==================== counter_sequencer
==> counter_sequencer/ff_map.png <==
The bar under the picture is 20 um long. Other sequential cells in the stronger grey, the rest of the logic in the fainter grey.
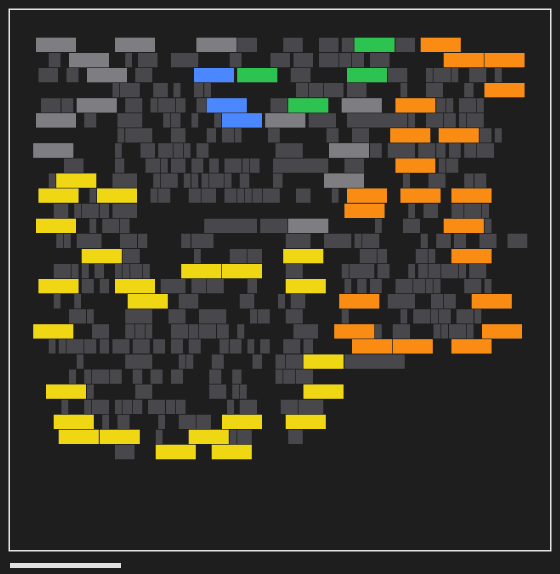

File: src/rtl/counter_sequencer.sv
// Mode sequencer for a 4-bit counter: conditions the switch and button inputs, then drives the
// counter's clear/enable from a small FSM (hold, free-run, single-step, seek-to-target).
module counter_sequencer #(
  parameter int unsigned PRESCALE        = 12500000,
  parameter int unsigned DEBOUNCE_CYCLES = 1250000,
  parameter logic [3:0]  TARGET          = 4'd10
) (
  input  logic       clk,
  input  logic       rst,
  input  logic [1:0] switches,
  input  logic       btn,
  input  logic [3:0] counter_in,
  output logic       cnt_rst,
  output logic       cnt_en,
  output logic [3:0] leds,
  output logic       done
);

  localparam int unsigned PW = (PRESCALE > 1) ? $clog2(PRESCALE) : 1;
  localparam int unsigned DW = (DEBOUNCE_CYCLES > 1) ? $clog2(DEBOUNCE_CYCLES) : 1;
  localparam logic [PW-1:0] PrescMax = PW'(PRESCALE - 1);
  localparam logic [DW-1:0] DbMax    = DW'(DEBOUNCE_CYCLES - 1);

  localparam logic [2:0] StClear = 3'd0;
  localparam logic [2:0] StHold  = 3'd1;
  localparam logic [2:0] StRun   = 3'd2;
  localparam logic [2:0] StStep  = 3'd3;
  localparam logic [2:0] StSeek  = 3'd4;
  localparam logic [2:0] StDone  = 3'd5;

  logic [1:0]    sw_meta, sw_sync;
  logic          btn_meta, btn_sync, btn_db, btn_db_prev;
  logic [DW-1:0] db_cnt;
  logic [PW-1:0] presc;
  logic [2:0]    state, state_next;
  logic [1:0]    mode, mode_next;
  logic          en_next;
  logic          press, tick, keep_counting;

  assign press = btn_db & ~btn_db_prev;
  assign tick  = ((state == StRun) || (state == StSeek)) && (presc == PrescMax);
  // Prescaler only survives a cycle that stays in RUN/SEEK, so every entry starts from zero.
  assign keep_counting = ((state_next == StRun) || (state_next == StSeek)) &&
                         (state_next == state);

  always_ff @(posedge clk) begin
    if (rst) begin
      sw_meta     <= 2'b00;
      sw_sync     <= 2'b00;
      btn_meta    <= 1'b0;
      btn_sync    <= 1'b0;
      btn_db      <= 1'b0;
      btn_db_prev <= 1'b0;
      db_cnt      <= '0;
    end else begin
      sw_meta     <= switches;
      sw_sync     <= sw_meta;
      btn_meta    <= btn;
      btn_sync    <= btn_meta;
      btn_db_prev <= btn_db;
      // Any sample matching the accepted level restarts the stability count.
      if (btn_sync == btn_db) begin
        db_cnt <= '0;
      end else if (db_cnt == DbMax) begin
        btn_db <= btn_sync;
        db_cnt <= '0;
      end else begin
        db_cnt <= db_cnt + DW'(1);
      end
    end
  end

  always_comb begin
    state_next = state;
    mode_next  = mode;
    en_next    = 1'b0;
    case (state)
      StClear: begin
        mode_next = sw_sync;
        unique case (sw_sync)
          2'b00: state_next = StHold;
          2'b01: state_next = StRun;
          2'b10: state_next = StStep;
          2'b11: state_next = StSeek;
        endcase
      end
      StHold: state_next = StHold;
      StRun: begin
        if (press) state_next = StClear;
        else if (tick) en_next = 1'b1;
      end
      StStep: begin
        if (press) en_next = 1'b1;
      end
      StSeek: begin
        if (tick) begin
          if (counter_in == TARGET) state_next = StDone;
          else en_next = 1'b1;
        end
      end
      StDone: begin
        if (press) state_next = StClear;
      end
      default: state_next = StClear;
    endcase
    if ((state != StClear) && (sw_sync != mode)) begin
      state_next = StClear;
      en_next    = 1'b0;
    end
  end

  always_ff @(posedge clk) begin
    if (rst) begin
      state   <= StClear;
      mode    <= 2'b00;
      presc   <= '0;
      cnt_rst <= 1'b1;
      cnt_en  <= 1'b0;
      leds    <= 4'd0;
      done    <= 1'b0;
    end else begin
      state   <= state_next;
      mode    <= mode_next;
      presc   <= (keep_counting && !tick) ? presc + PW'(1) : '0;
      cnt_rst <= (state_next == StClear);
      cnt_en  <= en_next;
      leds    <= counter_in;
      done    <= (state_next == StDone);
    end
  end

endmodule

File: config.mk
export PLATFORM = sky130hd
export DESIGN_NAME = counter_sequencer
export DESIGN_NICKNAME = d
export VERILOG_FILES = /design/src/rtl/counter_sequencer.sv
export SDC_FILE = /design/constraint.sdc
export NUM_CORES = 1
export LEC_CHECK = 0
export CAP_MARGIN = 20
export CORE_MARGIN = 4
export CORE_UTILIZATION = 39
export DETAILED_ROUTE_END_ITERATION = 12
export GPL_ROUTABILITY_DRIVEN = 0
export PLACE_DENSITY_LB_ADDON = 0.2
export SKIP_CTS_REPAIR_TIMING = 1
export SLEW_MARGIN = 20
export SYNTH_ARGS = -nofsm -noshare
export SYNTH_HDL_FRONTEND = slang
export SYNTH_SLANG_ARGS = --single-unit
File: constraint.sdc
create_clock -name clk -period 2.9 [get_ports clk]
set_clock_uncertainty 0.05 [all_clocks]
set_input_delay 0.87 -clock clk [delete_from_list [all_inputs] [get_ports clk]]
set_output_delay 0.87 -clock clk [all_outputs]
set_load 0.005 [all_outputs]
==================== stage_memory
===== config.mk =====
export PLATFORM = sky130hd
export DESIGN_NAME = stage_memory
export DESIGN_NICKNAME = d
export VERILOG_FILES = /design/src/rtl/stage_memory.sv
export SDC_FILE = /design/constraint.sdc
export NUM_CORES = 1
export LEC_CHECK = 0
export CAP_MARGIN = 15
export CORE_MARGIN = 5
export CORE_UTILIZATION = 42
export DETAILED_ROUTE_END_ITERATION = 10
export GPL_ROUTABILITY_DRIVEN = 0
export PLACE_DENSITY = 0.79
export SLEW_MARGIN = 40
export SYNTH_ARGS = -nofsm -noshare
export SYNTH_HDL_FRONTEND = slang
export SYNTH_SLANG_ARGS = --single-unit

===== constraint.sdc =====
create_clock -name clk -period 2.1 [get_ports clk]
set_input_delay 0.63 -clock clk [delete_from_list [all_inputs] [get_ports clk]]
set_output_delay 0.63 -clock clk [all_outputs]
set_load 0.03 [all_outputs]

===== src/rtl/stage_memory.sv =====
// MEM pipeline stage: EX/MEM and MEM/WB registers, data-memory handshake with timeout, load/store lane formatting.
// Optional MISALIGN_TRAP_EN traps misaligned half/word accesses instead of issuing them.
module stage_memory #(
  parameter int TIMEOUT_CYCLES = 64
) (
  input  logic        clk,
  input  logic        reset,
  input  logic [31:0] in_alu_out,
  input  logic [31:0] in_mem_in_data,
  input  logic [4:0]  in_rd,
  input  logic [2:0]  in_funct3,
  input  logic        in_mem_write,
  input  logic        in_mem_read,
  input  logic        in_mem_to_reg,
  input  logic        in_write_enable,
  output logic        dmem_req,
  output logic        dmem_we,
  output logic [31:0] dmem_addr,
  output logic [31:0] dmem_wdata,
  output logic [3:0]  dmem_be,
  input  logic        dmem_ready,
  input  logic [31:0] dmem_rdata,
  output logic        out_stall,
  output logic [4:0]  out_EXMEM_rd,
  output logic        out_EXMEM_write_enable,
  output logic [31:0] out_EXMEM_alu_out,
  output logic [4:0]  out_MEMWB_rd,
  output logic        out_MEMWB_write_enable,
  output logic        out_MEMWB_mem_to_reg,
  output logic [31:0] out_MEMWB_out_data,
  output logic        out_bus_error,
  output logic        out_misaligned
);
  localparam int CW = $clog2(TIMEOUT_CYCLES + 1);

  typedef enum logic {IDLE, WAIT} state_t;

  logic [31:0] exm_alu_q, exm_wdata_q;
  logic [4:0]  exm_rd_q;
  logic [2:0]  exm_f3_q;
  logic        exm_mw_q, exm_mr_q, exm_m2r_q, exm_we_q;

  logic [4:0]  wb_rd_q;
  logic        wb_we_q, wb_m2r_q;
  logic [31:0] wb_data_q;

  state_t      state_q, state_d;
  logic [CW-1:0] cnt_q, cnt_d;

  logic        mem_op, misalign, timeout, complete, error;
  logic [1:0]  lane;
  logic [7:0]  ld_byte;
  logic [15:0] ld_half;
  logic [31:0] ld_data;

  assign mem_op = exm_mr_q | exm_mw_q;
  assign lane   = exm_alu_q[1:0];

`ifdef MISALIGN_TRAP_EN
  assign misalign = mem_op &&
                    ((exm_f3_q[1:0] == 2'b01 && lane[0]) ||
                     (exm_f3_q == 3'b010 && lane != 2'b00));
`else
  assign misalign = 1'b0;
`endif

  assign timeout   = (state_q == WAIT) && (cnt_q == CW'(TIMEOUT_CYCLES));
  assign dmem_req  = mem_op && !misalign && !timeout;
  assign complete  = dmem_req && dmem_ready;
  assign error     = timeout | misalign;
  assign out_stall = mem_op && !complete && !error;

  assign out_bus_error  = timeout;
  assign out_misaligned = misalign;

  assign dmem_we   = exm_mw_q;
  assign dmem_addr = {exm_alu_q[31:2], 2'b00};

  // Store lane steering: data is replicated so any enabled lane carries it.
  always_comb begin
    dmem_wdata = exm_wdata_q;
    dmem_be    = 4'b1111;
    case (exm_f3_q[1:0])
      2'b00: begin
        dmem_wdata = {4{exm_wdata_q[7:0]}};
        dmem_be    = 4'b0001 << lane;
      end
      2'b01: begin
        dmem_wdata = {2{exm_wdata_q[15:0]}};
        dmem_be    = lane[1] ? 4'b1100 : 4'b0011;
      end
      default: ;
    endcase
    if (!exm_mw_q) dmem_be = 4'b0000;
  end

  always_comb begin
    ld_byte = dmem_rdata[8*lane +: 8];
    ld_half = lane[1] ? dmem_rdata[31:16] : dmem_rdata[15:0];
    case (exm_f3_q)
      3'b000:  ld_data = {{24{ld_byte[7]}}, ld_byte};
      3'b001:  ld_data = {{16{ld_half[15]}}, ld_half};
      3'b100:  ld_data = {24'h0, ld_byte};
      3'b101:  ld_data = {16'h0, ld_half};
      default: ld_data = dmem_rdata;
    endcase
  end

  always_comb begin
    state_d = state_q;
    cnt_d   = cnt_q;
    case (state_q)
      IDLE: if (dmem_req && !dmem_ready) begin
        state_d = WAIT;
        cnt_d   = '0;
      end
      WAIT: if (timeout || dmem_ready) state_d = IDLE;
            else cnt_d = cnt_q + CW'(1);
      default: state_d = IDLE;
    endcase
  end

  always_ff @(posedge clk) begin
    if (!reset) begin
      state_q     <= IDLE;
      cnt_q       <= '0;
      exm_alu_q   <= '0;
      exm_wdata_q <= '0;
      exm_rd_q    <= '0;
      exm_f3_q    <= '0;
      exm_mw_q    <= 1'b0;
      exm_mr_q    <= 1'b0;
      exm_m2r_q   <= 1'b0;
      exm_we_q    <= 1'b0;
      wb_rd_q     <= '0;
      wb_we_q     <= 1'b0;
      wb_m2r_q    <= 1'b0;
      wb_data_q   <= '0;
    end else begin
      state_q <= state_d;
      cnt_q   <= cnt_d;
      if (!out_stall) begin
        exm_alu_q   <= in_alu_out;
        exm_wdata_q <= in_mem_in_data;
        exm_rd_q    <= in_rd;
        exm_f3_q    <= in_funct3;
        exm_mw_q    <= in_mem_write;
        exm_mr_q    <= in_mem_read;
        exm_m2r_q   <= in_mem_to_reg;
        exm_we_q    <= in_write_enable;
      end
      // A stalled or faulted op leaves a bubble behind it in MEM/WB.
      if (out_stall || error) begin
        wb_rd_q   <= '0;
        wb_we_q   <= 1'b0;
        wb_m2r_q  <= 1'b0;
        wb_data_q <= '0;
      end else begin
        wb_rd_q   <= exm_rd_q;
        wb_we_q   <= exm_we_q;
        wb_m2r_q  <= exm_m2r_q;
        wb_data_q <= exm_mr_q ? ld_data : exm_alu_q;
      end
    end
  end

  assign out_EXMEM_rd           = exm_rd_q;
  assign out_EXMEM_write_enable = exm_we_q;
  assign out_EXMEM_alu_out      = exm_alu_q;
  assign out_MEMWB_rd           = wb_rd_q;
  assign out_MEMWB_write_enable = wb_we_q;
  assign out_MEMWB_mem_to_reg   = wb_m2r_q;
  assign out_MEMWB_out_data     = wb_data_q;

endmodule


==================== img_stream_loader_flat
### src/rtl/img_stream_loader_if.sv
// Image SRAM port bundle: the loader drives the write side (mst), the SRAM wrapper returns dout (slv).
interface img_sram_intf #(
    parameter int PIX_W = 8,
    parameter int DIM_W = 8
);
    logic             write_en;
    logic             sense_en;
    logic [DIM_W-1:0] row;
    logic [DIM_W-1:0] col;
    logic [PIX_W-1:0] din;
    logic [PIX_W-1:0] dout;

    modport mst (output write_en, sense_en, row, col, din, input dout);
    modport slv (input write_en, sense_en, row, col, din, output dout);
endinterface

### src/rtl/img_stream_loader.sv
// Raster-order pixel stream to image SRAM loader; pulses done when the nrows x ncols frame is committed.
// Optional build macro LOADER_LAST_CHECK_EN flags s_last/end-of-row disagreement in the sticky err bit.
module img_stream_loader #(
    parameter int PIX_W = 8,
    parameter int DIM_W = 8
) (
    input  logic             clk,
    input  logic             rstn,
    input  logic             start,
    input  logic [DIM_W-1:0] nrows,
    input  logic [DIM_W-1:0] ncols,
    input  logic             s_valid,
    output logic             s_ready,
    input  logic [PIX_W-1:0] s_data,
    input  logic             s_last,
    output logic             busy,
    output logic             done,
    output logic             err,
    img_sram_intf.mst        sram_img
);
    localparam logic [DIM_W-1:0] DIM_ZERO = {DIM_W{1'b0}};
    localparam logic [DIM_W-1:0] DIM_ONE  = {{(DIM_W-1){1'b0}}, 1'b1};

    typedef enum logic [1:0] {
        IDLE  = 2'd0,
        LOAD  = 2'd1,
        FLUSH = 2'd2
    } state_t;

    state_t           state_r, state_nxt_s;
    logic [DIM_W-1:0] nrows_r, ncols_r, row_cnt_r, col_cnt_r;
    logic [DIM_W-1:0] nrows_nxt_s, ncols_nxt_s, row_cnt_nxt_s, col_cnt_nxt_s;
    logic             err_r, err_nxt_s;
    logic             s_ready_r, busy_r, done_r, we_r;
    logic [DIM_W-1:0] row_r, col_r;
    logic [PIX_W-1:0] din_r;
    logic             accept_s, last_col_s, last_row_s;
    logic             unused_dout_s;

    assign unused_dout_s = ^sram_img.dout;

    // Next-state, frame counters and sticky error.
    always_comb begin
        state_nxt_s   = state_r;
        nrows_nxt_s   = nrows_r;
        ncols_nxt_s   = ncols_r;
        row_cnt_nxt_s = row_cnt_r;
        col_cnt_nxt_s = col_cnt_r;
        err_nxt_s     = err_r;
        accept_s      = 1'b0;
        last_col_s    = (col_cnt_r == (ncols_r - DIM_ONE));
        last_row_s    = (row_cnt_r == (nrows_r - DIM_ONE));
        case (state_r)
            IDLE: begin
                if (start) begin
                    if ((nrows != DIM_ZERO) && (ncols != DIM_ZERO)) begin
                        nrows_nxt_s   = nrows;
                        ncols_nxt_s   = ncols;
                        row_cnt_nxt_s = DIM_ZERO;
                        col_cnt_nxt_s = DIM_ZERO;
                        err_nxt_s     = 1'b0;
                        state_nxt_s   = LOAD;
                    end else begin
                        err_nxt_s = 1'b1;
                    end
                end else begin
                    state_nxt_s = IDLE;
                end
            end
            LOAD: begin
                accept_s = s_valid & s_ready_r;
                if (accept_s) begin
                    if (last_col_s) begin
                        col_cnt_nxt_s = DIM_ZERO;
                        if (last_row_s) begin
                            row_cnt_nxt_s = DIM_ZERO;
                            state_nxt_s   = FLUSH;
                        end else begin
                            row_cnt_nxt_s = row_cnt_r + DIM_ONE;
                        end
                    end else begin
                        col_cnt_nxt_s = col_cnt_r + DIM_ONE;
                    end
`ifdef LOADER_LAST_CHECK_EN
                    // A misplaced s_last only flags; addressing keeps following the counters.
                    if (s_last != last_col_s) begin
                        err_nxt_s = 1'b1;
                    end else begin
                        err_nxt_s = err_r;
                    end
`endif
                end else begin
                    state_nxt_s = LOAD;
                end
            end
            FLUSH: begin
                state_nxt_s = IDLE;
            end
            default: begin
                state_nxt_s = IDLE;
            end
        endcase
    end

`ifndef LOADER_LAST_CHECK_EN
    logic unused_last_s;
    assign unused_last_s = s_last;
`endif

    // State, latched dimensions, counters and status outputs.
    always_ff @(posedge clk or negedge rstn) begin
        if (!rstn) begin
            state_r   <= IDLE;
            nrows_r   <= DIM_ZERO;
            ncols_r   <= DIM_ZERO;
            row_cnt_r <= DIM_ZERO;
            col_cnt_r <= DIM_ZERO;
            err_r     <= 1'b0;
            s_ready_r <= 1'b0;
            busy_r    <= 1'b0;
            done_r    <= 1'b0;
        end else begin
            state_r   <= state_nxt_s;
            nrows_r   <= nrows_nxt_s;
            ncols_r   <= ncols_nxt_s;
            row_cnt_r <= row_cnt_nxt_s;
            col_cnt_r <= col_cnt_nxt_s;
            err_r     <= err_nxt_s;
            s_ready_r <= (state_nxt_s == LOAD);
            busy_r    <= (state_nxt_s != IDLE);
            done_r    <= (state_r == FLUSH);
        end
    end

    // SRAM write port: each accepted beat is written in the following cycle.
    always_ff @(posedge clk or negedge rstn) begin
        if (!rstn) begin
            we_r  <= 1'b0;
            row_r <= DIM_ZERO;
            col_r <= DIM_ZERO;
            din_r <= {PIX_W{1'b0}};
        end else begin
            we_r <= accept_s;
            if (accept_s) begin
                row_r <= row_cnt_r;
                col_r <= col_cnt_r;
                din_r <= s_data;
            end
        end
    end

    assign s_ready           = s_ready_r;
    assign busy              = busy_r;
    assign done              = done_r;
    assign err               = err_r;
    assign sram_img.write_en = we_r;
    assign sram_img.sense_en = we_r;
    assign sram_img.row      = row_r;
    assign sram_img.col      = col_r;
    assign sram_img.din      = din_r;
endmodule
### src/flat_wrapper.sv
// flat-port wrapper written by rule: the top's interface ports become plain ports
module img_stream_loader_flat 
#(
    parameter int PIX_W = 8,
    parameter int DIM_W = 8
)
  (clk, rstn, start, nrows, ncols, s_valid, s_ready, s_data, s_last, busy, done, err, sram_img_write_en, sram_img_sense_en, sram_img_row, sram_img_col, sram_img_din, sram_img_dout);
  img_sram_intf #(.PIX_W(PIX_W), .DIM_W(DIM_W)) sram_img_i ();
  input  logic clk;
  input  logic rstn;
  input  logic start;
  input  logic [DIM_W-1:0] nrows;
  input  logic [DIM_W-1:0] ncols;
  input  logic s_valid;
  output logic s_ready;
  input  logic [PIX_W-1:0] s_data;
  input  logic s_last;
  output logic busy;
  output logic done;
  output logic err;
  output wire logic [$bits(sram_img_i.write_en)-1:0] sram_img_write_en;
  output wire logic [$bits(sram_img_i.sense_en)-1:0] sram_img_sense_en;
  output wire logic [$bits(sram_img_i.row)-1:0] sram_img_row;
  output wire logic [$bits(sram_img_i.col)-1:0] sram_img_col;
  output wire logic [$bits(sram_img_i.din)-1:0] sram_img_din;
  input wire logic [$bits(sram_img_i.dout)-1:0] sram_img_dout;
  assign sram_img_write_en = sram_img_i.write_en;
  assign sram_img_sense_en = sram_img_i.sense_en;
  assign sram_img_row = sram_img_i.row;
  assign sram_img_col = sram_img_i.col;
  assign sram_img_din = sram_img_i.din;
  assign sram_img_i.dout = sram_img_dout;
  img_stream_loader #(.PIX_W(PIX_W), .DIM_W(DIM_W)) u_core (.clk(clk), .rstn(rstn), .start(start), .nrows(nrows), .ncols(ncols), .s_valid(s_valid), .s_ready(s_ready), .s_data(s_data), .s_last(s_last), .busy(busy), .done(done), .err(err), .sram_img(sram_img_i));
endmodule
### config.mk
export PLATFORM = sky130hd
export DESIGN_NAME = img_stream_loader_flat
export DESIGN_NICKNAME = d
export VERILOG_FILES = /design/src/rtl/img_stream_loader_if.sv /design/src/rtl/img_stream_loader.sv /design/src/flat_wrapper.sv
export SDC_FILE = /design/constraint.sdc
export NUM_CORES = 1
export LEC_CHECK = 0
export CORE_MARGIN = 4
export CORE_UTILIZATION = 45
export CTS_CLUSTER_DIAMETER = 100
export DETAILED_ROUTE_END_ITERATION = 10
export PLACE_DENSITY_LB_ADDON = 0.2
export SETUP_SLACK_MARGIN = 0.4
export SYNTH_ARGS = -nofsm -noshare
export SYNTH_HDL_FRONTEND = slang
export SYNTH_SLANG_ARGS = --single-unit
### constraint.sdc
create_clock -name clk -period 3.3 [get_ports clk]
set_input_delay 0.66 -clock clk [delete_from_list [all_inputs] [get_ports clk]]
set_output_delay 0.66 -clock clk [all_outputs]
set_load 0.02 [all_outputs]

==> layout pictures side by side <==
Layout detail.
image #1
The bar under the picture is 10 um long. Window x 19 to 44, y 19 to 44 um. Cells in grey, sequential cells in the stronger grey; small squares are vias.
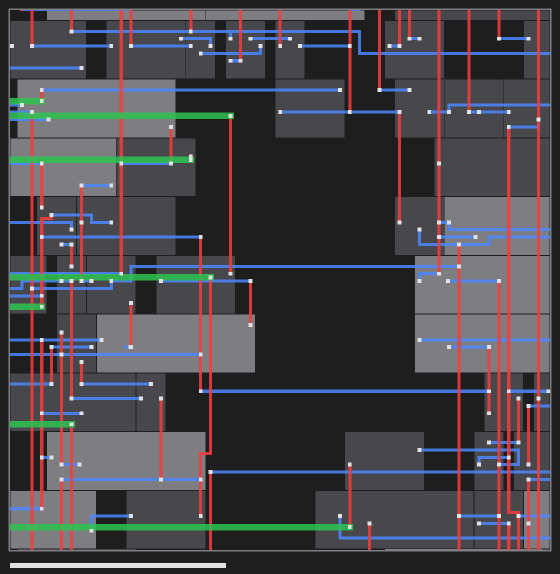
image #2
The bar under the picture is 10 um long. Window x 11 to 36, y 11 to 36 um. Cells in grey, sequential cells in the stronger grey; small squares are vias.
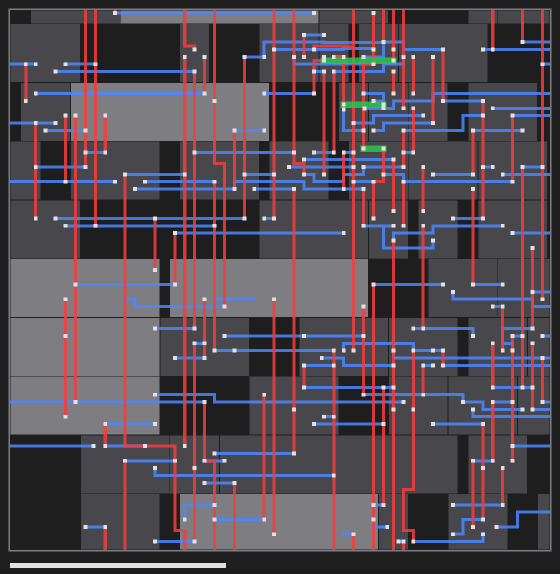
image #3
The bar under the picture is 10 um long. Window x 12 to 37, y 12 to 37 um. Cells in grey, sequential cells in the stronger grey; small squares are vias.
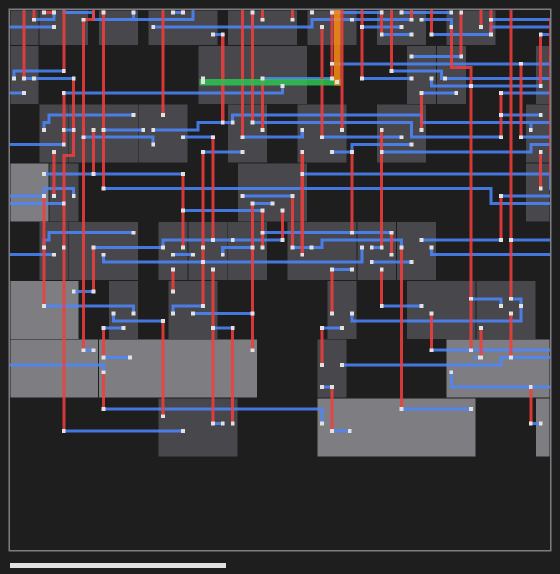
Of these, largest die: image #1
stage_memory is image #1.
counter_sequencer is image #3.
img_stream_loader_flat is image #2.

==> img_stream_loader_flat/gates.png <==
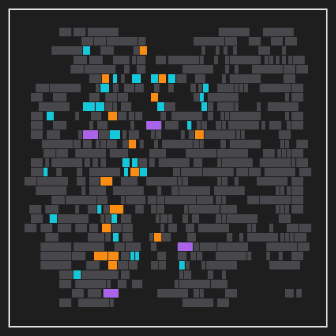
Key: and/or cells = orange [cells 15]; fa/ha/maj cells = purple [cells 4, most used ha_1]; nor cells = cyan [cells 28, most used nor2_1]

==> impl_metrics.csv, img_stream_loader_flat <==
group,metric,value,unit
worst_setup_path,r2r_start,"u_core.ncols_r[0]$_DFFE_PN0P_",
yosys,xor_share,0.0441,
cells_and_area,flop_area,0.00158,mm^2
worst_setup_path,crit_buf_inv,1,
timing,hold_violations,0,
timing,tns,0,ns
cells_and_area,comb_share,0.367,
worst_hold_path,whs_endpoint,"u_core.sram_img.din[6]$_DFFE_PN0P_",
status,status,"finished, final reports clean",
yosys,ys_area,0.00318,mm^2
worst_setup_path,cp.required,3.53,ns
floorplanning,coreArea,0.00683,mm^2
power,pwr-share-comb,0.178,
clock_tree,clock_path_buffers,2,
timing,slew_violations,0,
yosys,synthesis.instances,332,
worst_setup_path,crit_chain,"inv_1, ha_1, nor3b_1, a21boi_0, o21bai_1, a2bb2oi_1, and2_1, nor2_1, mux2_2",
power,top_power_group,"registers",
power,pg_seq,0.000918,W
[img_stream_loader_flat: cell usage after synthesis (4+ instances only)]
master / instances / area, um^2
a211oi_1: 7 / 52.6
a21oi_1: 6 / 30.0
a22o_1: 4 / 35.0
clkbuf_1: 11 / 41.3
dfrtp_1: 63 / 1580
ha_1: 4 / 50.1
inv_1: 15 / 56.3
mux2_2: 17 / 191
nand2_1: 78 / 293
nand3_1: 14 / 70.1
nand4_1: 5 / 31.3
nor2_1: 8 / 30.0
nor2b_1: 5 / 31.3
nor3_1: 6 / 30.0
nor4_1: 4 / 25.0
o21ai_0: 18 / 90.1
o22ai_1: 5 / 31.3
xnor2_1: 11 / 96.3
xor2_1: 5 / 43.8
[img_stream_loader_flat: stage by stage]
step / cell area (um^2) / total power [W] / std cells / hold WS [ns] / setup slack, ns
floorplan: 3180 / 0.00112 / 332 / 0.364 / 0.927
global placement: 3840 / 0.00127 / 475 / 0.457 / 0.575
detailed placement: 3840 / 0.00128 / 475 / 0.462 / 0.562
CTS: 4050 / 0.00198 / 491 / 0.481 / 0.595
global route: 4050 / 0.00206 / 491 / 0.496 / 0.402
finish: 4050 / 0.00195 / 491 / 0.476 / 0.632
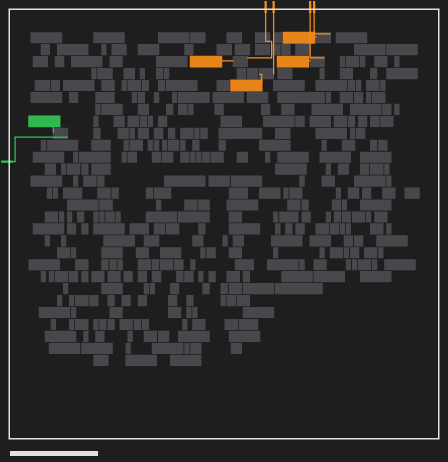
(counter_sequencer/port_trees.png)
The bar under the picture is 20 um long.
Key: `leds` = orange [direction output, edge top, end cells 4, wire 62.6 um]; `cnt_rst` = green [direction output, edge left, end cells 1, wire 21.3 um]
IO Count: 16
Port Buf Inserts: 15

==> counter_sequencer/gates.png <==
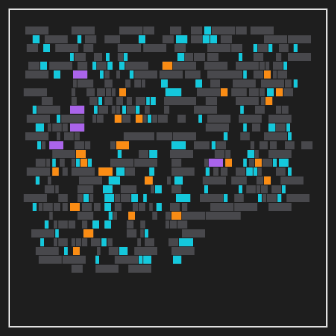
Key: and/or cells = orange [cells 22, most used and3_1]; nor cells = cyan [cells 99, most used nor2_1]; fa/ha/maj cells = purple [cells 5, most used ha_1]

About counter_sequencer/ff_map.png:
Key: `presc` = yellow [flops 24]; `state` = blue [flops 3]; `db_cnt` = orange [flops 21]; `leds` = green [flops 4, where top centre]
sequential share of cell area: 0.365
sequential group power: 0.000919 W
FF+latch area: 0.00130 mm^2
Final Core Density: 0.458

==> impl_metrics.csv, counter_sequencer <==
group,metric,value,unit
status,status,"finished, final reports clean",
yosys,ys_cells,356,
worst_hold_path,holdPathStages,1,
drt,drtPass1Iterations,4,
cells_and_area,antenna_cells,0,
power,swShare,0.231,
cells_and_area,final_layout_size_suffix_gt1_frac,0.0827,
cells_and_area,buffers,19,
cells_and_area,clkbuf_count,10,
power,p_clk_frac,0.455,
cells_and_area,logic_gates,265,
timing,finalSetupViolCount,0,
global_route,grt_start_max_net_pins,25,
cells_and_area,area_share_nonclk_buffers,0.0506,
worst_setup_path,worstPathMaxFanout,21,
worst_hold_path,hold_path_class,"flop to flop",
clock_tree,clock_latency,0.34,ns
yosys,synthesis.area,0.00312,mm^2
worst_setup_path,cp.required,3.05,ns
clock_tree,clockRootBuffer,"clkbuf_8",
power,pwr-share-comb,0.064,
cells_and_area,regMostFlops,"presc",
drt,drt_wl_total,5980,um
[counter_sequencer: routing by layer]
layer	part of all wire	global-route usage
met2	0.47	0.213
met5	0	0
met4	0.012	0.0447
met3	0.034	0.0409
met1	0.49	0.179
[counter_sequencer: worst reg2reg max path, cell delays in order, from the launching register on]
cell and delay [ns]:
dfxtp_1 0.38, ha_1 0.21, and3_1 0.23, nand4_1 0.11
nor4_1 0.37, or3_1 0.64, nor2_1 0.12
[counter_sequencer: through the flow]
stage	total power, W	cell area (um^2)
2_1_floorplan	0.00103	3120
3_3_place_gp	0.00106	3330
3_5_place_dp	0.00106	3330
4_1_cts	0.00194	3560
5_1_grt	0.00201	3560
6_report	0.00191	3560
[counter_sequencer: cell families (layout without fill, tap and decap cells)]
logic type,after synthesis,count (layout),synth area share
adders and majority gates,5,5,0.0201
AOI/OAI and AO/OA,22,22,0.0614
buffers and inverters,26,45,0.0421
xor gates and xnor gates,43,43,0.121
and+or+nand+nor,192,192,0.329
DFF,65,65,0.417
muxes,3,3,0.00963
==> stage_memory/port_trees.png <==
The bar under the picture is 50 um long.
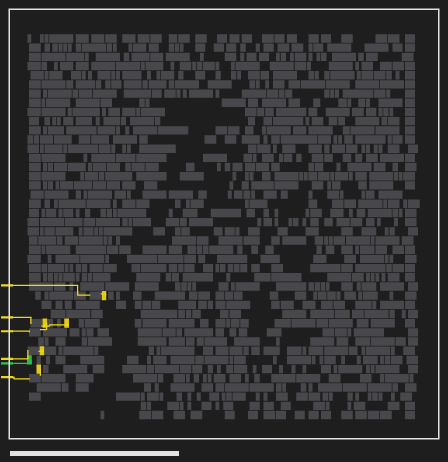
Key: `in_rd` = yellow [direction input, edge left, end cells 5, wire 69.9 um]; `out_misaligned` = green [direction output, edge left, end cells 1, wire 6.60 um]
Port Buf Inserts: 257
IO Count: 261

==> impl_metrics.csv, stage_memory <==
group,metric,value,unit
status,violations,"setup timing",
worst_setup_path,crit_start,"exm_f3_q[1]$_SDFFE_PN0N_",
yosys,synthTopLogicFamily,"simple AND/OR/NAND/NOR gates",
cells_and_area,fin_area,0.00946,mm^2
cells_and_area,syn_to_final_growth,65.3,%
floorplanning,fp_util,0.431,
worst_setup_path,crit_buf_inv,3,
status,status,"finished with violations",
timing,timing.final.ws_setup,-0.177,ns
power,p_clk_frac,0.395,
worst_setup_path,critPathTopFamily,"buffers and inverters",
worst_setup_path,crit_cells,5,
clock_tree,cts-resized-gates,190,
timing,whs,0.455,ns
floorplanning,num_rows,42,
timing,finalSetupViolCount,17,
timing,fin_worst_skew,0.00991,ns
drt,vias,5832,
power,power,0.00755,W
worst_setup_path,worstSetupEndpoint,"dmem_wdata[13]",
power,power_leakage,4.07,nW
yosys,ys.flop_type,"dfxtp_1",
yosys,ys_types,45,
clock_tree,clockRootBuffer,"clkbuf_16",
## stage_memory: worst register-to-register path: cells and delay by family, from the launching register on
family,cells,cell delay [ns]
simple gates,2,0.40
compound gates,2,0.25
buf+inv,5,0.57
flops,1,0.32
fa+ha+maj,1,0.11
## stage_memory: synthesized netlist by cell type, drive strengths merged, types with 2 or more instances
master,n
nand2,204
dfxtp,123
a21oi,91
buf,71
nor2,29
mux2,27
a211oi,25
clkbuf,21
mux2i,14
o21ai,11
and2,9
o22ai,9
nand3b,7
o211ai,7
inv,6
o221a,6
nand2b,5
nor3,5
nor2b,3
o21a,3
ha,2
nand3,2
nand4b,2
nor4bb,2
or3,2
xnor2,2
## stage_memory: area by class of cell
| type | instances | area [um^2] |
|---|---|---|
| Sequential cell | 123 | 2480 |
| Multi-Input combinational cell | 479 | 2950 |
| Inverter | 6 | 25.0 |
| Clock buffer | 24 | 492 |
| Timing Repair Buffer | 315 | 3180 |
| Tap cell | 176 | 220 |
| Fill cell | 1053 | 3830 |
| Clock inverter | 7 | 113 |
## stage_memory: metal layers
layer	up-vias	routed length, um	share of wire
li1	2803	-	-
met3	33	1900	0.090
met4	0	420	0.020
met1	2731	7980	0.38
met5	-	0	0
met2	265	10700	0.51

==================== adc_scan_sequencer
==> adc_scan_sequencer/closeup.png <==
The bar under the picture is 10 um long. Window x 14 to 39, y 14 to 39 um. Cells in grey, sequential cells in the stronger grey; small squares are vias.
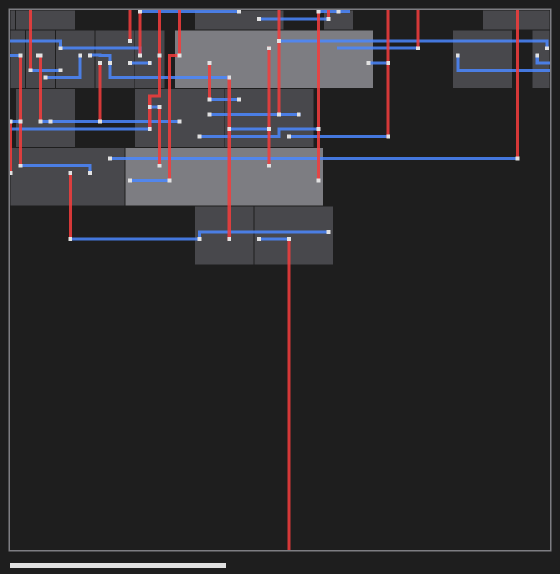

<file path="src/rtl/adc_scan_sequencer.sv">
// Scan controller for an 8-channel 12-bit SPI ADC with CONVST on cs_n.
// Walks the latched channel mask in ascending order and accounts for the ADC's one-frame config latency.
module adc_scan_sequencer #(
    parameter int CLK_DIV     = 2,
    parameter int CONV_CYCLES = 80
) (
    input  logic        clk,
    input  logic        reset_n,
    input  logic [7:0]  ch_enable,
    input  logic        start,
    input  logic        continuous,
    output logic        busy,
    output logic        adc_sclk,
    output logic        adc_cs_n,
    output logic        adc_din,
    input  logic        adc_dout,
    output logic        result_valid,
    output logic [2:0]  result_ch,
    output logic [11:0] result_data,
    output logic        scan_done
);

    localparam int DIV_W  = (CLK_DIV > 1) ? $clog2(CLK_DIV) : 1;
    localparam int CONV_W = $clog2(CONV_CYCLES);
    localparam logic [DIV_W-1:0]  DIV_LAST  = DIV_W'(CLK_DIV - 1);
    localparam logic [CONV_W-1:0] CONV_LAST = CONV_W'(CONV_CYCLES - 1);

    typedef enum logic [1:0] {IDLE, CONV, SHIFT} state_t;

    state_t            state;
    logic [7:0]        mask;
    logic [2:0]        cfg_ch;
    logic [2:0]        data_ch;
    logic              prime;
    logic              last;
    logic [CONV_W-1:0] conv_cnt;
    logic [DIV_W-1:0]  div_cnt;
    logic [4:0]        half_cnt;
    logic [4:0]        half_nxt;
    logic [11:0]       shreg;
    logic [5:0]        cfg_cur;
    logic [3:0]        nxt;
    logic [2:0]        first_ch;

    function automatic logic [2:0] lowest_ch(input logic [7:0] m);
        lowest_ch = 3'd0;
        for (int i = 7; i >= 0; i--)
            if (m[i]) lowest_ch = 3'(i);
    endfunction

    // Returns {found, channel} for the lowest enabled channel strictly above c; no wrap.
    function automatic logic [3:0] next_ch(input logic [7:0] m, input logic [2:0] c);
        next_ch = 4'd0;
        for (int i = 7; i >= 0; i--)
            if (m[i] && (i > int'(c))) next_ch = {1'b1, 3'(i)};
    endfunction

    function automatic logic [5:0] cfg_word(input logic [2:0] c);
        cfg_word = {1'b1, c[0], c[2], c[1], 1'b1, 1'b0};
    endfunction

    function automatic logic din_bit(input logic [5:0] cfg, input logic [3:0] idx);
        din_bit = 1'b0;
        if (idx < 4'd6) din_bit = cfg[3'(4'd5 - idx)];
    endfunction

    assign cfg_cur  = cfg_word(cfg_ch);
    assign nxt      = next_ch(mask, cfg_ch);
    assign first_ch = lowest_ch(mask);
    assign half_nxt = half_cnt + 5'd1;

    always_ff @(posedge clk or negedge reset_n) begin
        if (!reset_n) begin
            state        <= IDLE;
            mask         <= 8'd0;
            cfg_ch       <= 3'd0;
            data_ch      <= 3'd0;
            prime        <= 1'b0;
            last         <= 1'b0;
            conv_cnt     <= '0;
            div_cnt      <= '0;
            half_cnt     <= 5'd0;
            shreg        <= 12'd0;
            busy         <= 1'b0;
            adc_sclk     <= 1'b0;
            adc_cs_n     <= 1'b1;
            adc_din      <= 1'b0;
            result_valid <= 1'b0;
            result_ch    <= 3'd0;
            result_data  <= 12'd0;
            scan_done    <= 1'b0;
        end else begin
            result_valid <= 1'b0;
            scan_done    <= 1'b0;
            case (state)
                IDLE: begin
                    if (start && (ch_enable != 8'd0)) begin
                        mask     <= ch_enable;
                        cfg_ch   <= lowest_ch(ch_enable);
                        prime    <= 1'b1;
                        last     <= 1'b0;
                        busy     <= 1'b1;
                        conv_cnt <= '0;
                        state    <= CONV;
                    end
                end
                CONV: begin
                    if (conv_cnt == CONV_LAST) begin
                        state    <= SHIFT;
                        adc_cs_n <= 1'b0;
                        adc_din  <= cfg_cur[5];
                        div_cnt  <= '0;
                        half_cnt <= 5'd0;
                    end else begin
                        conv_cnt <= conv_cnt + 1'b1;
                    end
                end
                SHIFT: begin
                    if (div_cnt != DIV_LAST) begin
                        div_cnt <= div_cnt + 1'b1;
                    end else if (half_cnt != 5'd23) begin
                        // Odd half-periods are sclk-high: sample on entry, update din on the falling side.
                        div_cnt  <= '0;
                        half_cnt <= half_nxt;
                        adc_sclk <= half_nxt[0];
                        if (half_nxt[0])
                            shreg <= {shreg[10:0], adc_dout};
                        else
                            adc_din <= din_bit(cfg_cur, half_nxt[4:1]);
                    end else begin
                        div_cnt  <= '0;
                        adc_cs_n <= 1'b1;
                        adc_sclk <= 1'b0;
                        adc_din  <= 1'b0;
                        conv_cnt <= '0;
                        if (!prime) begin
                            result_valid <= 1'b1;
                            result_ch    <= data_ch;
                            result_data  <= shreg;
                        end
                        if (last) begin
                            scan_done <= 1'b1;
                            if (continuous && (ch_enable != 8'd0)) begin
                                mask   <= ch_enable;
                                cfg_ch <= lowest_ch(ch_enable);
                                prime  <= 1'b1;
                                last   <= 1'b0;
                                state  <= CONV;
                            end else begin
                                busy  <= 1'b0;
                                state <= IDLE;
                            end
                        end else begin
                            // Running out of higher channels means the next frame only resends the first cfg.
                            data_ch <= cfg_ch;
                            prime   <= 1'b0;
                            state   <= CONV;
                            if (nxt[3]) begin
                                cfg_ch <= nxt[2:0];
                                last   <= 1'b0;
                            end else begin
                                cfg_ch <= first_ch;
                                last   <= 1'b1;
                            end
                        end
                    end
                end
                default: state <= IDLE;
            endcase
        end
    end

endmodule

</file>
<file path="config.mk">
export PLATFORM = sky130hd
export DESIGN_NAME = adc_scan_sequencer
export DESIGN_NICKNAME = d
export VERILOG_FILES = /design/src/rtl/adc_scan_sequencer.sv
export SDC_FILE = /design/constraint.sdc
export NUM_CORES = 1
export LEC_CHECK = 0
export ABC_AREA = 0
export CAP_MARGIN = 15
export CORE_MARGIN = 3
export CORE_UTILIZATION = 30
export CTS_CLUSTER_SIZE = 20
export DETAILED_ROUTE_END_ITERATION = 7
export SLEW_MARGIN = 40
export SYNTH_ARGS = -nofsm -noshare
export SYNTH_HDL_FRONTEND = slang
export SYNTH_SLANG_ARGS = --single-unit
</file>
<file path="constraint.sdc">
create_clock -name clk -period 2 [get_ports clk]
set_clock_uncertainty 0.05 [all_clocks]
set_input_delay 0.4 -clock clk [delete_from_list [all_inputs] [get_ports clk]]
set_output_delay 0.4 -clock clk [all_outputs]
set_load 0.1 [all_outputs]
</file>
==================== bg_tile_row_fetcher
File: src/rtl/gpu2d_bg_pkg.sv
// Shared BG-pipeline definitions: tile geometry, colour-index width, row buffer and fetch request types.
package gpu2d_bg_pkg;

  localparam int COL_IDX_W  = 6;
  localparam int ROW_PIX    = 16;
  localparam int TILE_ROWS  = 16;
  localparam int TILE_IDX_W = 8;
  localparam int ROW_W      = $clog2(TILE_ROWS);
  localparam int POS_W      = $clog2(ROW_PIX);
  localparam int ADDR_W     = TILE_IDX_W + ROW_W;

  typedef logic [COL_IDX_W-1:0] col_idx_t;
  typedef col_idx_t [ROW_PIX-1:0] row_buf_t;

  typedef struct packed {
    logic [TILE_IDX_W-1:0] tile_idx;
    logic [ROW_W-1:0]      row;
    logic                  hflip;
    logic [POS_W-1:0]      x_start;
  } fetch_req_t;

  // Row lane shown at emit position pos; mirrored rows read from the far end.
  function automatic logic [POS_W-1:0] pix_lane(input logic hflip, input logic [POS_W-1:0] pos);
    return hflip ? (POS_W'(ROW_PIX - 1) - pos) : pos;
  endfunction

endpackage

File: src/rtl/bg_row_buf.sv
// One buffered tile row plus its emit metadata (h-flip, start column) and a valid flag.
module bg_row_buf
  import gpu2d_bg_pkg::*;
(
  input  logic             clk,
  input  logic             reset,
  input  logic             load,
  input  logic             clear,
  input  row_buf_t         data_in,
  input  logic             hflip_in,
  input  logic [POS_W-1:0] x_start_in,
  output logic             valid,
  output row_buf_t         data,
  output logic             hflip,
  output logic [POS_W-1:0] x_start
);

  logic             valid_reg;
  row_buf_t         data_reg;
  logic             hflip_reg;
  logic [POS_W-1:0] x_start_reg;

  // A load in the same cycle as a clear refills the slot that is being freed.
  always_ff @(posedge clk or negedge reset) begin
    if (!reset) begin
      valid_reg   <= 1'b0;
      data_reg    <= '0;
      hflip_reg   <= 1'b0;
      x_start_reg <= '0;
    end else if (load) begin
      valid_reg   <= 1'b1;
      data_reg    <= data_in;
      hflip_reg   <= hflip_in;
      x_start_reg <= x_start_in;
    end else if (clear) begin
      valid_reg   <= 1'b0;
    end
  end

  assign valid   = valid_reg;
  assign data    = data_reg;
  assign hflip   = hflip_reg;
  assign x_start = x_start_reg;

endmodule

File: src/rtl/bg_tile_row_fetcher.sv
// Fetches one tile row from BG tile RAM per request and streams its pixels; a pending row buffer
// lets the next fetch complete while the active row is still being emitted.
module bg_tile_row_fetcher
  import gpu2d_bg_pkg::*;
(
  input  logic                  clk,
  input  logic                  reset,
  input  logic                  io_flush,
  input  logic                  io_req_valid,
  output logic                  io_req_ready,
  input  logic [TILE_IDX_W-1:0] io_req_tileIdx,
  input  logic [ROW_W-1:0]      io_req_row,
  input  logic                  io_req_hflip,
  input  logic [POS_W-1:0]      io_req_xStart,
  output logic                  io_rdEn,
  output logic [ADDR_W-1:0]     io_rdAddr,
  input  logic [COL_IDX_W-1:0]  io_rdData_colIdxVec_0,
  input  logic [COL_IDX_W-1:0]  io_rdData_colIdxVec_1,
  input  logic [COL_IDX_W-1:0]  io_rdData_colIdxVec_2,
  input  logic [COL_IDX_W-1:0]  io_rdData_colIdxVec_3,
  input  logic [COL_IDX_W-1:0]  io_rdData_colIdxVec_4,
  input  logic [COL_IDX_W-1:0]  io_rdData_colIdxVec_5,
  input  logic [COL_IDX_W-1:0]  io_rdData_colIdxVec_6,
  input  logic [COL_IDX_W-1:0]  io_rdData_colIdxVec_7,
  input  logic [COL_IDX_W-1:0]  io_rdData_colIdxVec_8,
  input  logic [COL_IDX_W-1:0]  io_rdData_colIdxVec_9,
  input  logic [COL_IDX_W-1:0]  io_rdData_colIdxVec_10,
  input  logic [COL_IDX_W-1:0]  io_rdData_colIdxVec_11,
  input  logic [COL_IDX_W-1:0]  io_rdData_colIdxVec_12,
  input  logic [COL_IDX_W-1:0]  io_rdData_colIdxVec_13,
  input  logic [COL_IDX_W-1:0]  io_rdData_colIdxVec_14,
  input  logic [COL_IDX_W-1:0]  io_rdData_colIdxVec_15,
  output logic                  io_pix_valid,
  input  logic                  io_pix_ready,
  output logic [COL_IDX_W-1:0]  io_pix_colIdx,
  output logic                  io_pix_transparent,
  output logic                  io_pix_last
);

  fetch_req_t       req;
  row_buf_t         rd_row;
  logic             in_flight_reg;
  logic             flight_hflip_reg;
  logic [POS_W-1:0] flight_x_start_reg;
  logic [POS_W-1:0] pos_reg, pos_next;

  logic             accept, capture, capture_direct, promote;
  logic             xfer, last_xfer, act_free, at_last;
  logic             pend_valid, pend_hflip, pend_load, pend_clear;
  logic [POS_W-1:0] pend_x_start;
  row_buf_t         pend_data;
  logic             act_valid, act_hflip, act_load, act_clear;
  logic [POS_W-1:0] act_x_start;
  row_buf_t         act_data;
  row_buf_t         act_data_in;
  logic             act_hflip_in;
  logic [POS_W-1:0] act_x_start_in;

  assign req = '{tile_idx: io_req_tileIdx, row: io_req_row, hflip: io_req_hflip, x_start: io_req_xStart};
  assign rd_row = {io_rdData_colIdxVec_15, io_rdData_colIdxVec_14, io_rdData_colIdxVec_13,
                   io_rdData_colIdxVec_12, io_rdData_colIdxVec_11, io_rdData_colIdxVec_10,
                   io_rdData_colIdxVec_9,  io_rdData_colIdxVec_8,  io_rdData_colIdxVec_7,
                   io_rdData_colIdxVec_6,  io_rdData_colIdxVec_5,  io_rdData_colIdxVec_4,
                   io_rdData_colIdxVec_3,  io_rdData_colIdxVec_2,  io_rdData_colIdxVec_1,
                   io_rdData_colIdxVec_0};

  // Only one row may be in flight or pending, so a returning read always has a free slot.
  assign io_req_ready = reset && !in_flight_reg && !pend_valid && !io_flush;
  assign accept       = io_req_valid && io_req_ready;
  assign io_rdEn      = accept;
  assign io_rdAddr    = accept ? {req.tile_idx, req.row} : '0;

  assign at_last   = (pos_reg == POS_W'(ROW_PIX - 1));
  assign xfer      = act_valid && io_pix_ready;
  assign last_xfer = xfer && at_last;
  assign act_free  = !act_valid || last_xfer;

  // Returning data skips the pending slot when the emitter can take it now (2-cycle latency).
  assign capture        = in_flight_reg && !io_flush;
  assign capture_direct = capture && act_free && !pend_valid;
  assign promote        = pend_valid && act_free && !io_flush;

  assign pend_load  = capture && !capture_direct;
  assign pend_clear = io_flush || promote;
  assign act_load   = capture_direct || promote;
  assign act_clear  = io_flush || last_xfer;

  assign act_data_in    = promote ? pend_data    : rd_row;
  assign act_hflip_in   = promote ? pend_hflip   : flight_hflip_reg;
  assign act_x_start_in = promote ? pend_x_start : flight_x_start_reg;

  bg_row_buf u_pend (
    .clk        (clk),
    .reset      (reset),
    .load       (pend_load),
    .clear      (pend_clear),
    .data_in    (rd_row),
    .hflip_in   (flight_hflip_reg),
    .x_start_in (flight_x_start_reg),
    .valid      (pend_valid),
    .data       (pend_data),
    .hflip      (pend_hflip),
    .x_start    (pend_x_start)
  );

  bg_row_buf u_act (
    .clk        (clk),
    .reset      (reset),
    .load       (act_load),
    .clear      (act_clear),
    .data_in    (act_data_in),
    .hflip_in   (act_hflip_in),
    .x_start_in (act_x_start_in),
    .valid      (act_valid),
    .data       (act_data),
    .hflip      (act_hflip),
    .x_start    (act_x_start)
  );

  always_comb begin
    pos_next = pos_reg;
    if (act_load) begin
      pos_next = act_x_start_in;
    end else if (xfer && !at_last) begin
      pos_next = pos_reg + 1'b1;
    end
  end

  // in_flight lasts exactly the RAM latency; a flush drops it because capture is masked.
  always_ff @(posedge clk or negedge reset) begin
    if (!reset) begin
      in_flight_reg      <= 1'b0;
      flight_hflip_reg   <= 1'b0;
      flight_x_start_reg <= '0;
      pos_reg            <= '0;
    end else begin
      in_flight_reg <= accept;
      if (accept) begin
        flight_hflip_reg   <= req.hflip;
        flight_x_start_reg <= req.x_start;
      end
      pos_reg <= pos_next;
    end
  end

  assign io_pix_valid       = act_valid;
  assign io_pix_colIdx      = act_valid ? act_data[pix_lane(act_hflip, pos_reg)] : '0;
  assign io_pix_transparent = act_valid && (io_pix_colIdx == '0);
  assign io_pix_last        = act_valid && at_last;

  always_ff @(posedge clk) begin
    if (reset) begin
      assert (!(capture && pend_valid));
    end
  end

endmodule

File: config.mk
export PLATFORM = sky130hd
export DESIGN_NAME = bg_tile_row_fetcher
export DESIGN_NICKNAME = d
export VERILOG_FILES = /design/src/rtl/gpu2d_bg_pkg.sv /design/src/rtl/bg_row_buf.sv /design/src/rtl/bg_tile_row_fetcher.sv
export SDC_FILE = /design/constraint.sdc
export NUM_CORES = 1
export LEC_CHECK = 0
export ABC_AREA = 1
export CAP_MARGIN = 10
export CORE_MARGIN = 2
export CORE_UTILIZATION = 59
export CTS_CLUSTER_DIAMETER = 100
export DETAILED_ROUTE_END_ITERATION = 12
export HOLD_SLACK_MARGIN = 0.06
export PLACE_DENSITY = 0.91
export SYNTH_ARGS = -nofsm -noshare
export SYNTH_HDL_FRONTEND = slang
export SYNTH_SLANG_ARGS = --single-unit
File: constraint.sdc
create_clock -name clk -period 3.65 [get_ports clk]
set_input_delay 0.5475 -clock clk [delete_from_list [all_inputs] [get_ports clk]]
set_output_delay 0.5475 -clock clk [all_outputs]
set_load 0.01 [all_outputs]
==> bg_tile_row_fetcher/congestion_map.png <==
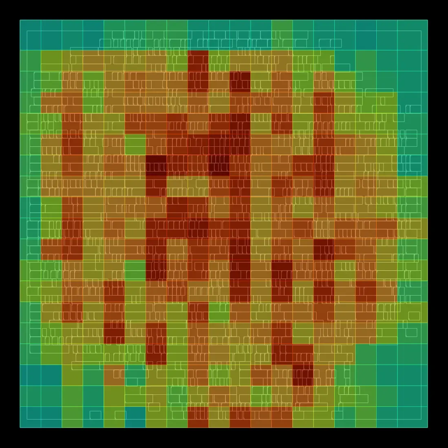
met3 usage: 0.0401
GRT Total Usage: 0.298
met2 global-route usage: 0.497
wire per inst: 16.5 um

==> bg_tile_row_fetcher/gates.png <==
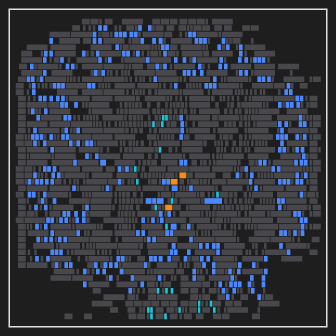
Key: xor and xnor cells = orange [cells 3, most used xnor2_1]; nor cells = cyan [cells 23, most used nor2_1]; aoi and oai cells = blue [cells 317, most used o21ai_0, where all over the die]
most numerous logic cell after layout: nand2_1
count of non-filler cells in the finished layout: 1,609

==> impl_metrics.csv, bg_tile_row_fetcher <==
group,metric,value,unit
worst_setup_path,rrSetupSlack,1.01,ns
drt,ant_nets,0,
yosys,ys.flops,210,
timing,whs,0.321,ns
worst_setup_path,cp.required,3.10,ns
global_route,grt_pass1_wl,43300,um
clock_tree,clkTransAtPathRegs,0.07,ns
power,power_leakage,6.20,nW
worst_setup_path,critPathLaunchType,"flop",
clock_tree,clockRootBuffer,"clkbuf_16",
power,pg_seq,0.00373,W
clock_tree,cts_setup_buffers,0,
power,top_power_group,"registers",
worst_setup_path,crit_start,"u_act.hflip$_DFFE_PN0N_",
yosys,yosysWarnings,0,
yosys,avgSynthCellArea,7.85,um^2
global_route,grt_pass1_vias,8875,
drt,viasPerCell,5.69,
floorplanning,num_rows,47,
worst_setup_path,timing.rr.end,"u_act.data[63]$_DFFE_PN0N_",
worst_setup_path,slowest_stage,"xnor2_1",
place,gp_congestion,0.872,
global_route,grt_start_max_net_pins,102,
status,status,"finished, final reports clean",
cells_and_area,fin_area,0.0122,mm^2
clock_tree,cts_tree,"built",
yosys,top_cells_by_area,"dfrtp_1, nand2_1, o21ai_0, nand3_1, inv_1",
clock_tree,cts_buffers,22,
[bg_tile_row_fetcher: final cells by class]
type	count	area, um^2	share of cell area
clock buffers	31	646	0.0530
clock inverters	9	76.3	0.00626
inverters	131	495	0.0407
multi-input cells	850	3850	0.316
flip-flops and latches	210	5260	0.432
well taps	220	275	0.0226
repair buffers	157	1570	0.129
repair inverters	1	7.51	0.000616
[bg_tile_row_fetcher: cell usage in the layout, fill, tap and decap left out, drive strengths merged]
master         instances
nand2                400
o21ai                308
dfrtp                210
clkdlybuf4s50        139
inv                  131
nand3                102
clkbuf                32
nor2                  23
buf                   17
clkinv                 6
a21oi                  4
clkinvlp               3
a22oi                  3
xnor2                  2
nand4                  2
mux2                   2
o211ai                 2
xor2                   1
ha                     1
bufinv                 1
[bg_tile_row_fetcher: per-layer routing]
metal / GRT usage / up-vias
met3: 0.0401 / 103
met1: 0.399 / 4330
met2: 0.497 / 443
li1: - / 4279
met5: 0 / -
met4: 0.123 / 0
[bg_tile_row_fetcher: cell families after synthesis]
group | after synthesis
AND/OR/NAND/NOR | 527
AND-OR/OR-AND | 317
buffers and inverters | 213
flip-flops | 210
XOR/XNOR | 3
multiplexers | 2
adder cells (fa/ha/maj) | 1
==> adc_scan_sequencer/gates.png <==
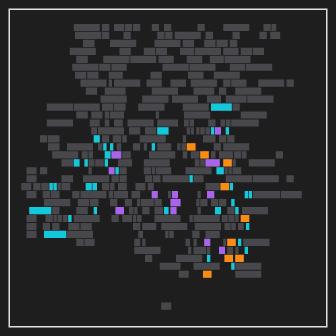
Key: and/or cells = purple [cells 12, most used and3_1, where centre]; nor cells = cyan [cells 35, most used nor2_1]; xor and xnor cells = orange [cells 9, most used xor2_1]
fraction of area in multi-input gates: 0.363
count of non-filler cells in the finished layout: 469

==> adc_scan_sequencer/congestion_map.png <==
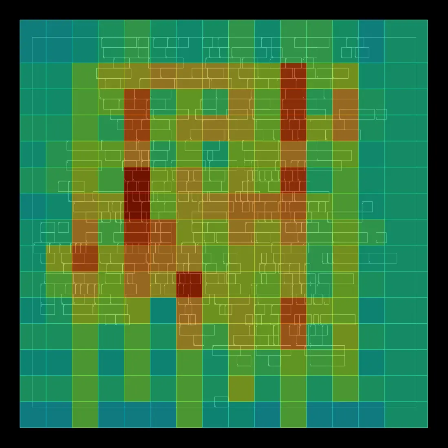
busiest layer in global routing: met2
met2 global-route usage: 0.191
GRT met1 Usage: 0.163
Final Core Density: 0.399

## Picture notes: adc_scan_sequencer/closeup.png
Key: M1 = blue; M2 = red
Netlist names of flops here include `mask` (2). 13 logic cells have their middle in the window. Most frequent: mux2_2 (2), dfrtp_1 (2), buf_4 (2). Sequential cells in the window: 2.

==> impl_metrics.csv, adc_scan_sequencer <==
group,metric,value,unit
status,status,"finished, final reports clean",
drt,vias,2225,
global_route,grt_pass1_wl,11300,um
yosys,async_flop_share,1.00,
cells_and_area,layout.nets,346,
floorplanning,coreArea,0.00995,mm^2
cells_and_area,lay_top_cells,"dfrtp_1, buf_4, mux2_2",
yosys,adder_share,0.00802,
drt,wire_per_inst,13.9,um
timing,period_needed,1.93,ns
yosys,avgSynthCellArea,11.7,um^2
power,power,0.00378,W
yosys,ys.flops,64,
clock_tree,cts_buffers,9,
floorplanning,num_rows,36,
-- adc_scan_sequencer: logic make-up after synthesis --
logic type,count (synthesis)
AND-OR/OR-AND,47
XOR/XNOR,9
multiplexers,39
adder cells (fa/ha/maj),2
AND/OR/NAND/NOR,93
flip-flops,64
buffers and inverters,12
-- adc_scan_sequencer: cell type report --
cell class / instances / area share
clock buffers: 12 / 0.0390
clock inverters: 4 / 0.00724
inverters: 5 / 0.00472
multi-input cells: 190 / 0.363
flip-flops and latches: 64 / 0.403
well taps: 133 / 0.0419
repair buffers: 61 / 0.141
-- adc_scan_sequencer: routing by layer --
layer  part of all wire  GRT usage  wire length, um  vias to the layer above
met2               0.47      0.191             3070                       35
li1                   -          -                -                     1086
met5                  0          0                0                        -
met4              0.017     0.0496              109                        0
met1               0.48      0.163             3140                     1094
met3              0.032     0.0316              212                       10
-- adc_scan_sequencer: stage by stage --
stage	cells	setup WS [ns]	utilization	hold WS, ns	setup TNS (ns)
floorplan	266	0.0207	-	0.0544	0
global placement	452	-0.251	0.379	0.326	-3.70
detailed placement	452	-0.340	0.379	0.346	-4.37
CTS	469	0.0181	0.399	0.452	0
global route	469	-0.0500	0.399	0.481	-0.0797
finish	469	0.0725	0.399	0.448	0

==> layout pictures side by side <==
Where the registers sit.
(a)
The bar under the picture is 50 um long. Other sequential cells in the stronger grey, the rest of the logic in the fainter grey.
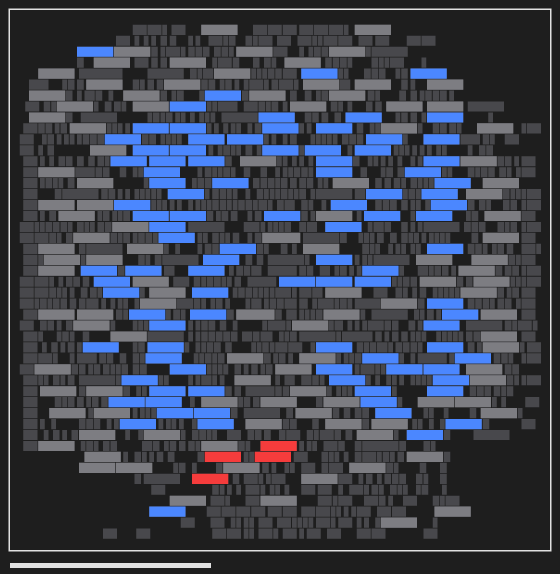
(b)
The bar under the picture is 20 um long. Other sequential cells in the stronger grey, the rest of the logic in the fainter grey.
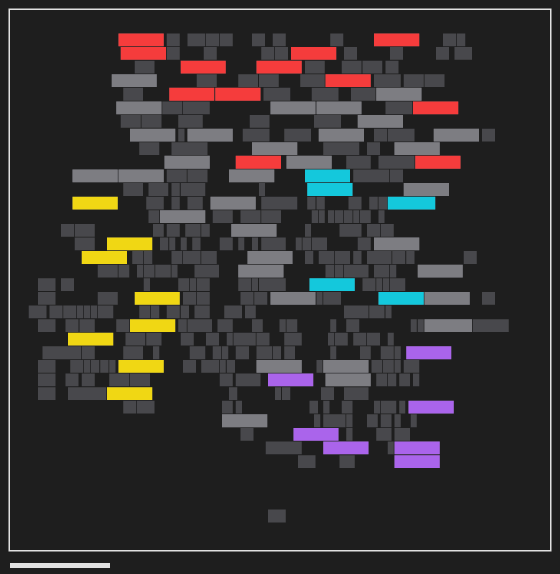
bg_tile_row_fetcher -> (a)
adc_scan_sequencer -> (b)
Of these, largest die: (a)
Of these, most sequential cells: (a)

Key to (b):
Key: `mask` = yellow [flops 8, where middle left]; `conv_cnt` = purple [flops 7, where lower right]; `result_data` = red [flops 12]; `half_cnt` = cyan [flops 5]


==================== signed_minmax_tracker_flat
## src/rtl/signed_minmax_tracker_if.sv

```systemverilog
// rtl/signed_minmax_tracker_if.sv - sample-in / window-result-out handshake bundle for signed_minmax_tracker
//
// Purpose: groups the input sample stream and the window result stream into one bundle.
// Parameters:
//   WIDTH : sample width in bits (signed two's complement)
//   CNT_W : index width; exists only when MINMAX_INDEX_EN is defined
// Signals:
//   in_valid / in_data / in_ready        : sample handshake (upstream -> tracker)
//   out_valid / out_ready                : result handshake (tracker -> consumer)
//   out_min / out_max                    : signed window minimum / maximum
//   out_range                            : unsigned max - min, WIDTH+1 bits
//   out_min_idx / out_max_idx            : first-occurrence positions (MINMAX_INDEX_EN only)
// Modports:
//   master : environment side (drives samples, consumes results)
//   slave  : tracker side
interface signed_minmax_tracker_if #(
    parameter int WIDTH = 4
`ifdef MINMAX_INDEX_EN
    ,
    parameter int CNT_W = 8
`endif
);
    logic               in_valid;
    logic [WIDTH-1:0]   in_data;
    logic               in_ready;
    logic               out_valid;
    logic               out_ready;
    logic [WIDTH-1:0]   out_min;
    logic [WIDTH-1:0]   out_max;
    logic [WIDTH:0]     out_range;
`ifdef MINMAX_INDEX_EN
    logic [CNT_W-1:0]   out_min_idx;
    logic [CNT_W-1:0]   out_max_idx;
`endif

    modport master (
        output in_valid, in_data, out_ready,
`ifdef MINMAX_INDEX_EN
        input  out_min_idx, out_max_idx,
`endif
        input  in_ready, out_valid, out_min, out_max, out_range
    );

    modport slave (
        input  in_valid, in_data, out_ready,
`ifdef MINMAX_INDEX_EN
        output out_min_idx, out_max_idx,
`endif
        output in_ready, out_valid, out_min, out_max, out_range
    );
endinterface

```

## src/rtl/signed_minmax_tracker.sv

```systemverilog
// rtl/signed_minmax_tracker.sv - windowed signed min/max/range tracker with valid/ready streams
//
// Purpose: accumulates WINDOW signed samples, then presents min, max and range of
// the window until the consumer accepts it.
// Optional feature macro: MINMAX_INDEX_EN adds out_min_idx / out_max_idx (first
// occurrence positions within the window).
// Parameters:
//   WIDTH  : sample width (signed)
//   WINDOW : samples per window, 2..255
//   CNT_W  : sample counter width, 2**CNT_W > WINDOW
// Ports:
//   clk    : rising-edge clock
//   rst    : asynchronous active-high reset
//   clear  : synchronous abort of the current window / pending result
//   bus    : signed_minmax_tracker_if.slave (sample in, result out)
module signed_minmax_tracker #(
    parameter int WIDTH  = 4,
    parameter int WINDOW = 8,
    parameter int CNT_W  = 8
) (
    input  logic                     clk,
    input  logic                     rst,
    input  logic                     clear,
    signed_minmax_tracker_if.slave   bus
);
    localparam logic [1:0] IDLE  = 2'd0;
    localparam logic [1:0] ACCUM = 2'd1;
    localparam logic [1:0] HOLD  = 2'd2;

    logic [1:0]              state;
    logic [CNT_W-1:0]        count;
    logic signed [WIDTH-1:0] run_min;
    logic signed [WIDTH-1:0] run_max;
    logic [WIDTH-1:0]        res_min;
    logic [WIDTH-1:0]        res_max;
    logic [WIDTH:0]          res_range;
    logic                    res_valid;
`ifdef MINMAX_INDEX_EN
    logic [CNT_W-1:0]        run_min_idx;
    logic [CNT_W-1:0]        run_max_idx;
    logic [CNT_W-1:0]        res_min_idx;
    logic [CNT_W-1:0]        res_max_idx;
    logic [CNT_W-1:0]        next_min_idx;
    logic [CNT_W-1:0]        next_max_idx;
`endif

    logic                    ready;
    logic                    accept;
    logic                    last;
    logic signed [WIDTH-1:0] sample;
    logic                    sample_lt;
    logic                    sample_gt;
    logic signed [WIDTH-1:0] next_min;
    logic signed [WIDTH-1:0] next_max;
    logic [WIDTH:0]          next_range;

    assign ready  = (state != HOLD);
    assign accept = bus.in_valid & ready;
    assign sample = $signed(bus.in_data);
    // count holds the number of samples already in the window, so this sample
    // completes it when count is one short of WINDOW.
    assign last   = (count == CNT_W'(WINDOW - 1));

    always_comb begin
        sample_lt  = (sample < run_min);
        sample_gt  = (sample > run_max);
        // Strict compares: equal samples never displace the held value.
        next_min   = sample_lt ? sample : run_min;
        next_max   = sample_gt ? sample : run_max;
        // One extra bit on both operands keeps max - min from wrapping (e.g. 7 - -8 = 15).
        next_range = {next_max[WIDTH-1], next_max} - {next_min[WIDTH-1], next_min};
`ifdef MINMAX_INDEX_EN
        next_min_idx = sample_lt ? count : run_min_idx;
        next_max_idx = sample_gt ? count : run_max_idx;
`endif
    end

    always_ff @(posedge clk or posedge rst) begin
        if (rst) begin
            state     <= IDLE;
            count     <= '0;
            run_min   <= '0;
            run_max   <= '0;
            res_min   <= '0;
            res_max   <= '0;
            res_range <= '0;
            res_valid <= 1'b0;
`ifdef MINMAX_INDEX_EN
            run_min_idx <= '0;
            run_max_idx <= '0;
            res_min_idx <= '0;
            res_max_idx <= '0;
`endif
        end else if (clear) begin
            // Result registers deliberately keep their last values.
            state     <= IDLE;
            count     <= '0;
            res_valid <= 1'b0;
        end else begin
            case (state)
                IDLE: begin
                    if (accept) begin
                        run_min <= sample;
                        run_max <= sample;
                        count   <= CNT_W'(1);
`ifdef MINMAX_INDEX_EN
                        run_min_idx <= '0;
                        run_max_idx <= '0;
`endif
                        state   <= ACCUM;
                    end
                end
                ACCUM: begin
                    if (accept) begin
                        run_min <= next_min;
                        run_max <= next_max;
                        count   <= count + CNT_W'(1);
`ifdef MINMAX_INDEX_EN
                        run_min_idx <= next_min_idx;
                        run_max_idx <= next_max_idx;
`endif
                        if (last) begin
                            res_min   <= next_min;
                            res_max   <= next_max;
                            res_range <= next_range;
                            res_valid <= 1'b1;
`ifdef MINMAX_INDEX_EN
                            res_min_idx <= next_min_idx;
                            res_max_idx <= next_max_idx;
`endif
                            state     <= HOLD;
                        end
                    end
                end
                HOLD: begin
                    if (bus.out_ready) begin
                        res_valid <= 1'b0;
                        count     <= '0;
                        state     <= IDLE;
                    end
                end
                default: begin
                    state <= IDLE;
                    count <= '0;
                end
            endcase
        end
    end

    assign bus.in_ready  = ready;
    assign bus.out_valid = res_valid;
    assign bus.out_min   = res_min;
    assign bus.out_max   = res_max;
    assign bus.out_range = res_range;
`ifdef MINMAX_INDEX_EN
    assign bus.out_min_idx = res_min_idx;
    assign bus.out_max_idx = res_max_idx;
`endif
endmodule

```

## src/flat_wrapper.sv

```systemverilog
// flat-port wrapper written by rule: the top's interface ports become plain ports
module signed_minmax_tracker_flat 
#(
    parameter int WIDTH  = 4,
    parameter int WINDOW = 8,
    parameter int CNT_W  = 8
)
  (clk, rst, clear, bus_in_valid, bus_in_data, bus_out_ready, bus_in_ready, bus_out_valid, bus_out_min, bus_out_max, bus_out_range);
  signed_minmax_tracker_if #(.WIDTH(WIDTH)) bus_i ();
  input  logic clk;
  input  logic rst;
  input  logic clear;
  input wire logic [$bits(bus_i.in_valid)-1:0] bus_in_valid;
  input wire logic [$bits(bus_i.in_data)-1:0] bus_in_data;
  input wire logic [$bits(bus_i.out_ready)-1:0] bus_out_ready;
  output wire logic [$bits(bus_i.in_ready)-1:0] bus_in_ready;
  output wire logic [$bits(bus_i.out_valid)-1:0] bus_out_valid;
  output wire logic [$bits(bus_i.out_min)-1:0] bus_out_min;
  output wire logic [$bits(bus_i.out_max)-1:0] bus_out_max;
  output wire logic [$bits(bus_i.out_range)-1:0] bus_out_range;
  assign bus_i.in_valid = bus_in_valid;
  assign bus_i.in_data = bus_in_data;
  assign bus_i.out_ready = bus_out_ready;
  assign bus_in_ready = bus_i.in_ready;
  assign bus_out_valid = bus_i.out_valid;
  assign bus_out_min = bus_i.out_min;
  assign bus_out_max = bus_i.out_max;
  assign bus_out_range = bus_i.out_range;
  signed_minmax_tracker #(.WIDTH(WIDTH), .WINDOW(WINDOW), .CNT_W(CNT_W)) u_core (.clk(clk), .rst(rst), .clear(clear), .bus(bus_i));
endmodule
```

## config.mk

```make
export PLATFORM = sky130hd
export DESIGN_NAME = signed_minmax_tracker_flat
export DESIGN_NICKNAME = d
export VERILOG_FILES = /design/src/rtl/signed_minmax_tracker_if.sv /design/src/rtl/signed_minmax_tracker.sv /design/src/flat_wrapper.sv
export SDC_FILE = /design/constraint.sdc
export NUM_CORES = 1
export LEC_CHECK = 0
export ABC_AREA = 1
export CAP_MARGIN = 20
export CORE_AREA = 2 2 69 71
export DETAILED_ROUTE_END_ITERATION = 7
export DIE_AREA = 0 0 71 73
export PLACE_DENSITY = 0.66
export SLEW_MARGIN = 0
export SYNTH_ARGS = -nofsm -noshare
export SYNTH_HDL_FRONTEND = slang
export SYNTH_SLANG_ARGS = --single-unit
```

## constraint.sdc

```tcl
create_clock -name clk -period 2.95 [get_ports clk]
set_input_delay 0.59 -clock clk [delete_from_list [all_inputs] [get_ports clk]]
set_output_delay 0.59 -clock clk [all_outputs]
set_load 0.02 [all_outputs]
```

==================== sys_bridge
$ cat config.mk
export PLATFORM = sky130hd
export DESIGN_NAME = sys_bridge
export DESIGN_NICKNAME = d
export VERILOG_FILES = /design/src/rtl/sys_bridge_pkg.sv /design/src/rtl/sys_bridge_timer_counter.sv /design/src/rtl/sys_bridge.sv
export SDC_FILE = /design/constraint.sdc
export NUM_CORES = 1
export LEC_CHECK = 0
export CORE_MARGIN = 3
export CORE_UTILIZATION = 34
export CTS_BUF_LIST = sky130_fd_sc_hd__clkbuf_16
export CTS_CLUSTER_SIZE = 14
export DETAILED_ROUTE_END_ITERATION = 10
export PLACE_DENSITY = 0.74
export SYNTH_ARGS = -nofsm -noshare
export SYNTH_HDL_FRONTEND = slang
export SYNTH_SLANG_ARGS = --single-unit
$ cat constraint.sdc
create_clock -name clk -period 3.3 [get_ports clk]
set_input_delay 0.66 -clock clk [delete_from_list [all_inputs] [get_ports clk]]
set_output_delay 0.66 -clock clk [all_outputs]
set_load 0.1 [all_outputs]
$ cat src/rtl/sys_bridge_pkg.sv
// Shared constants for sys_bridge: default memory map, timer register
// offsets, CTRL bit layout, MODE encodings and the timer FSM states.
package sys_bridge_pkg;

  // Default memory map; sys_bridge exposes these as overridable parameters.
  localparam logic [31:0] DEF_DM_LIMIT    = 32'h0000_3000;
  localparam logic [31:0] DEF_TIMER0_BASE = 32'h0000_7F00;
  localparam logic [31:0] DEF_TIMER1_BASE = 32'h0000_7F10;

  // Word offsets inside a timer window, taken from address bits [3:2].
  localparam logic [1:0] REG_CTRL   = 2'd0;
  localparam logic [1:0] REG_PRESET = 2'd1;
  localparam logic [1:0] REG_COUNT  = 2'd2;

  // CTRL layout: bit0 EN, bits[2:1] MODE, bit3 IM; higher bits read as 0.
  localparam int CTRL_W        = 4;
  localparam int CTRL_EN_BIT   = 0;
  localparam int CTRL_MODE_LSB = 1;
  localparam int CTRL_MODE_MSB = 2;
  localparam int CTRL_IM_BIT   = 3;

  // MODE encodings; every value other than AUTO behaves as one-shot.
  localparam logic [1:0] MODE_ONESHOT = 2'b00;
  localparam logic [1:0] MODE_AUTO    = 2'b01;

  typedef enum logic [1:0] {
    ST_IDLE = 2'd0,
    ST_LOAD = 2'd1,
    ST_CNT  = 2'd2,
    ST_INT  = 2'd3
  } timer_state_e;

  // True when addr hits one of the three mapped words of the 16-byte
  // window starting at base (offset 0xC is unmapped).
  function automatic logic in_timer_window(input logic [31:0] addr,
                                           input logic [31:0] base);
    return (((addr ^ base) & 32'hFFFF_FFF0) == 32'h0) && (addr[3:2] != 2'b11);
  endfunction

endpackage

$ cat src/rtl/sys_bridge_timer_counter.sv
// timer_counter: memory-mapped countdown timer with CTRL/PRESET/COUNT
// registers, one-shot and auto-reload modes, and a maskable interrupt.
module timer_counter
  import sys_bridge_pkg::*;
(
  input  logic        clk,
  input  logic        reset,
  input  logic        we,
  input  logic [1:0]  addr,
  input  logic [31:0] wdata,
  output logic [31:0] rdata,
  output logic        irq
);

  timer_state_e      state_q, state_d;
  logic [CTRL_W-1:0] ctrl_q, ctrl_d;
  logic [31:0]       preset_q, preset_d;
  logic [31:0]       count_q, count_d;
  logic              flag_q, flag_d;

  logic       en;
  logic [1:0] mode;
  logic       im;

  assign en   = ctrl_q[CTRL_EN_BIT];
  assign mode = ctrl_q[CTRL_MODE_MSB:CTRL_MODE_LSB];
  assign im   = ctrl_q[CTRL_IM_BIT];

  // State and register file update with synchronous reset.
  always_ff @(posedge clk) begin
    // NOTE: sequential state uses non-blocking assignments so every register
    // samples the pre-edge values of the others, independent of statement order.
    if (reset) begin
      state_q  <= ST_IDLE;
      ctrl_q   <= '0;
      preset_q <= '0;
      count_q  <= '0;
      flag_q   <= 1'b0;
    end else begin
      state_q  <= state_d;
      ctrl_q   <= ctrl_d;
      preset_q <= preset_d;
      count_q  <= count_d;
      flag_q   <= flag_d;
    end
  end

  // Next-state: FSM sequencing first, then CPU writes override it.
  always_comb begin
    // NOTE: every variable gets a hold value up front so no path through the
    // case/if tree leaves one unassigned, which would infer a latch.
    state_d  = state_q;
    ctrl_d   = ctrl_q;
    preset_d = preset_q;
    count_d  = count_q;
    flag_d   = flag_q;

    unique case (state_q)
      ST_IDLE: if (en) state_d = ST_LOAD;
      ST_LOAD: begin
        count_d = preset_q;
        state_d = ST_CNT;
      end
      ST_CNT: begin
        if (!en) begin
          state_d = ST_IDLE;
        end else if (count_q > 32'd1) begin
          count_d = count_q - 32'd1;
        end else begin
          count_d = '0;
          flag_d  = 1'b1;
          state_d = ST_INT;
        end
      end
      ST_INT: begin
        if (mode == MODE_AUTO) begin
          flag_d  = 1'b0;
          state_d = ST_LOAD;
        end else begin
          ctrl_d[CTRL_EN_BIT] = 1'b0;
          state_d             = ST_IDLE;
        end
      end
      default: state_d = ST_IDLE;
    endcase

    // A CPU write lands after the FSM so it wins any same-cycle conflict;
    // any CTRL write acknowledges a pending interrupt.
    if (we) begin
      unique case (addr)
        REG_CTRL: begin
          ctrl_d = wdata[CTRL_W-1:0];
          flag_d = 1'b0;
        end
        REG_PRESET: preset_d = wdata;
        default: ;
      endcase
    end
  end

  // Zero-latency register read.
  always_comb begin
    rdata = '0;
    unique case (addr)
      REG_CTRL:   rdata = {{(32-CTRL_W){1'b0}}, ctrl_q};
      REG_PRESET: rdata = preset_q;
      REG_COUNT:  rdata = count_q;
      default:    rdata = '0;
    endcase
  end

  assign irq = im & flag_q;

endmodule

$ cat src/rtl/sys_bridge.sv
// sys_bridge: decodes CPU MEM-stage accesses to data memory, timer 0 or
// timer 1, muxes read data, and assembles the hardware interrupt vector.
// Optional macro SYS_BRIDGE_TIMER1_EN instantiates timer 1; without it the
// timer 1 window reads 0, ignores writes and HWInt[1] is 0.
module sys_bridge
  import sys_bridge_pkg::*;
#(
  parameter logic [31:0] DM_LIMIT    = DEF_DM_LIMIT,
  parameter logic [31:0] TIMER0_BASE = DEF_TIMER0_BASE,
  parameter logic [31:0] TIMER1_BASE = DEF_TIMER1_BASE
) (
  input  logic        clk,
  input  logic        reset,
  input  logic [31:0] BrPC,
  input  logic [31:0] BrAddr,
  input  logic [31:0] BrWData,
  input  logic [3:0]  BrWE,
  output logic [31:0] BrRData,
  output logic [31:0] DM_PC,
  output logic [31:0] DM_Addr,
  output logic [31:0] DM_WData,
  output logic [3:0]  DM_WE,
  input  logic [31:0] DM_RData,
  input  logic [3:0]  HWIntExt,
  output logic [5:0]  HWInt
);

  logic        dm_sel;
  logic        t0_sel;
  logic        t1_sel;
  logic        full_word;
  logic [31:0] t0_rdata;
  logic [31:0] t1_rdata;
  logic        irq0;
  logic        irq1;

  assign dm_sel    = BrAddr < DM_LIMIT;
  assign t0_sel    = in_timer_window(BrAddr, TIMER0_BASE);
  assign full_word = BrWE == 4'b1111;

  assign DM_PC    = BrPC;
  assign DM_Addr  = BrAddr;
  assign DM_WData = BrWData;
  assign DM_WE    = dm_sel ? BrWE : 4'b0000;

  timer_counter u_timer0 (
    .clk   (clk),
    .reset (reset),
    .we    (t0_sel & full_word),
    .addr  (BrAddr[3:2]),
    .wdata (BrWData),
    .rdata (t0_rdata),
    .irq   (irq0)
  );

`ifdef SYS_BRIDGE_TIMER1_EN
  assign t1_sel = in_timer_window(BrAddr, TIMER1_BASE);

  timer_counter u_timer1 (
    .clk   (clk),
    .reset (reset),
    .we    (t1_sel & full_word),
    .addr  (BrAddr[3:2]),
    .wdata (BrWData),
    .rdata (t1_rdata),
    .irq   (irq1)
  );
`else
  assign t1_sel   = 1'b0;
  assign t1_rdata = '0;
  assign irq1     = 1'b0;
`endif

  // Read-data select for the current MEM-stage address.
  always_comb begin
    BrRData = '0;
    if (dm_sel)      BrRData = DM_RData;
    else if (t0_sel) BrRData = t0_rdata;
    else if (t1_sel) BrRData = t1_rdata;
  end

  assign HWInt = {HWIntExt, irq1, irq0};

endmodule

==================== seq_divmod
$ cat config.mk
export PLATFORM = sky130hd
export DESIGN_NAME = seq_divmod
export DESIGN_NICKNAME = d
export VERILOG_FILES = /design/src/rtl/seq_divmod_pkg.sv /design/src/rtl/divmod_step.sv /design/src/rtl/seq_divmod.sv
export SDC_FILE = /design/constraint.sdc
export NUM_CORES = 1
export LEC_CHECK = 0
export ABC_CLOCK_PERIOD_IN_PS = 2900
export CORE_MARGIN = 2
export CORE_UTILIZATION = 46
export CTS_CLUSTER_DIAMETER = 80
export DETAILED_ROUTE_END_ITERATION = 8
export GPL_TIMING_DRIVEN = 0
export PLACE_DENSITY = 0.86
export SLEW_MARGIN = 20
export SYNTH_ARGS = -nofsm -noshare
export SYNTH_HDL_FRONTEND = slang
export SYNTH_SLANG_ARGS = --single-unit
export TNS_END_PERCENT = 20
$ cat constraint.sdc
create_clock -name Clk -period 2.9 [get_ports Clk]
set_input_delay 0.435 -clock Clk [delete_from_list [all_inputs] [get_ports Clk]]
set_output_delay 0.435 -clock Clk [all_outputs]
set_load 0.05 [all_outputs]
$ cat src/rtl/seq_divmod_pkg.sv
// seq_divmod_pkg: shared types and constants for the iterative unsigned
// divider (seq_divmod) and its single-step datapath (divmod_step).
package seq_divmod_pkg;

  // FSM encoding, also exported on the state_dbg port of seq_divmod.
  typedef enum logic [1:0] {
    IDLE = 2'd0,
    RUN  = 2'd1,
    DONE = 2'd2
  } state_t;

  // Default operand / quotient / remainder width.
  localparam int DATAW_DEFAULT = 64;

  // Width of the iteration counter. It must hold the value DATAW.
  function automatic int cnt_width(input int dataw);
    return $clog2(dataw + 1);
  endfunction

endpackage

$ cat src/rtl/divmod_step.sv
// divmod_step: one combinational restoring shift-subtract step.
// It shifts {rem, quot} left by one and tries to subtract the divisor.
// If the result is non-negative, the remainder takes the difference and a
// 1 enters the quotient LSB. Otherwise the shifted remainder is kept and a
// 0 enters the quotient LSB.
module divmod_step
  import seq_divmod_pkg::*;
#(
  parameter int DATAW = DATAW_DEFAULT
) (
  input  logic [DATAW:0]   rem_in,
  input  logic [DATAW-1:0] quot_in,
  input  logic [DATAW-1:0] divisor,
  output logic [DATAW:0]   rem_out,
  output logic [DATAW-1:0] quot_out
);

  logic [DATAW:0] rem_shift;
  logic [DATAW:0] trial;
  logic           unused_msb;

  // The partial remainder never exceeds the divisor, so its top bit is
  // always 0 on entry. It is shifted out here.
  assign unused_msb = rem_in[DATAW];

  assign rem_shift = {rem_in[DATAW-1:0], quot_in[DATAW-1]};
  assign trial     = rem_shift - {1'b0, divisor};

  // Restore or keep: the MSB of trial is the sign of the subtraction.
  always_comb begin
    rem_out  = rem_shift;
    quot_out = {quot_in[DATAW-2:0], 1'b0};
    if (!trial[DATAW]) begin
      rem_out     = trial;
      quot_out[0] = 1'b1;
    end
  end

endmodule

$ cat src/rtl/seq_divmod.sv
// seq_divmod: multi-cycle unsigned divider.
// It computes the quotient and the remainder in DATAW cycles, one restoring
// step per cycle, behind a start/ready/done handshake.
// Optional feature macro SEQ_DIVMOD_DBZ_EN adds the dbz (divide-by-zero)
// flag output.
//
// Handshake: a request transfers on a rising clock edge where start=1 and
// ready=1. ready is high in IDLE and DONE. start is ignored while busy=1.
// done pulses high for one cycle when quot/rem are final. Those values
// stay valid until the next accepted start.
module seq_divmod
  import seq_divmod_pkg::*;
#(
  parameter int DATAW = DATAW_DEFAULT
) (
  input  logic             Clk,
  input  logic             Rst,
  input  logic             start,
  input  logic [DATAW-1:0] dividend,
  input  logic [DATAW-1:0] divisor,
  output logic             ready,
  output logic             busy,
  output logic             done,
  output logic [DATAW-1:0] quot,
  output logic [DATAW-1:0] rem,
`ifdef SEQ_DIVMOD_DBZ_EN
  output logic             dbz,
`endif
  output logic [1:0]       state_dbg
);

  localparam int CW = cnt_width(DATAW);

  state_t           state_q, state_d;
  logic [CW-1:0]    cnt_q;
  logic [DATAW:0]   rem_q;
  logic [DATAW-1:0] quot_q;
  logic [DATAW-1:0] div_q;
  logic [DATAW:0]   rem_nx;
  logic [DATAW-1:0] quot_nx;
  logic             accept;

  // A start is taken in any state that advertises ready.
  assign accept = start && ((state_q == IDLE) || (state_q == DONE));

  divmod_step #(.DATAW(DATAW)) u_step (
    .rem_in  (rem_q),
    .quot_in (quot_q),
    .divisor (div_q),
    .rem_out (rem_nx),
    .quot_out(quot_nx)
  );

  // State register. Reset returns to IDLE and overrides start.
  always_ff @(posedge Clk) begin
    if (Rst) state_q <= IDLE;
    else     state_q <= state_d;
  end

  // Next-state logic: RUN lasts exactly DATAW cycles. DONE can chain
  // directly into a new RUN.
  always_comb begin
    state_d = state_q;
    case (state_q)
      IDLE:    if (accept) state_d = RUN;
      RUN:     if (cnt_q == CW'(1)) state_d = DONE;
      DONE:    state_d = accept ? RUN : IDLE;
      default: state_d = IDLE;
    endcase
  end

  // Output decode of the state register. All of these are derived from
  // flops only, so there is no input-to-output path.
  always_comb begin
    ready     = (state_q != RUN);
    busy      = (state_q == RUN);
    done      = (state_q == DONE);
    state_dbg = state_q;
  end

  // Datapath: load operands on accept and iterate while in RUN.
  // Reset discards the operation in flight.
  always_ff @(posedge Clk) begin
    if (Rst) begin
      rem_q  <= '0;
      quot_q <= '0;
      div_q  <= '0;
      cnt_q  <= '0;
    end else if (accept) begin
      rem_q  <= '0;
      quot_q <= dividend;
      div_q  <= divisor;
      cnt_q  <= CW'(DATAW);
    end else if (state_q == RUN) begin
      rem_q  <= rem_nx;
      quot_q <= quot_nx;
      cnt_q  <= cnt_q - CW'(1);
    end
  end

  assign quot = quot_q;
  assign rem  = rem_q[DATAW-1:0];

`ifdef SEQ_DIVMOD_DBZ_EN
  logic dbz_q;

  // The divide-by-zero flag is reloaded on every accepted start.
  always_ff @(posedge Clk) begin
    if (Rst)         dbz_q <= 1'b0;
    else if (accept) dbz_q <= (divisor == '0);
  end

  assign dbz = dbz_q;
`endif

endmodule

==> sys_bridge/gates.png <==
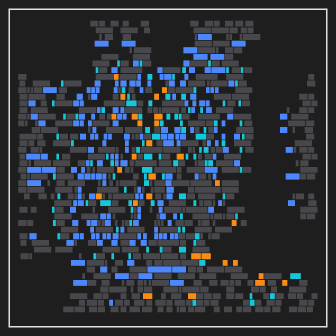
Key: nor cells = cyan [cells 99, most used nor2_1]; and/or cells = orange [cells 28]; aoi and oai cells = blue [cells 182, most used o21ai_0]

==> impl_metrics.csv, sys_bridge <==
group,metric,value,unit
global_route,grt_use_met1,0.272,
worst_setup_path,crit_start,"BrAddr[14]",
cells_and_area,layout.nets,912,
floorplanning,coreArea,0.0147,mm^2
clock_tree,clockRootBuffer,"clkbuf_16",
worst_setup_path,path_class,"primary input to output port",
drt,ant_nets,0,
power,power_leakage,2.87,nW
worst_setup_path,rrSetupSlack,0.77,ns
power,p_clk_frac,0.395,
timing,rsz0062_at_grt,"false",
status,status,"finished, final reports clean",
power,peakVddDrop,0.199,mV
cells_and_area,area_share_nonclk_buffers,0.335,
drt,drt_wl_total,17900,um
cells_and_area,final_layout_size_suffix_gt1_frac,0.250,
## sys_bridge: registers in the layout, indices dropped and copies added (netlist names)
name               count
u_timer0.flag_q        1
u_timer0.count_q      32
u_timer0.ctrl_q        4
u_timer0.state_q       2
u_timer0.preset_q     32
## sys_bridge: kinds of logic (layout without fill, tap and decap cells)
family	Yosys count	in the layout	synth area share
compound gates	192	192	0.230
xor+xnor	2	2	0.00339
fa+ha+maj	2	2	0.00484
buf+inv	158	249	0.195
flops	71	71	0.275
mux	40	40	0.0774
other cells	1	1	0.000725
simple gates	220	220	0.214
## sys_bridge: timing repair
action,in CTS,in global routing
pin swaps,0,21
gates resized,2,53
setup endpoints to repair,17,36
hold buffers,0,0
gates cloned,0,5
## sys_bridge: through the flow
stage | hold WS [ns] | TNS, ns | instance area, um^2
final | 0.488 | 0 | 7550
after global routing | 0.525 | 0 | 7550
after CTS | 0.487 | -0.180 | 7170
after detailed placement | 0.472 | -0.0272 | 6890
after global placement | 0.463 | 0 | 6890
after floorplan | 0.446 | -6.84 | 5230
## sys_bridge: critical path, delay by kind of cell
family                 cells  cell delay (ns)
buffers and inverters      3             0.95
and+or+nand+nor            2             0.44
AOI/OAI and AO/OA          2             0.51
==> signed_minmax_tracker_flat/port_trees.png <==
The bar under the picture is 20 um long.
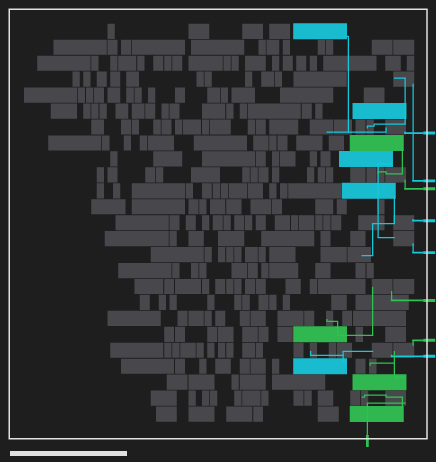
Key: `bus_out_max` = green [direction output, edge 3 right, 1 bottom, end cells 4, wire 74.1 um]; `bus_out_range` = cyan [direction output, edge right, end cells 5, wire 123 um]

==> impl_metrics.csv, signed_minmax_tracker_flat <==
group,metric,value,unit
timing,whs,0.472,ns
yosys,ys_seq_frac,0.411,
worst_setup_path,slowest_stage,"clkdlybuf4s50_1",
cells_and_area,flop_area,801,um^2
timing,slew_violations,0,
yosys,top_cells_by_area,"dfrtp_1, nand2_1, ha_1, inv_1, nand3_1",
floorplanning,dieArea,0.00518,mm^2
status,status,"finished, final reports clean",
yosys,yosysWarnings,0,
worst_setup_path,crit_start,"bus_in_data[2]",
global_route,grt_util_all_layers,0.171,
cells_and_area,regMostFlops,"u_core.count",
timing,tns,0,ns
yosys,synthesis.area,0.00195,mm^2
cells_and_area,logic_area,0.00101,mm^2
drt,wl_met3,145,um
power,peakVddDrop,0.220,mV
yosys,synthTopLogicFamily,"simple AND/OR/NAND/NOR gates",
worst_setup_path,crit_chain,"clkdlybuf4s50_1, ha_1, a21oi_2, or2_2, nand2_1, nand2_1, nand2_1, inv_1, ha_1, inv_1, fa_2, mux2_1",
worst_hold_path,min_from,"u_core.bus.out_valid$_DFFE_PP0P_",
cells_and_area,final_layout_size_suffix_gt1_frac,0.197,
floorplanning,die_y,73,um
clock_tree,cts_tree,"built",
-- signed_minmax_tracker_flat: power groups by stage --
stage | Combinational (W) | Clock, W | Sequential, W
floorplan | 0.000417 | 0 | 0.000507
global placement | 0.000666 | 0 | 0.000506
detailed placement | 0.000675 | 0 | 0.000507
CTS | 0.000678 | 0.000417 | 0.000499
global route | 0.000814 | 0.000437 | 0.000506
finish | 0.000717 | 0.000409 | 0.000500
-- signed_minmax_tracker_flat: through the flow --
step,power [W],utilization
after CTS,0.00159,0.554
after detailed placement,0.00118,0.531
after global routing,0.00176,0.564
after global placement,0.00117,0.531
final,0.00163,0.564
after floorplan,0.000924,-
-- signed_minmax_tracker_flat: worst max-delay path by stage --
stage / slack [ns] / end / depth (start not counted)
global placement: -0.15 / u_core.bus.out_range[1]$_DFFE_PP0P_ / 12
detailed placement: -0.24 / u_core.bus.out_range[1]$_DFFE_PP0P_ / 12
global route: 0.004 / u_core.bus.out_range[1]$_DFFE_PP0P_ / 12
finish: 0.10 / u_core.bus.out_range[1]$_DFFE_PP0P_ / 12
CTS: 0.04 / u_core.bus.out_range[1]$_DFFE_PP0P_ / 12
floorplan: 0.38 / u_core.bus.out_range[1]$_DFFE_PP0P_ / 11
==> seq_divmod/port_trees.png <==
The bar under the picture is 50 um long.
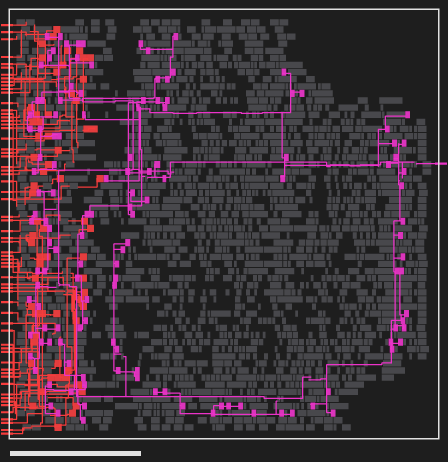
Key: `Rst` = magenta [direction input, edge right, end cells 132, wire 1,700 um]; `dividend` = red [direction input, edge left, end cells 64, wire 1,900 um]
IO Count: 264
Port Buf Inserts: 262

==> seq_divmod/closeup.png <==
The bar under the picture is 10 um long. Window x 28 to 53, y 28 to 53 um. Cells in grey, sequential cells in the stronger grey; small squares are vias.
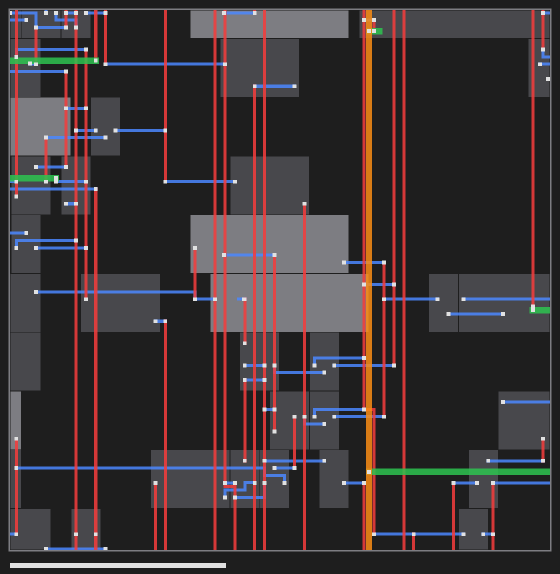
Key: M2 = red; M1 = blue; M3 = green; M4 = orange
26 logic cells have their middle in the window. Most frequent: nand2_1 (8), clkdlybuf4s50_1 (5). Sequential cells in the window: 2. Netlist names of flops here include `div_q` (2).

==> impl_metrics.csv, seq_divmod <==
group,metric,value,unit
yosys,ys_cells,1573,
worst_setup_path,r2r_start,"quot[63]$_SDFFE_PP0P_",
timing,tightest_slew,1.10,ns
place,place_hpwl,31200,um
timing,slew_violations,0,
yosys,ys_types,65,
yosys,fp_nets,1771,
clock_tree,cts_buffers,23,
worst_hold_path,min_from,"divisor[39]",
worst_setup_path,critPathTopFamily,"AND-OR/OR-AND gates",
timing,finalSetupViolCount,66,
floorplanning,die_y,164,um
clock_tree,hold_buffers,0,
cells_and_area,buffers,384,
global_route,grt_start_max_net_pins,14,
status,violations,"setup timing",
power,power_leakage,6.29,nW
worst_setup_path,crit_start,"quot[63]$_SDFFE_PP0P_",
drt,maxUsedRoutingLayer,"met4",
global_route,grt_pass1_wl,62400,um
status,status,"finished with violations",
yosys,top_cell_area_share,0.342,
timing,timing.final.ws_setup,-0.555,ns
seq_divmod: layout by cell type (no fill, tap or decap), types with 6 or more instances in the layout:
cell type | synthesis | layout
nor2b_1 | 6 | 6
xnor2_1 | 34 | 34
nor3_1 | 12 | 11
inv_1 | 88 | 87
nand2b_1 | 13 | 12
ha_1 | 66 | 65
a211oi_2 | 4 | 7
clkbuf_1 | 77 | 79
xor2_1 | 32 | 31
a21o_1 | 15 | 15
clkbuf_16 | 0 | 23
a21oi_1 | 313 | 308
mux2i_1 | 11 | 11
nand2_1 | 265 | 265
clkdlybuf4s50_1 | 0 | 260
o211ai_1 | 8 | 8
a22oi_1 | 63 | 63
nand3_1 | 13 | 13
dfxtp_2 | 0 | 34
o21ai_1 | 23 | 23
o21ai_0 | 73 | 72
a211oi_1 | 11 | 8
buf_6 | 3 | 6
buf_2 | 19 | 14
a21oi_2 | 4 | 8
nor2_1 | 90 | 88
o21bai_1 | 12 | 12
o211a_1 | 7 | 7
o21a_1 | 14 | 14
nand4_1 | 18 | 18
buf_4 | 3 | 13
dfxtp_1 | 201 | 165
seq_divmod: flip-flops by register name, summed over array words and instances, names as in the netlist:
register,flops
quot,64
state_dbg,2
div_q,64
rem_q,64
cnt_q,7

==> gallery <==
Where the registers sit.
picture 1
The bar under the picture is 50 um long. Other sequential cells in the stronger grey, the rest of the logic in the fainter grey.
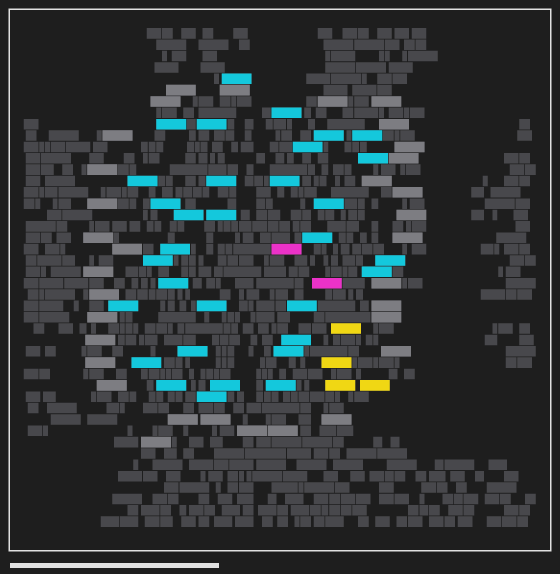
picture 2
The bar under the picture is 20 um long. Other sequential cells in the stronger grey, the rest of the logic in the fainter grey.
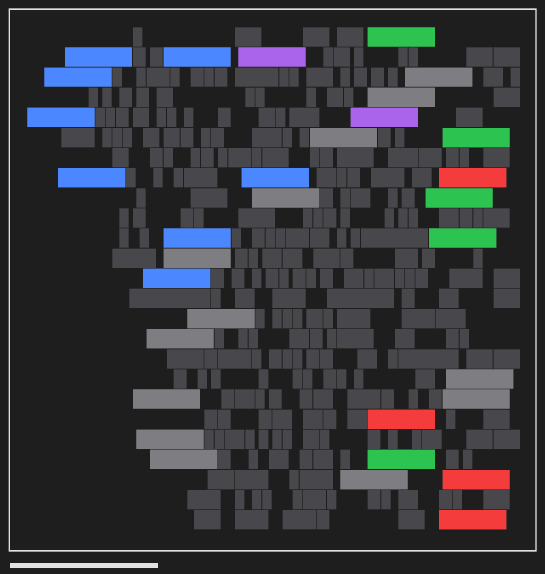
picture 3
The bar under the picture is 50 um long. Other sequential cells in the stronger grey, the rest of the logic in the fainter grey.
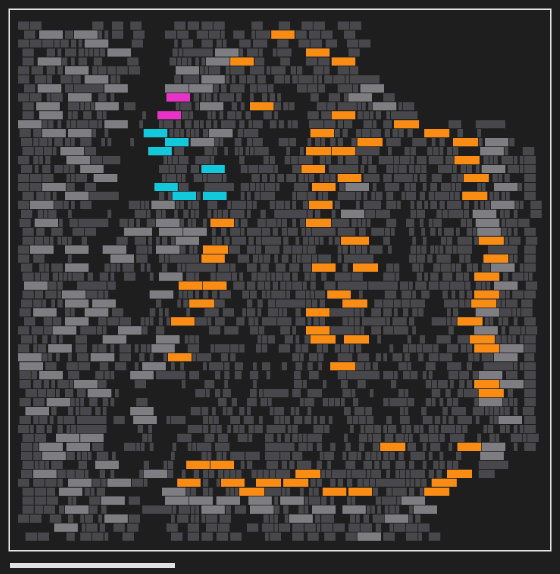
- fewest cells: picture 2
| picture | from |
|---|---|
| picture 3 | seq_divmod |
| picture 2 | signed_minmax_tracker_flat |
| picture 1 | sys_bridge |

Key to picture 2:
Key: `u_core.state` = purple [flops 2]; `u_core.count` = blue [flops 8]; `u_core.bus.out_max` = red [flops 4]; `u_core.bus.out_range` = green [flops 5]
Another 13 sequential cells are not coloured.


==================== dcache_writeback
==> dcache_writeback/ff_map.png <==
The bar under the picture is 100 um long. Other sequential cells in the stronger grey, the rest of the logic in the fainter grey.
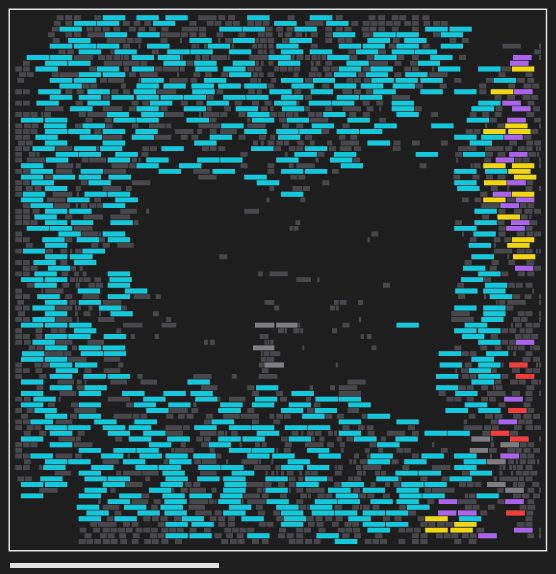

File: config.mk
export PLATFORM = sky130hd
export DESIGN_NAME = dcache_writeback
export DESIGN_NICKNAME = d
export VERILOG_FILES = /design/src/rtl/dcache_pkg.sv /design/src/rtl/dcache_wb_beat_mux.sv /design/src/rtl/dcache_writeback.sv
export SDC_FILE = /design/constraint.sdc
export NUM_CORES = 1
export LEC_CHECK = 0
export CAP_MARGIN = 40
export CORE_AREA = 2 2 254 256
export DETAILED_ROUTE_END_ITERATION = 10
export DIE_AREA = 0 0 256 258
export PLACE_DENSITY = 0.68
export RECOVER_POWER = 100
export SYNTH_ARGS = -nofsm -noshare
export SYNTH_HDL_FRONTEND = slang
export SYNTH_SLANG_ARGS = --single-unit
File: constraint.sdc
create_clock -name clk -period 4.4 [get_ports clk]
set_clock_uncertainty 0.2 [all_clocks]
set_input_delay 0.44 -clock clk [delete_from_list [all_inputs] [get_ports clk]]
set_output_delay 0.44 -clock clk [all_outputs]
set_load 0.03 [all_outputs]
File: src/rtl/dcache_pkg.sv
// Shared definitions for the data-cache writeback path: geometry of a cache
// line, the writeback FSM state encoding and the AXI constants it drives.
// The optional retry-on-error behaviour is selected by DCACHE_WB_RETRY_EN.
package dcache_pkg;

    // Cache geometry
    localparam int INDEX_SIZE    = 6;
    localparam int WORD_OFF_SIZE = 4;
    localparam int TAG_SIZE      = 20;
    localparam int WORD_W        = 32;
    localparam int WORDS         = 2 ** WORD_OFF_SIZE;
    localparam int DATA_W        = WORD_W * WORDS;
    localparam int LINE_W        = TAG_SIZE + DATA_W;

    // Field offsets inside a line read from the RAM: words low, tag high
    localparam int DATA_LSB      = 0;
    localparam int TAG_LSB       = DATA_W;

    // Bits of a byte address below the index (byte-in-line offset)
    localparam int LINE_OFF_BITS = 32 - TAG_SIZE - INDEX_SIZE;

    // AXI constants used by the write burst
    localparam logic [1:0] BURST_INCR = 2'b01;
    localparam logic [2:0] SIZE_4B    = 3'd2;
    localparam logic [1:0] RESP_OKAY  = 2'b00;
    localparam logic [7:0] BURST_LEN  = 8'(WORDS - 1);
    localparam logic [3:0] STRB_ALL   = 4'hF;

    // Number of extra attempts after an error response (retry build only)
    localparam logic [1:0] RETRY_MAX  = 2'd3;

    typedef enum logic [2:0] {
        WB_IDLE  = 3'd0,
        WB_CHECK = 3'd1,
        WB_AW    = 3'd2,
        WB_W     = 3'd3,
        WB_B     = 3'd4,
        WB_CLEAN = 3'd5,
        WB_DONE  = 3'd6
    } wb_state_e;

    // Byte address of the first word of a line
    function automatic logic [31:0] line_addr(input logic [TAG_SIZE-1:0]   tag,
                                              input logic [INDEX_SIZE-1:0] idx);
        return {tag, idx, {LINE_OFF_BITS{1'b0}}};
    endfunction

endpackage

File: src/rtl/dcache_wb_beat_mux.sv
// Line buffer for the writeback path. Captures a whole cache line when the
// eviction is accepted and walks a beat counter across its 16 data words,
// presenting the current word as write data. The counter wraps to 0 after
// the last beat so a restarted burst begins again at word 0.
module dcache_wb_beat_mux
    import dcache_pkg::*;
(
    input  logic                     clk,
    input  logic                     reset,
    input  logic                     load,
    input  logic [LINE_W-1:0]        line_in,
    input  logic                     beat_ack,
    output logic [WORD_OFF_SIZE-1:0] beat_cnt,
    output logic                     beat_last,
    output logic [WORD_W-1:0]        wdata,
    output logic [TAG_SIZE-1:0]      tag
);

    logic [DATA_W-1:0]   data_q;
    logic [TAG_SIZE-1:0] tag_q;

    // Line capture: contents are don't-care until the first load, so no reset
    always_ff @(posedge clk) begin
        if (load) begin
            data_q <= line_in[DATA_LSB +: DATA_W];
            tag_q  <= line_in[TAG_LSB +: TAG_SIZE];
        end
    end

    // Beat counter: cleared on a new line, advanced by each accepted beat
    always_ff @(posedge clk or posedge reset) begin
        if (reset) begin
            beat_cnt <= '0;
        end else if (load) begin
            beat_cnt <= '0;
        end else if (beat_ack) begin
            beat_cnt <= beat_cnt + WORD_OFF_SIZE'(1);
        end
    end

    assign beat_last = (beat_cnt == {WORD_OFF_SIZE{1'b1}});
    assign wdata     = data_q[{beat_cnt, 5'd0} +: WORD_W];
    assign tag       = tag_q;

endmodule

File: src/rtl/dcache_writeback.sv
// Data-cache eviction writer. On a request it snapshots one line and its
// valid/dirty bits; a valid dirty line is written out as a single 16-beat
// AXI INCR burst and then marked clean. Clean or invalid lines finish two
// cycles after the request with no bus traffic.
//
// Handshakes: every AXI channel transfers on a cycle where both valid and
// ready are high at the rising edge; once raised, valid and its payload stay
// stable until that transfer, and wvalid stays high for the whole burst.
//
// Build option DCACHE_WB_RETRY_EN: an error write response restarts the burst
// from the address phase, up to three times, before the error is reported.
// Without it the first error response ends the eviction with wb_err set.
module dcache_writeback
    import dcache_pkg::*;
(
    input  logic                  clk,
    input  logic                  reset,

    // Controller side
    input  logic                  wb_req,
    input  logic [INDEX_SIZE-1:0] wb_index,
    output logic                  wb_busy,
    output logic                  wb_done,
    output logic                  wb_err,

    // Line RAM read port (combinational read)
    output logic [INDEX_SIZE-1:0] ram_raddr,
    input  logic [LINE_W-1:0]     ram_rdata,
    input  logic                  ram_valid,
    input  logic                  ram_dirty,

    // Valid/dirty bit write port
    output logic                  dv_wen,
    output logic [INDEX_SIZE-1:0] dv_waddr,
    output logic                  dv_w_valid,
    output logic                  dv_w_dirty,

    // AXI write address channel
    output logic [31:0]           awaddr,
    output logic [7:0]            awlen,
    output logic [2:0]            awsize,
    output logic [1:0]            awburst,
    output logic                  awvalid,
    input  logic                  awready,

    // AXI write data channel
    output logic [31:0]           wdata,
    output logic [3:0]            wstrb,
    output logic                  wlast,
    output logic                  wvalid,
    input  logic                  wready,

    // AXI write response channel
    input  logic [1:0]            bresp,
    input  logic                  bvalid,
    output logic                  bready,

    // Current FSM state, for observation only
    output wb_state_e             dbg_state
);

    wb_state_e             state;
    wb_state_e             state_nxt;

    logic [INDEX_SIZE-1:0] idx_q;
    logic                  valid_q;
    logic                  dirty_q;
    logic                  err_q;
    logic [31:0]           awaddr_q;

    logic                  req_acc;
    logic                  beat_ack;
    logic                  resp_ok;
    logic                  resp_err;
    logic                  out_of_retries;

    logic [WORD_OFF_SIZE-1:0] beat_cnt;
    logic                     beat_last;
    logic [TAG_SIZE-1:0]      buf_tag;

    assign req_acc  = (state == WB_IDLE) && wb_req;
    assign beat_ack = wvalid && wready;
    assign resp_ok  = (state == WB_B) && bvalid && (bresp == RESP_OKAY);
    assign resp_err = (state == WB_B) && bvalid && (bresp != RESP_OKAY);

`ifdef DCACHE_WB_RETRY_EN
    logic [1:0] retry_q;

    // Retry count for the current eviction; bumped on each retried error
    always_ff @(posedge clk or posedge reset) begin
        if (reset) begin
            retry_q <= '0;
        end else if (req_acc) begin
            retry_q <= '0;
        end else if (resp_err && (retry_q != RETRY_MAX)) begin
            retry_q <= retry_q + 2'd1;
        end
    end

    assign out_of_retries = (retry_q == RETRY_MAX);
`else
    assign out_of_retries = 1'b1;
`endif

    // Line buffer and beat sequencing
    dcache_wb_beat_mux u_beat_mux (
        .clk       (clk),
        .reset     (reset),
        .load      (req_acc),
        .line_in   (ram_rdata),
        .beat_ack  (beat_ack),
        .beat_cnt  (beat_cnt),
        .beat_last (beat_last),
        .wdata     (wdata),
        .tag       (buf_tag)
    );

    // State register
    always_ff @(posedge clk or posedge reset) begin
        if (reset) begin
            state <= WB_IDLE;
        end else begin
            state <= state_nxt;
        end
    end

    // Next-state logic
    always_comb begin
        state_nxt = state;
        case (state)
            WB_IDLE: begin
                if (wb_req) begin
                    state_nxt = WB_CHECK;
                end
            end
            WB_CHECK: begin
                if (valid_q && dirty_q) begin
                    state_nxt = WB_AW;
                end else begin
                    state_nxt = WB_DONE;
                end
            end
            WB_AW: begin
                if (awready) begin
                    state_nxt = WB_W;
                end
            end
            WB_W: begin
                if (wready && beat_last) begin
                    state_nxt = WB_B;
                end
            end
            WB_B: begin
                if (resp_ok) begin
                    state_nxt = WB_CLEAN;
                end else if (resp_err) begin
                    state_nxt = out_of_retries ? WB_DONE : WB_AW;
                end
            end
            WB_CLEAN: state_nxt = WB_DONE;
            WB_DONE:  state_nxt = WB_IDLE;
            default:  state_nxt = WB_IDLE;
        endcase
    end

    // Snapshot of index and status bits taken when the request is accepted
    always_ff @(posedge clk or posedge reset) begin
        if (reset) begin
            idx_q   <= '0;
            valid_q <= 1'b0;
            dirty_q <= 1'b0;
        end else if (req_acc) begin
            idx_q   <= wb_index;
            valid_q <= ram_valid;
            dirty_q <= ram_dirty;
        end
    end

    // Burst address, formed once from the buffered tag and held for retries
    always_ff @(posedge clk or posedge reset) begin
        if (reset) begin
            awaddr_q <= '0;
        end else if (state == WB_CHECK) begin
            awaddr_q <= line_addr(buf_tag, idx_q);
        end
    end

    // Sticky error: cleared by a new request, set when the line gives up
    always_ff @(posedge clk or posedge reset) begin
        if (reset) begin
            err_q <= 1'b0;
        end else if (req_acc) begin
            err_q <= 1'b0;
        end else if (resp_err && out_of_retries) begin
            err_q <= 1'b1;
        end
    end

    // Outputs decoded from the registered state
    assign wb_busy    = (state != WB_IDLE);
    assign wb_done    = (state == WB_DONE);
    assign wb_err     = err_q;

    assign ram_raddr  = (state == WB_IDLE) ? wb_index : idx_q;

    assign dv_wen     = (state == WB_CLEAN);
    assign dv_waddr   = idx_q;
    assign dv_w_valid = 1'b1;
    assign dv_w_dirty = 1'b0;

    assign awaddr     = awaddr_q;
    assign awlen      = BURST_LEN;
    assign awsize     = SIZE_4B;
    assign awburst    = BURST_INCR;
    assign awvalid    = (state == WB_AW);

    assign wstrb      = STRB_ALL;
    assign wvalid     = (state == WB_W);
    assign wlast      = wvalid && beat_last;

    assign bready     = (state == WB_B);

    assign dbg_state  = state;

endmodule

==================== writeback_unit
### src/rtl/writeback_unit.sv
// Writeback stage: round-robin merge of ALU and memory results into the register
// file write port, plus a per-register pending-write scoreboard for hazard detection.
module writeback_unit #(
  parameter int XLEN = 32,
  parameter int NREG = 32,
  localparam int RW  = $clog2(NREG)
) (
  input  logic            clk,
  input  logic            rst,
  input  logic            alu_valid,
  input  logic [RW-1:0]   alu_rd,
  input  logic [XLEN-1:0] alu_data,
  output logic            alu_ready,
  input  logic            mem_valid,
  input  logic [RW-1:0]   mem_rd,
  input  logic [XLEN-1:0] mem_data,
  output logic            mem_ready,
  output logic [RW-1:0]   rf_sel_rd,
  output logic [XLEN-1:0] rf_in_rd,
  output logic            rf_we,
  input  logic            issue_valid,
  input  logic [RW-1:0]   issue_rd,
  output logic            issue_ready,
  input  logic [RW-1:0]   sel_rs1,
  input  logic [RW-1:0]   sel_rs2,
  output logic            rs1_busy,
  output logic            rs2_busy,
  output logic [NREG-1:0] busy_vec
);

  typedef enum logic {
    GRANT_ALU = 1'b0,
    GRANT_MEM = 1'b1
  } grant_e;

  grant_e          last_grant_q, last_grant_d;
  logic            rf_we_q, rf_we_d;
  logic [RW-1:0]   rf_sel_rd_q, rf_sel_rd_d;
  logic [XLEN-1:0] rf_in_rd_q, rf_in_rd_d;
  logic [NREG-1:0] busy_q, busy_d;
  logic            rs1_busy_q, rs1_busy_d;
  logic            rs2_busy_q, rs2_busy_d;

  // Arbitration: on a conflict the source not granted last time wins.
  always_comb begin
    alu_ready    = 1'b0;
    mem_ready    = 1'b0;
    last_grant_d = last_grant_q;
    if (rst) begin
      alu_ready = 1'b0;
      mem_ready = 1'b0;
    end else begin
      alu_ready = alu_valid && !(mem_valid && (last_grant_q == GRANT_ALU));
      mem_ready = mem_valid && !(alu_valid && (last_grant_q == GRANT_MEM));
      if (alu_valid && mem_valid) begin
        last_grant_d = mem_ready ? GRANT_MEM : GRANT_ALU;
      end else begin
        last_grant_d = last_grant_q;
      end
    end
  end

  // Output register: x0 results complete the handshake but never raise the write enable.
  always_comb begin
    rf_we_d     = 1'b0;
    rf_sel_rd_d = rf_sel_rd_q;
    rf_in_rd_d  = rf_in_rd_q;
    if (alu_ready) begin
      rf_sel_rd_d = alu_rd;
      rf_in_rd_d  = alu_data;
      rf_we_d     = (alu_rd != {RW{1'b0}});
    end else if (mem_ready) begin
      rf_sel_rd_d = mem_rd;
      rf_in_rd_d  = mem_data;
      rf_we_d     = (mem_rd != {RW{1'b0}});
    end else begin
      rf_we_d = 1'b0;
    end
  end

  // Scoreboard: clear on the committing edge, then set; a same-edge set wins.
  always_comb begin
    issue_ready = rst || !busy_q[issue_rd] || (issue_rd == {RW{1'b0}});
    busy_d      = busy_q;
    if (rf_we_q) begin
      busy_d[rf_sel_rd_q] = 1'b0;
    end else begin
      busy_d = busy_q;
    end
    if (issue_valid && issue_ready && (issue_rd != {RW{1'b0}})) begin
      busy_d[issue_rd] = 1'b1;
    end else begin
      busy_d[0] = 1'b0;
    end
    busy_d[0]  = 1'b0;
    rs1_busy_d = busy_q[sel_rs1];
    rs2_busy_d = busy_q[sel_rs2];
  end

  // State registers with synchronous reset; reset drops any in-flight write.
  always_ff @(posedge clk) begin
    if (rst) begin
      last_grant_q <= GRANT_ALU;
      rf_we_q      <= 1'b0;
      rf_sel_rd_q  <= {RW{1'b0}};
      rf_in_rd_q   <= {XLEN{1'b0}};
      busy_q       <= {NREG{1'b0}};
      rs1_busy_q   <= 1'b0;
      rs2_busy_q   <= 1'b0;
    end else begin
      last_grant_q <= last_grant_d;
      rf_we_q      <= rf_we_d;
      rf_sel_rd_q  <= rf_sel_rd_d;
      rf_in_rd_q   <= rf_in_rd_d;
      busy_q       <= busy_d;
      rs1_busy_q   <= rs1_busy_d;
      rs2_busy_q   <= rs2_busy_d;
    end
  end

  assign rf_we     = rf_we_q;
  assign rf_sel_rd = rf_sel_rd_q;
  assign rf_in_rd  = rf_in_rd_q;
  assign busy_vec  = busy_q;
  assign rs1_busy  = rs1_busy_q;
  assign rs2_busy  = rs2_busy_q;

endmodule

### config.mk
export PLATFORM = sky130hd
export DESIGN_NAME = writeback_unit
export DESIGN_NICKNAME = d
export VERILOG_FILES = /design/src/rtl/writeback_unit.sv
export SDC_FILE = /design/constraint.sdc
export NUM_CORES = 1
export LEC_CHECK = 0
export CORE_ASPECT_RATIO = 0.6
export CORE_MARGIN = 2
export CORE_UTILIZATION = 39
export CTS_BUF_LIST = sky130_fd_sc_hd__clkbuf_16
export CTS_CLUSTER_SIZE = 28
export DETAILED_ROUTE_END_ITERATION = 7
export PLACE_DENSITY = 0.8
export SLEW_MARGIN = 0
export SYNTH_ARGS = -nofsm -noshare
export SYNTH_HDL_FRONTEND = slang
export SYNTH_SLANG_ARGS = --single-unit
### constraint.sdc
create_clock -name clk -period 2.1 [get_ports clk]
set_input_delay 0.42 -clock clk [delete_from_list [all_inputs] [get_ports clk]]
set_output_delay 0.42 -clock clk [all_outputs]
set_load 0.01 [all_outputs]

==> layout pictures side by side <==
I/O nets highlighted.
Plate I
The bar under the picture is 100 um long.
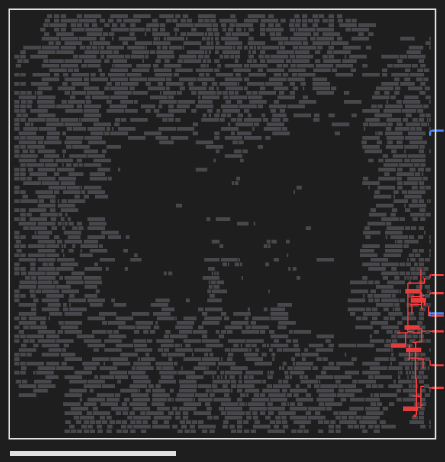
Plate II
The bar under the picture is 50 um long.
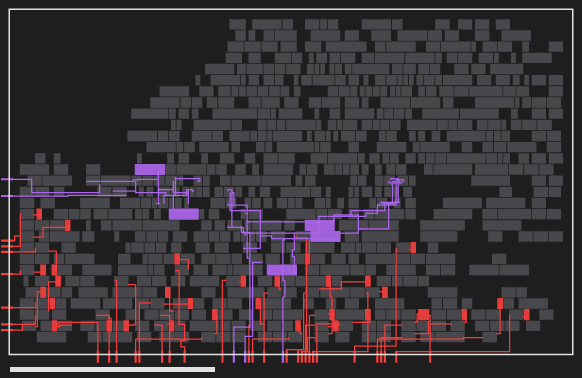
Plate II: writeback_unit
Plate I: dcache_writeback
- most cells: Plate I
- largest die: Plate I

Key to Plate I:
Key: `dv_waddr` = red [direction output, edge right, end cells 6, wire 266 um]; `awburst` = blue [direction output, edge right, end cells 2, wire 5.20 um]

==> dcache_writeback/closeup.png <==
The bar under the picture is 10 um long. Window x 52 to 77, y 52 to 77 um. Cells in grey, sequential cells in the stronger grey; small squares are vias.
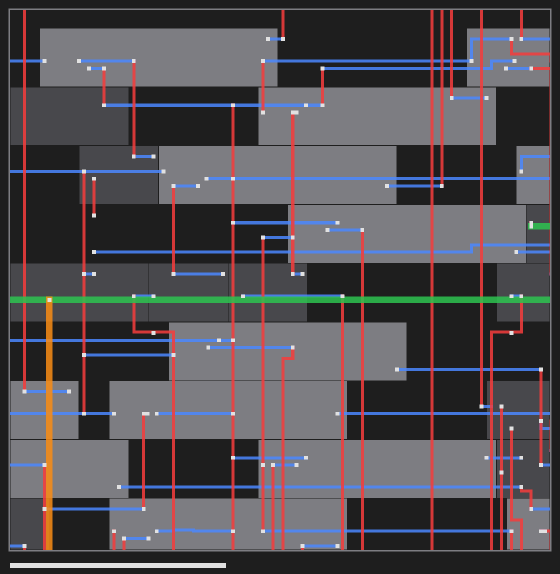
Key: M2 = red; M3 = green; M4 = orange; M1 = blue
Sequential cells in the window: 8. Netlist names of flops here include `u_beat_mux.data_q` (8). 13 logic cells have their middle in the window. Most frequent: edfxtp_1 (8), dlygate4sd3_1 (4), clkbuf_16 (1).

==> dcache_writeback/congestion_map.png <==
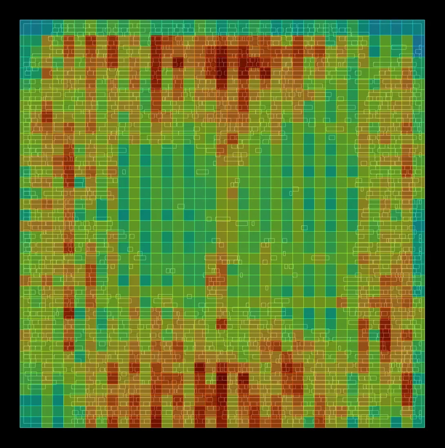
met3 usage: 0.0530
GRT met1 Usage: 0.237

## Picture notes: dcache_writeback/ff_map.png
Key: `dv_waddr` = red [flops 6, where lower right]; `u_beat_mux.data_q` = cyan [flops 512, where all over the die]; `u_beat_mux.tag` = yellow [flops 20]; `awaddr` = purple [flops 26]
Another 10 sequential cells are not coloured.
sequential group power: 0.00766 W
sequential share of cell area: 0.544
FF+latch area: 0.0170 mm^2
Final Core Density: 0.492

==> impl_metrics.csv, dcache_writeback <==
group,metric,value,unit
power,power_leakage,10.7,nW
worst_setup_path,critPathTopFamily,"buffers and inverters",
floorplanning,die_y,258,um
yosys,synthTopLogicFamily,"multiplexers",
status,status,"finished with violations",
timing,max_freq,243,MHz
worst_setup_path,critPathLaunchType,"flop",
timing,hold_violations,0,
worst_setup_path,crit_chain,"buf_12, buf_12, mux2i_1, a22oi_1, nand3_1, nand2_1, dlygate4sd3_1",
timing,timing.final.ws_setup,0.277,ns
clock_tree,cts_buffers,59,
yosys,yosysWarnings,0,
yosys,yosys.area.top_type,"edfxtp_1",
cells_and_area,fillerInstances,5248,
clock_tree,cts-resized-gates,0,
yosys,ys_types,42,
yosys,async_flop_share,0.0732,
status,violations,"capacitance limit, slew limit",
power,pwr_density_cell,567,mW/mm^2
timing,slew_violations,59,
worst_setup_path,slowest_stage,"dlygate4sd3_1",
flow_run,maxCapViolCount,2,
power,peakVddDrop,0.348,mV
clock_tree,hold_buffers,1,
yosys,ys_cells,1103,
-- dcache_writeback: how the worst min path moves through the flow --
stage	start	end	slack, ns	cells past startpoint
after global placement	u_beat_mux.tag[11]$_DFFE_PP_	awaddr[23]$_DFFE_PP0P_	0.24	1
after floorplan	u_beat_mux.tag[0]$_DFFE_PP_	awaddr[12]$_DFFE_PP0P_	0.24	1
after CTS	ram_rdata[66]	u_beat_mux.data_q[66]$_DFFE_PP_	0.13	1
after global routing	ram_rdata[181]	u_beat_mux.data_q[181]$_DFFE_PP_	0.22	1
after detailed placement	u_beat_mux.tag[15]$_DFFE_PP_	awaddr[27]$_DFFE_PP0P_	0.25	1
final	ram_rdata[149]	u_beat_mux.data_q[149]$_DFFE_PP_	0.24	1
-- dcache_writeback: routing by layer --
metal | wire (um) | vias to the layer above | GRT usage | share of wire
li1 | - | 5796 | - | -
met1 | 25500 | 6649 | 0.237 | 0.39
met2 | 33800 | 640 | 0.332 | 0.51
met3 | 5030 | 116 | 0.0530 | 0.076
met4 | 1750 | 12 | 0.0733 | 0.026
met5 | 75 | - | 0 | 0.0011
==> writeback_unit/closeup.png <==
The bar under the picture is 10 um long. Window x 22 to 47, y 8 to 33 um. Cells in grey, sequential cells in the stronger grey; small squares are vias.
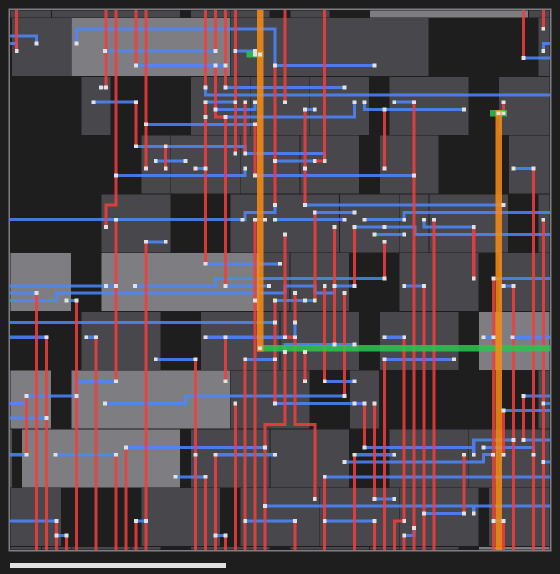
Key: M1 = blue; M4 = orange; M3 = green; M2 = red
45 logic cells have their middle in the window. Sequential cells in the window: 4. Most frequent: clkdlybuf4s50_1 (18), buf_4 (5), dfxtp_1 (4). Netlist names of flops here include `rf_in_rd` (3), `last_grant_q` (1).

==> writeback_unit/gates.png <==
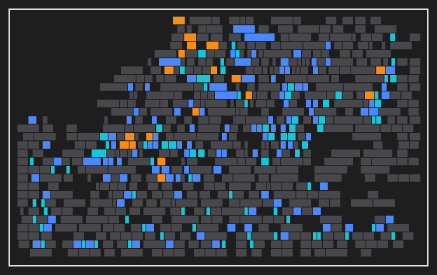
Key: nor cells = cyan [cells 77, most used nor2_1, where all over the die]; aoi and oai cells = blue [cells 112, most used o21ai_0]; and/or cells = orange [cells 18, most used or3_1]

==> impl_metrics.csv, writeback_unit <==
group,metric,value,unit
status,status,"finished with violations",
status,violations,"setup timing",
timing,whs,0.482,ns
power,p_sw,0.00102,W
place,dp.cells,794,
timing,tns,-0.148,ns
worst_setup_path,cp.required,1.68,ns
floorplanning,die_w,137,um
timing,slew_violations,0,
clock_tree,cts_tree,"built",
global_route,grt_pass1_vias,4413,
flow_run,maxCapViolCount,0,
cells_and_area,nFlopsAndLatches,72,
clock_tree,clock_path_buffers,2,
timing,max_freq,445,MHz
place,port_buffers,167,
timing,timing.final.ws_setup,-0.148,ns
cells_and_area,fin_area,0.00679,mm^2
global_route,antenna_found_initial,0,
power,peakVddDrop,0.396,mV
yosys,top_cell_area_share,0.349,
timing,finalSetupViolCount,1,
yosys,yosys.area_share.aoi,0.176,
yosys,yosysWarnings,0,
power,swShare,0.257,
floorplanning,ios,169,
drt,vias,4543,
worst_setup_path,crit_start,"issue_rd[2]",
-- writeback_unit: metal layers --
layer | vias up | GRT usage | part of all wire
met1 | 2130 | 0.375 | 0.45
met4 | 0 | 0.0947 | 0.028
met3 | 40 | 0.0893 | 0.10
met5 | - | 0 | 0
met2 | 241 | 0.393 | 0.42
li1 | 2132 | - | -
-- writeback_unit: path summary, 6_finish.rpt --
kind                            depth (start not counted)                        end  slack (ns)
worst max-delay path                                    7                issue_ready       -0.15
worst min register to register                          2  rf_in_rd[31]$_SDFFE_PP0P_        0.56
worst min-delay path                                    3     busy_vec[1]$_SDFF_PP0_        0.48
worst max register to register                          5        rs1_busy$_SDFF_PP0_        0.26
-- writeback_unit: worst register-to-register path, stage by stage (launching register included) --
cell and delay, ns:
dfxtp_1 0.35, buf_4 0.16, mux4_1 0.49, mux4_2 0.50, nor2b_1 0.15, nor3_1 0.06
-- writeback_unit: power groups by stage --
stage               combinational (W)  sequential, W  clock [W]
global route                 0.000910        0.00152    0.00169
global placement             0.000805        0.00153          0
finish                       0.000856        0.00151    0.00161
detailed placement           0.000824        0.00153          0
CTS                          0.000846        0.00151    0.00163
floorplan                    0.000324        0.00155          0


==> screenshots <==
Routing congestion.
panel A
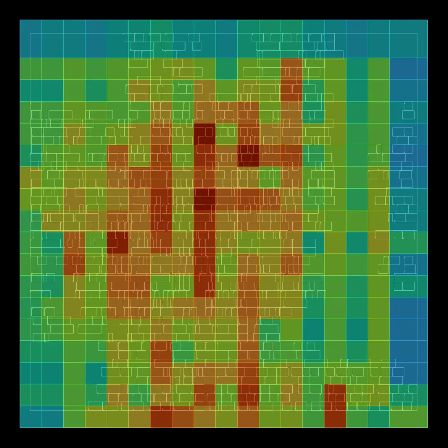
panel B
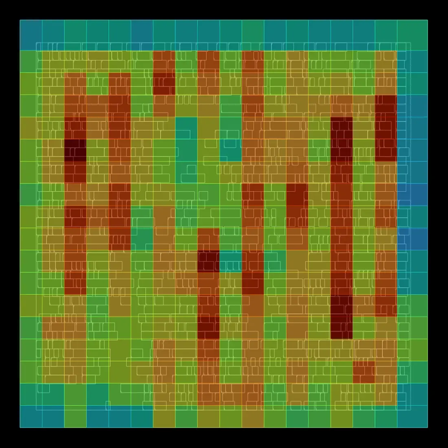
panel C
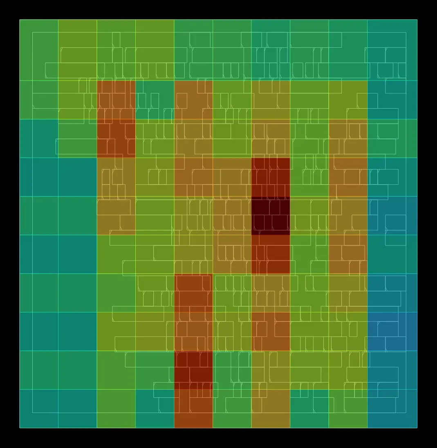
panel D
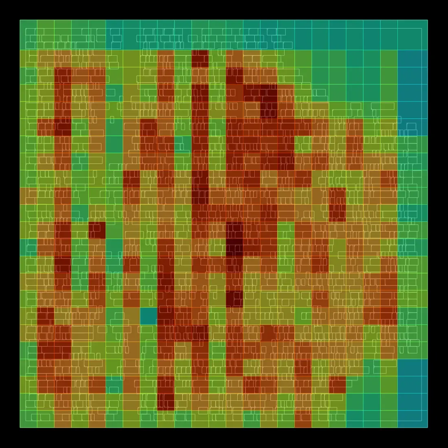
panel E
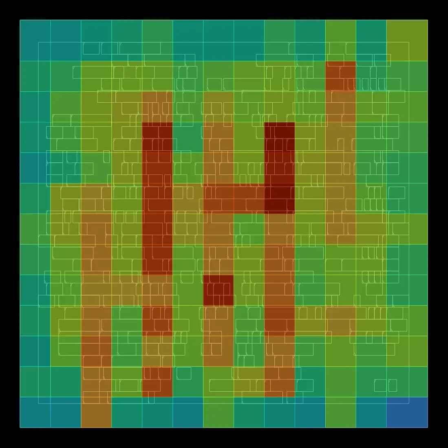
panel F
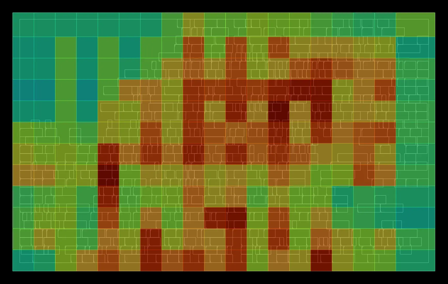
- seq_divmod = panel D
- writeback_unit = panel F
- img_stream_loader_flat = panel E
- sys_bridge = panel A
- stage_memory = panel B
- signed_minmax_tracker_flat = panel C
- least wire per cell: panel C


## Gallery

Logic cells by family.
shot_01.png
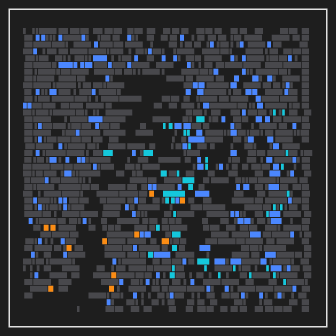
shot_02.png
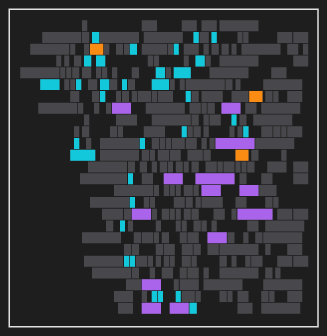
shot_03.png
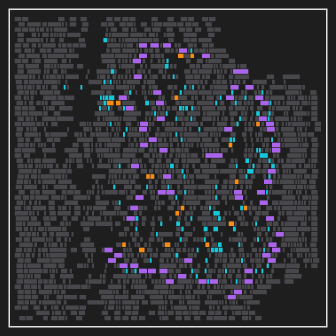
shot_02.png -> signed_minmax_tracker_flat
shot_03.png -> seq_divmod
shot_01.png -> stage_memory
- fewest cells: shot_02.png

Key to shot_03.png:
Key: fa/ha/maj cells = purple [cells 67, most used ha_1]; nor cells = cyan [cells 117, most used nor2_1]; and/or cells = orange [cells 18, most used or3_1]

Power is estimated from default activity; no workload was simulated.
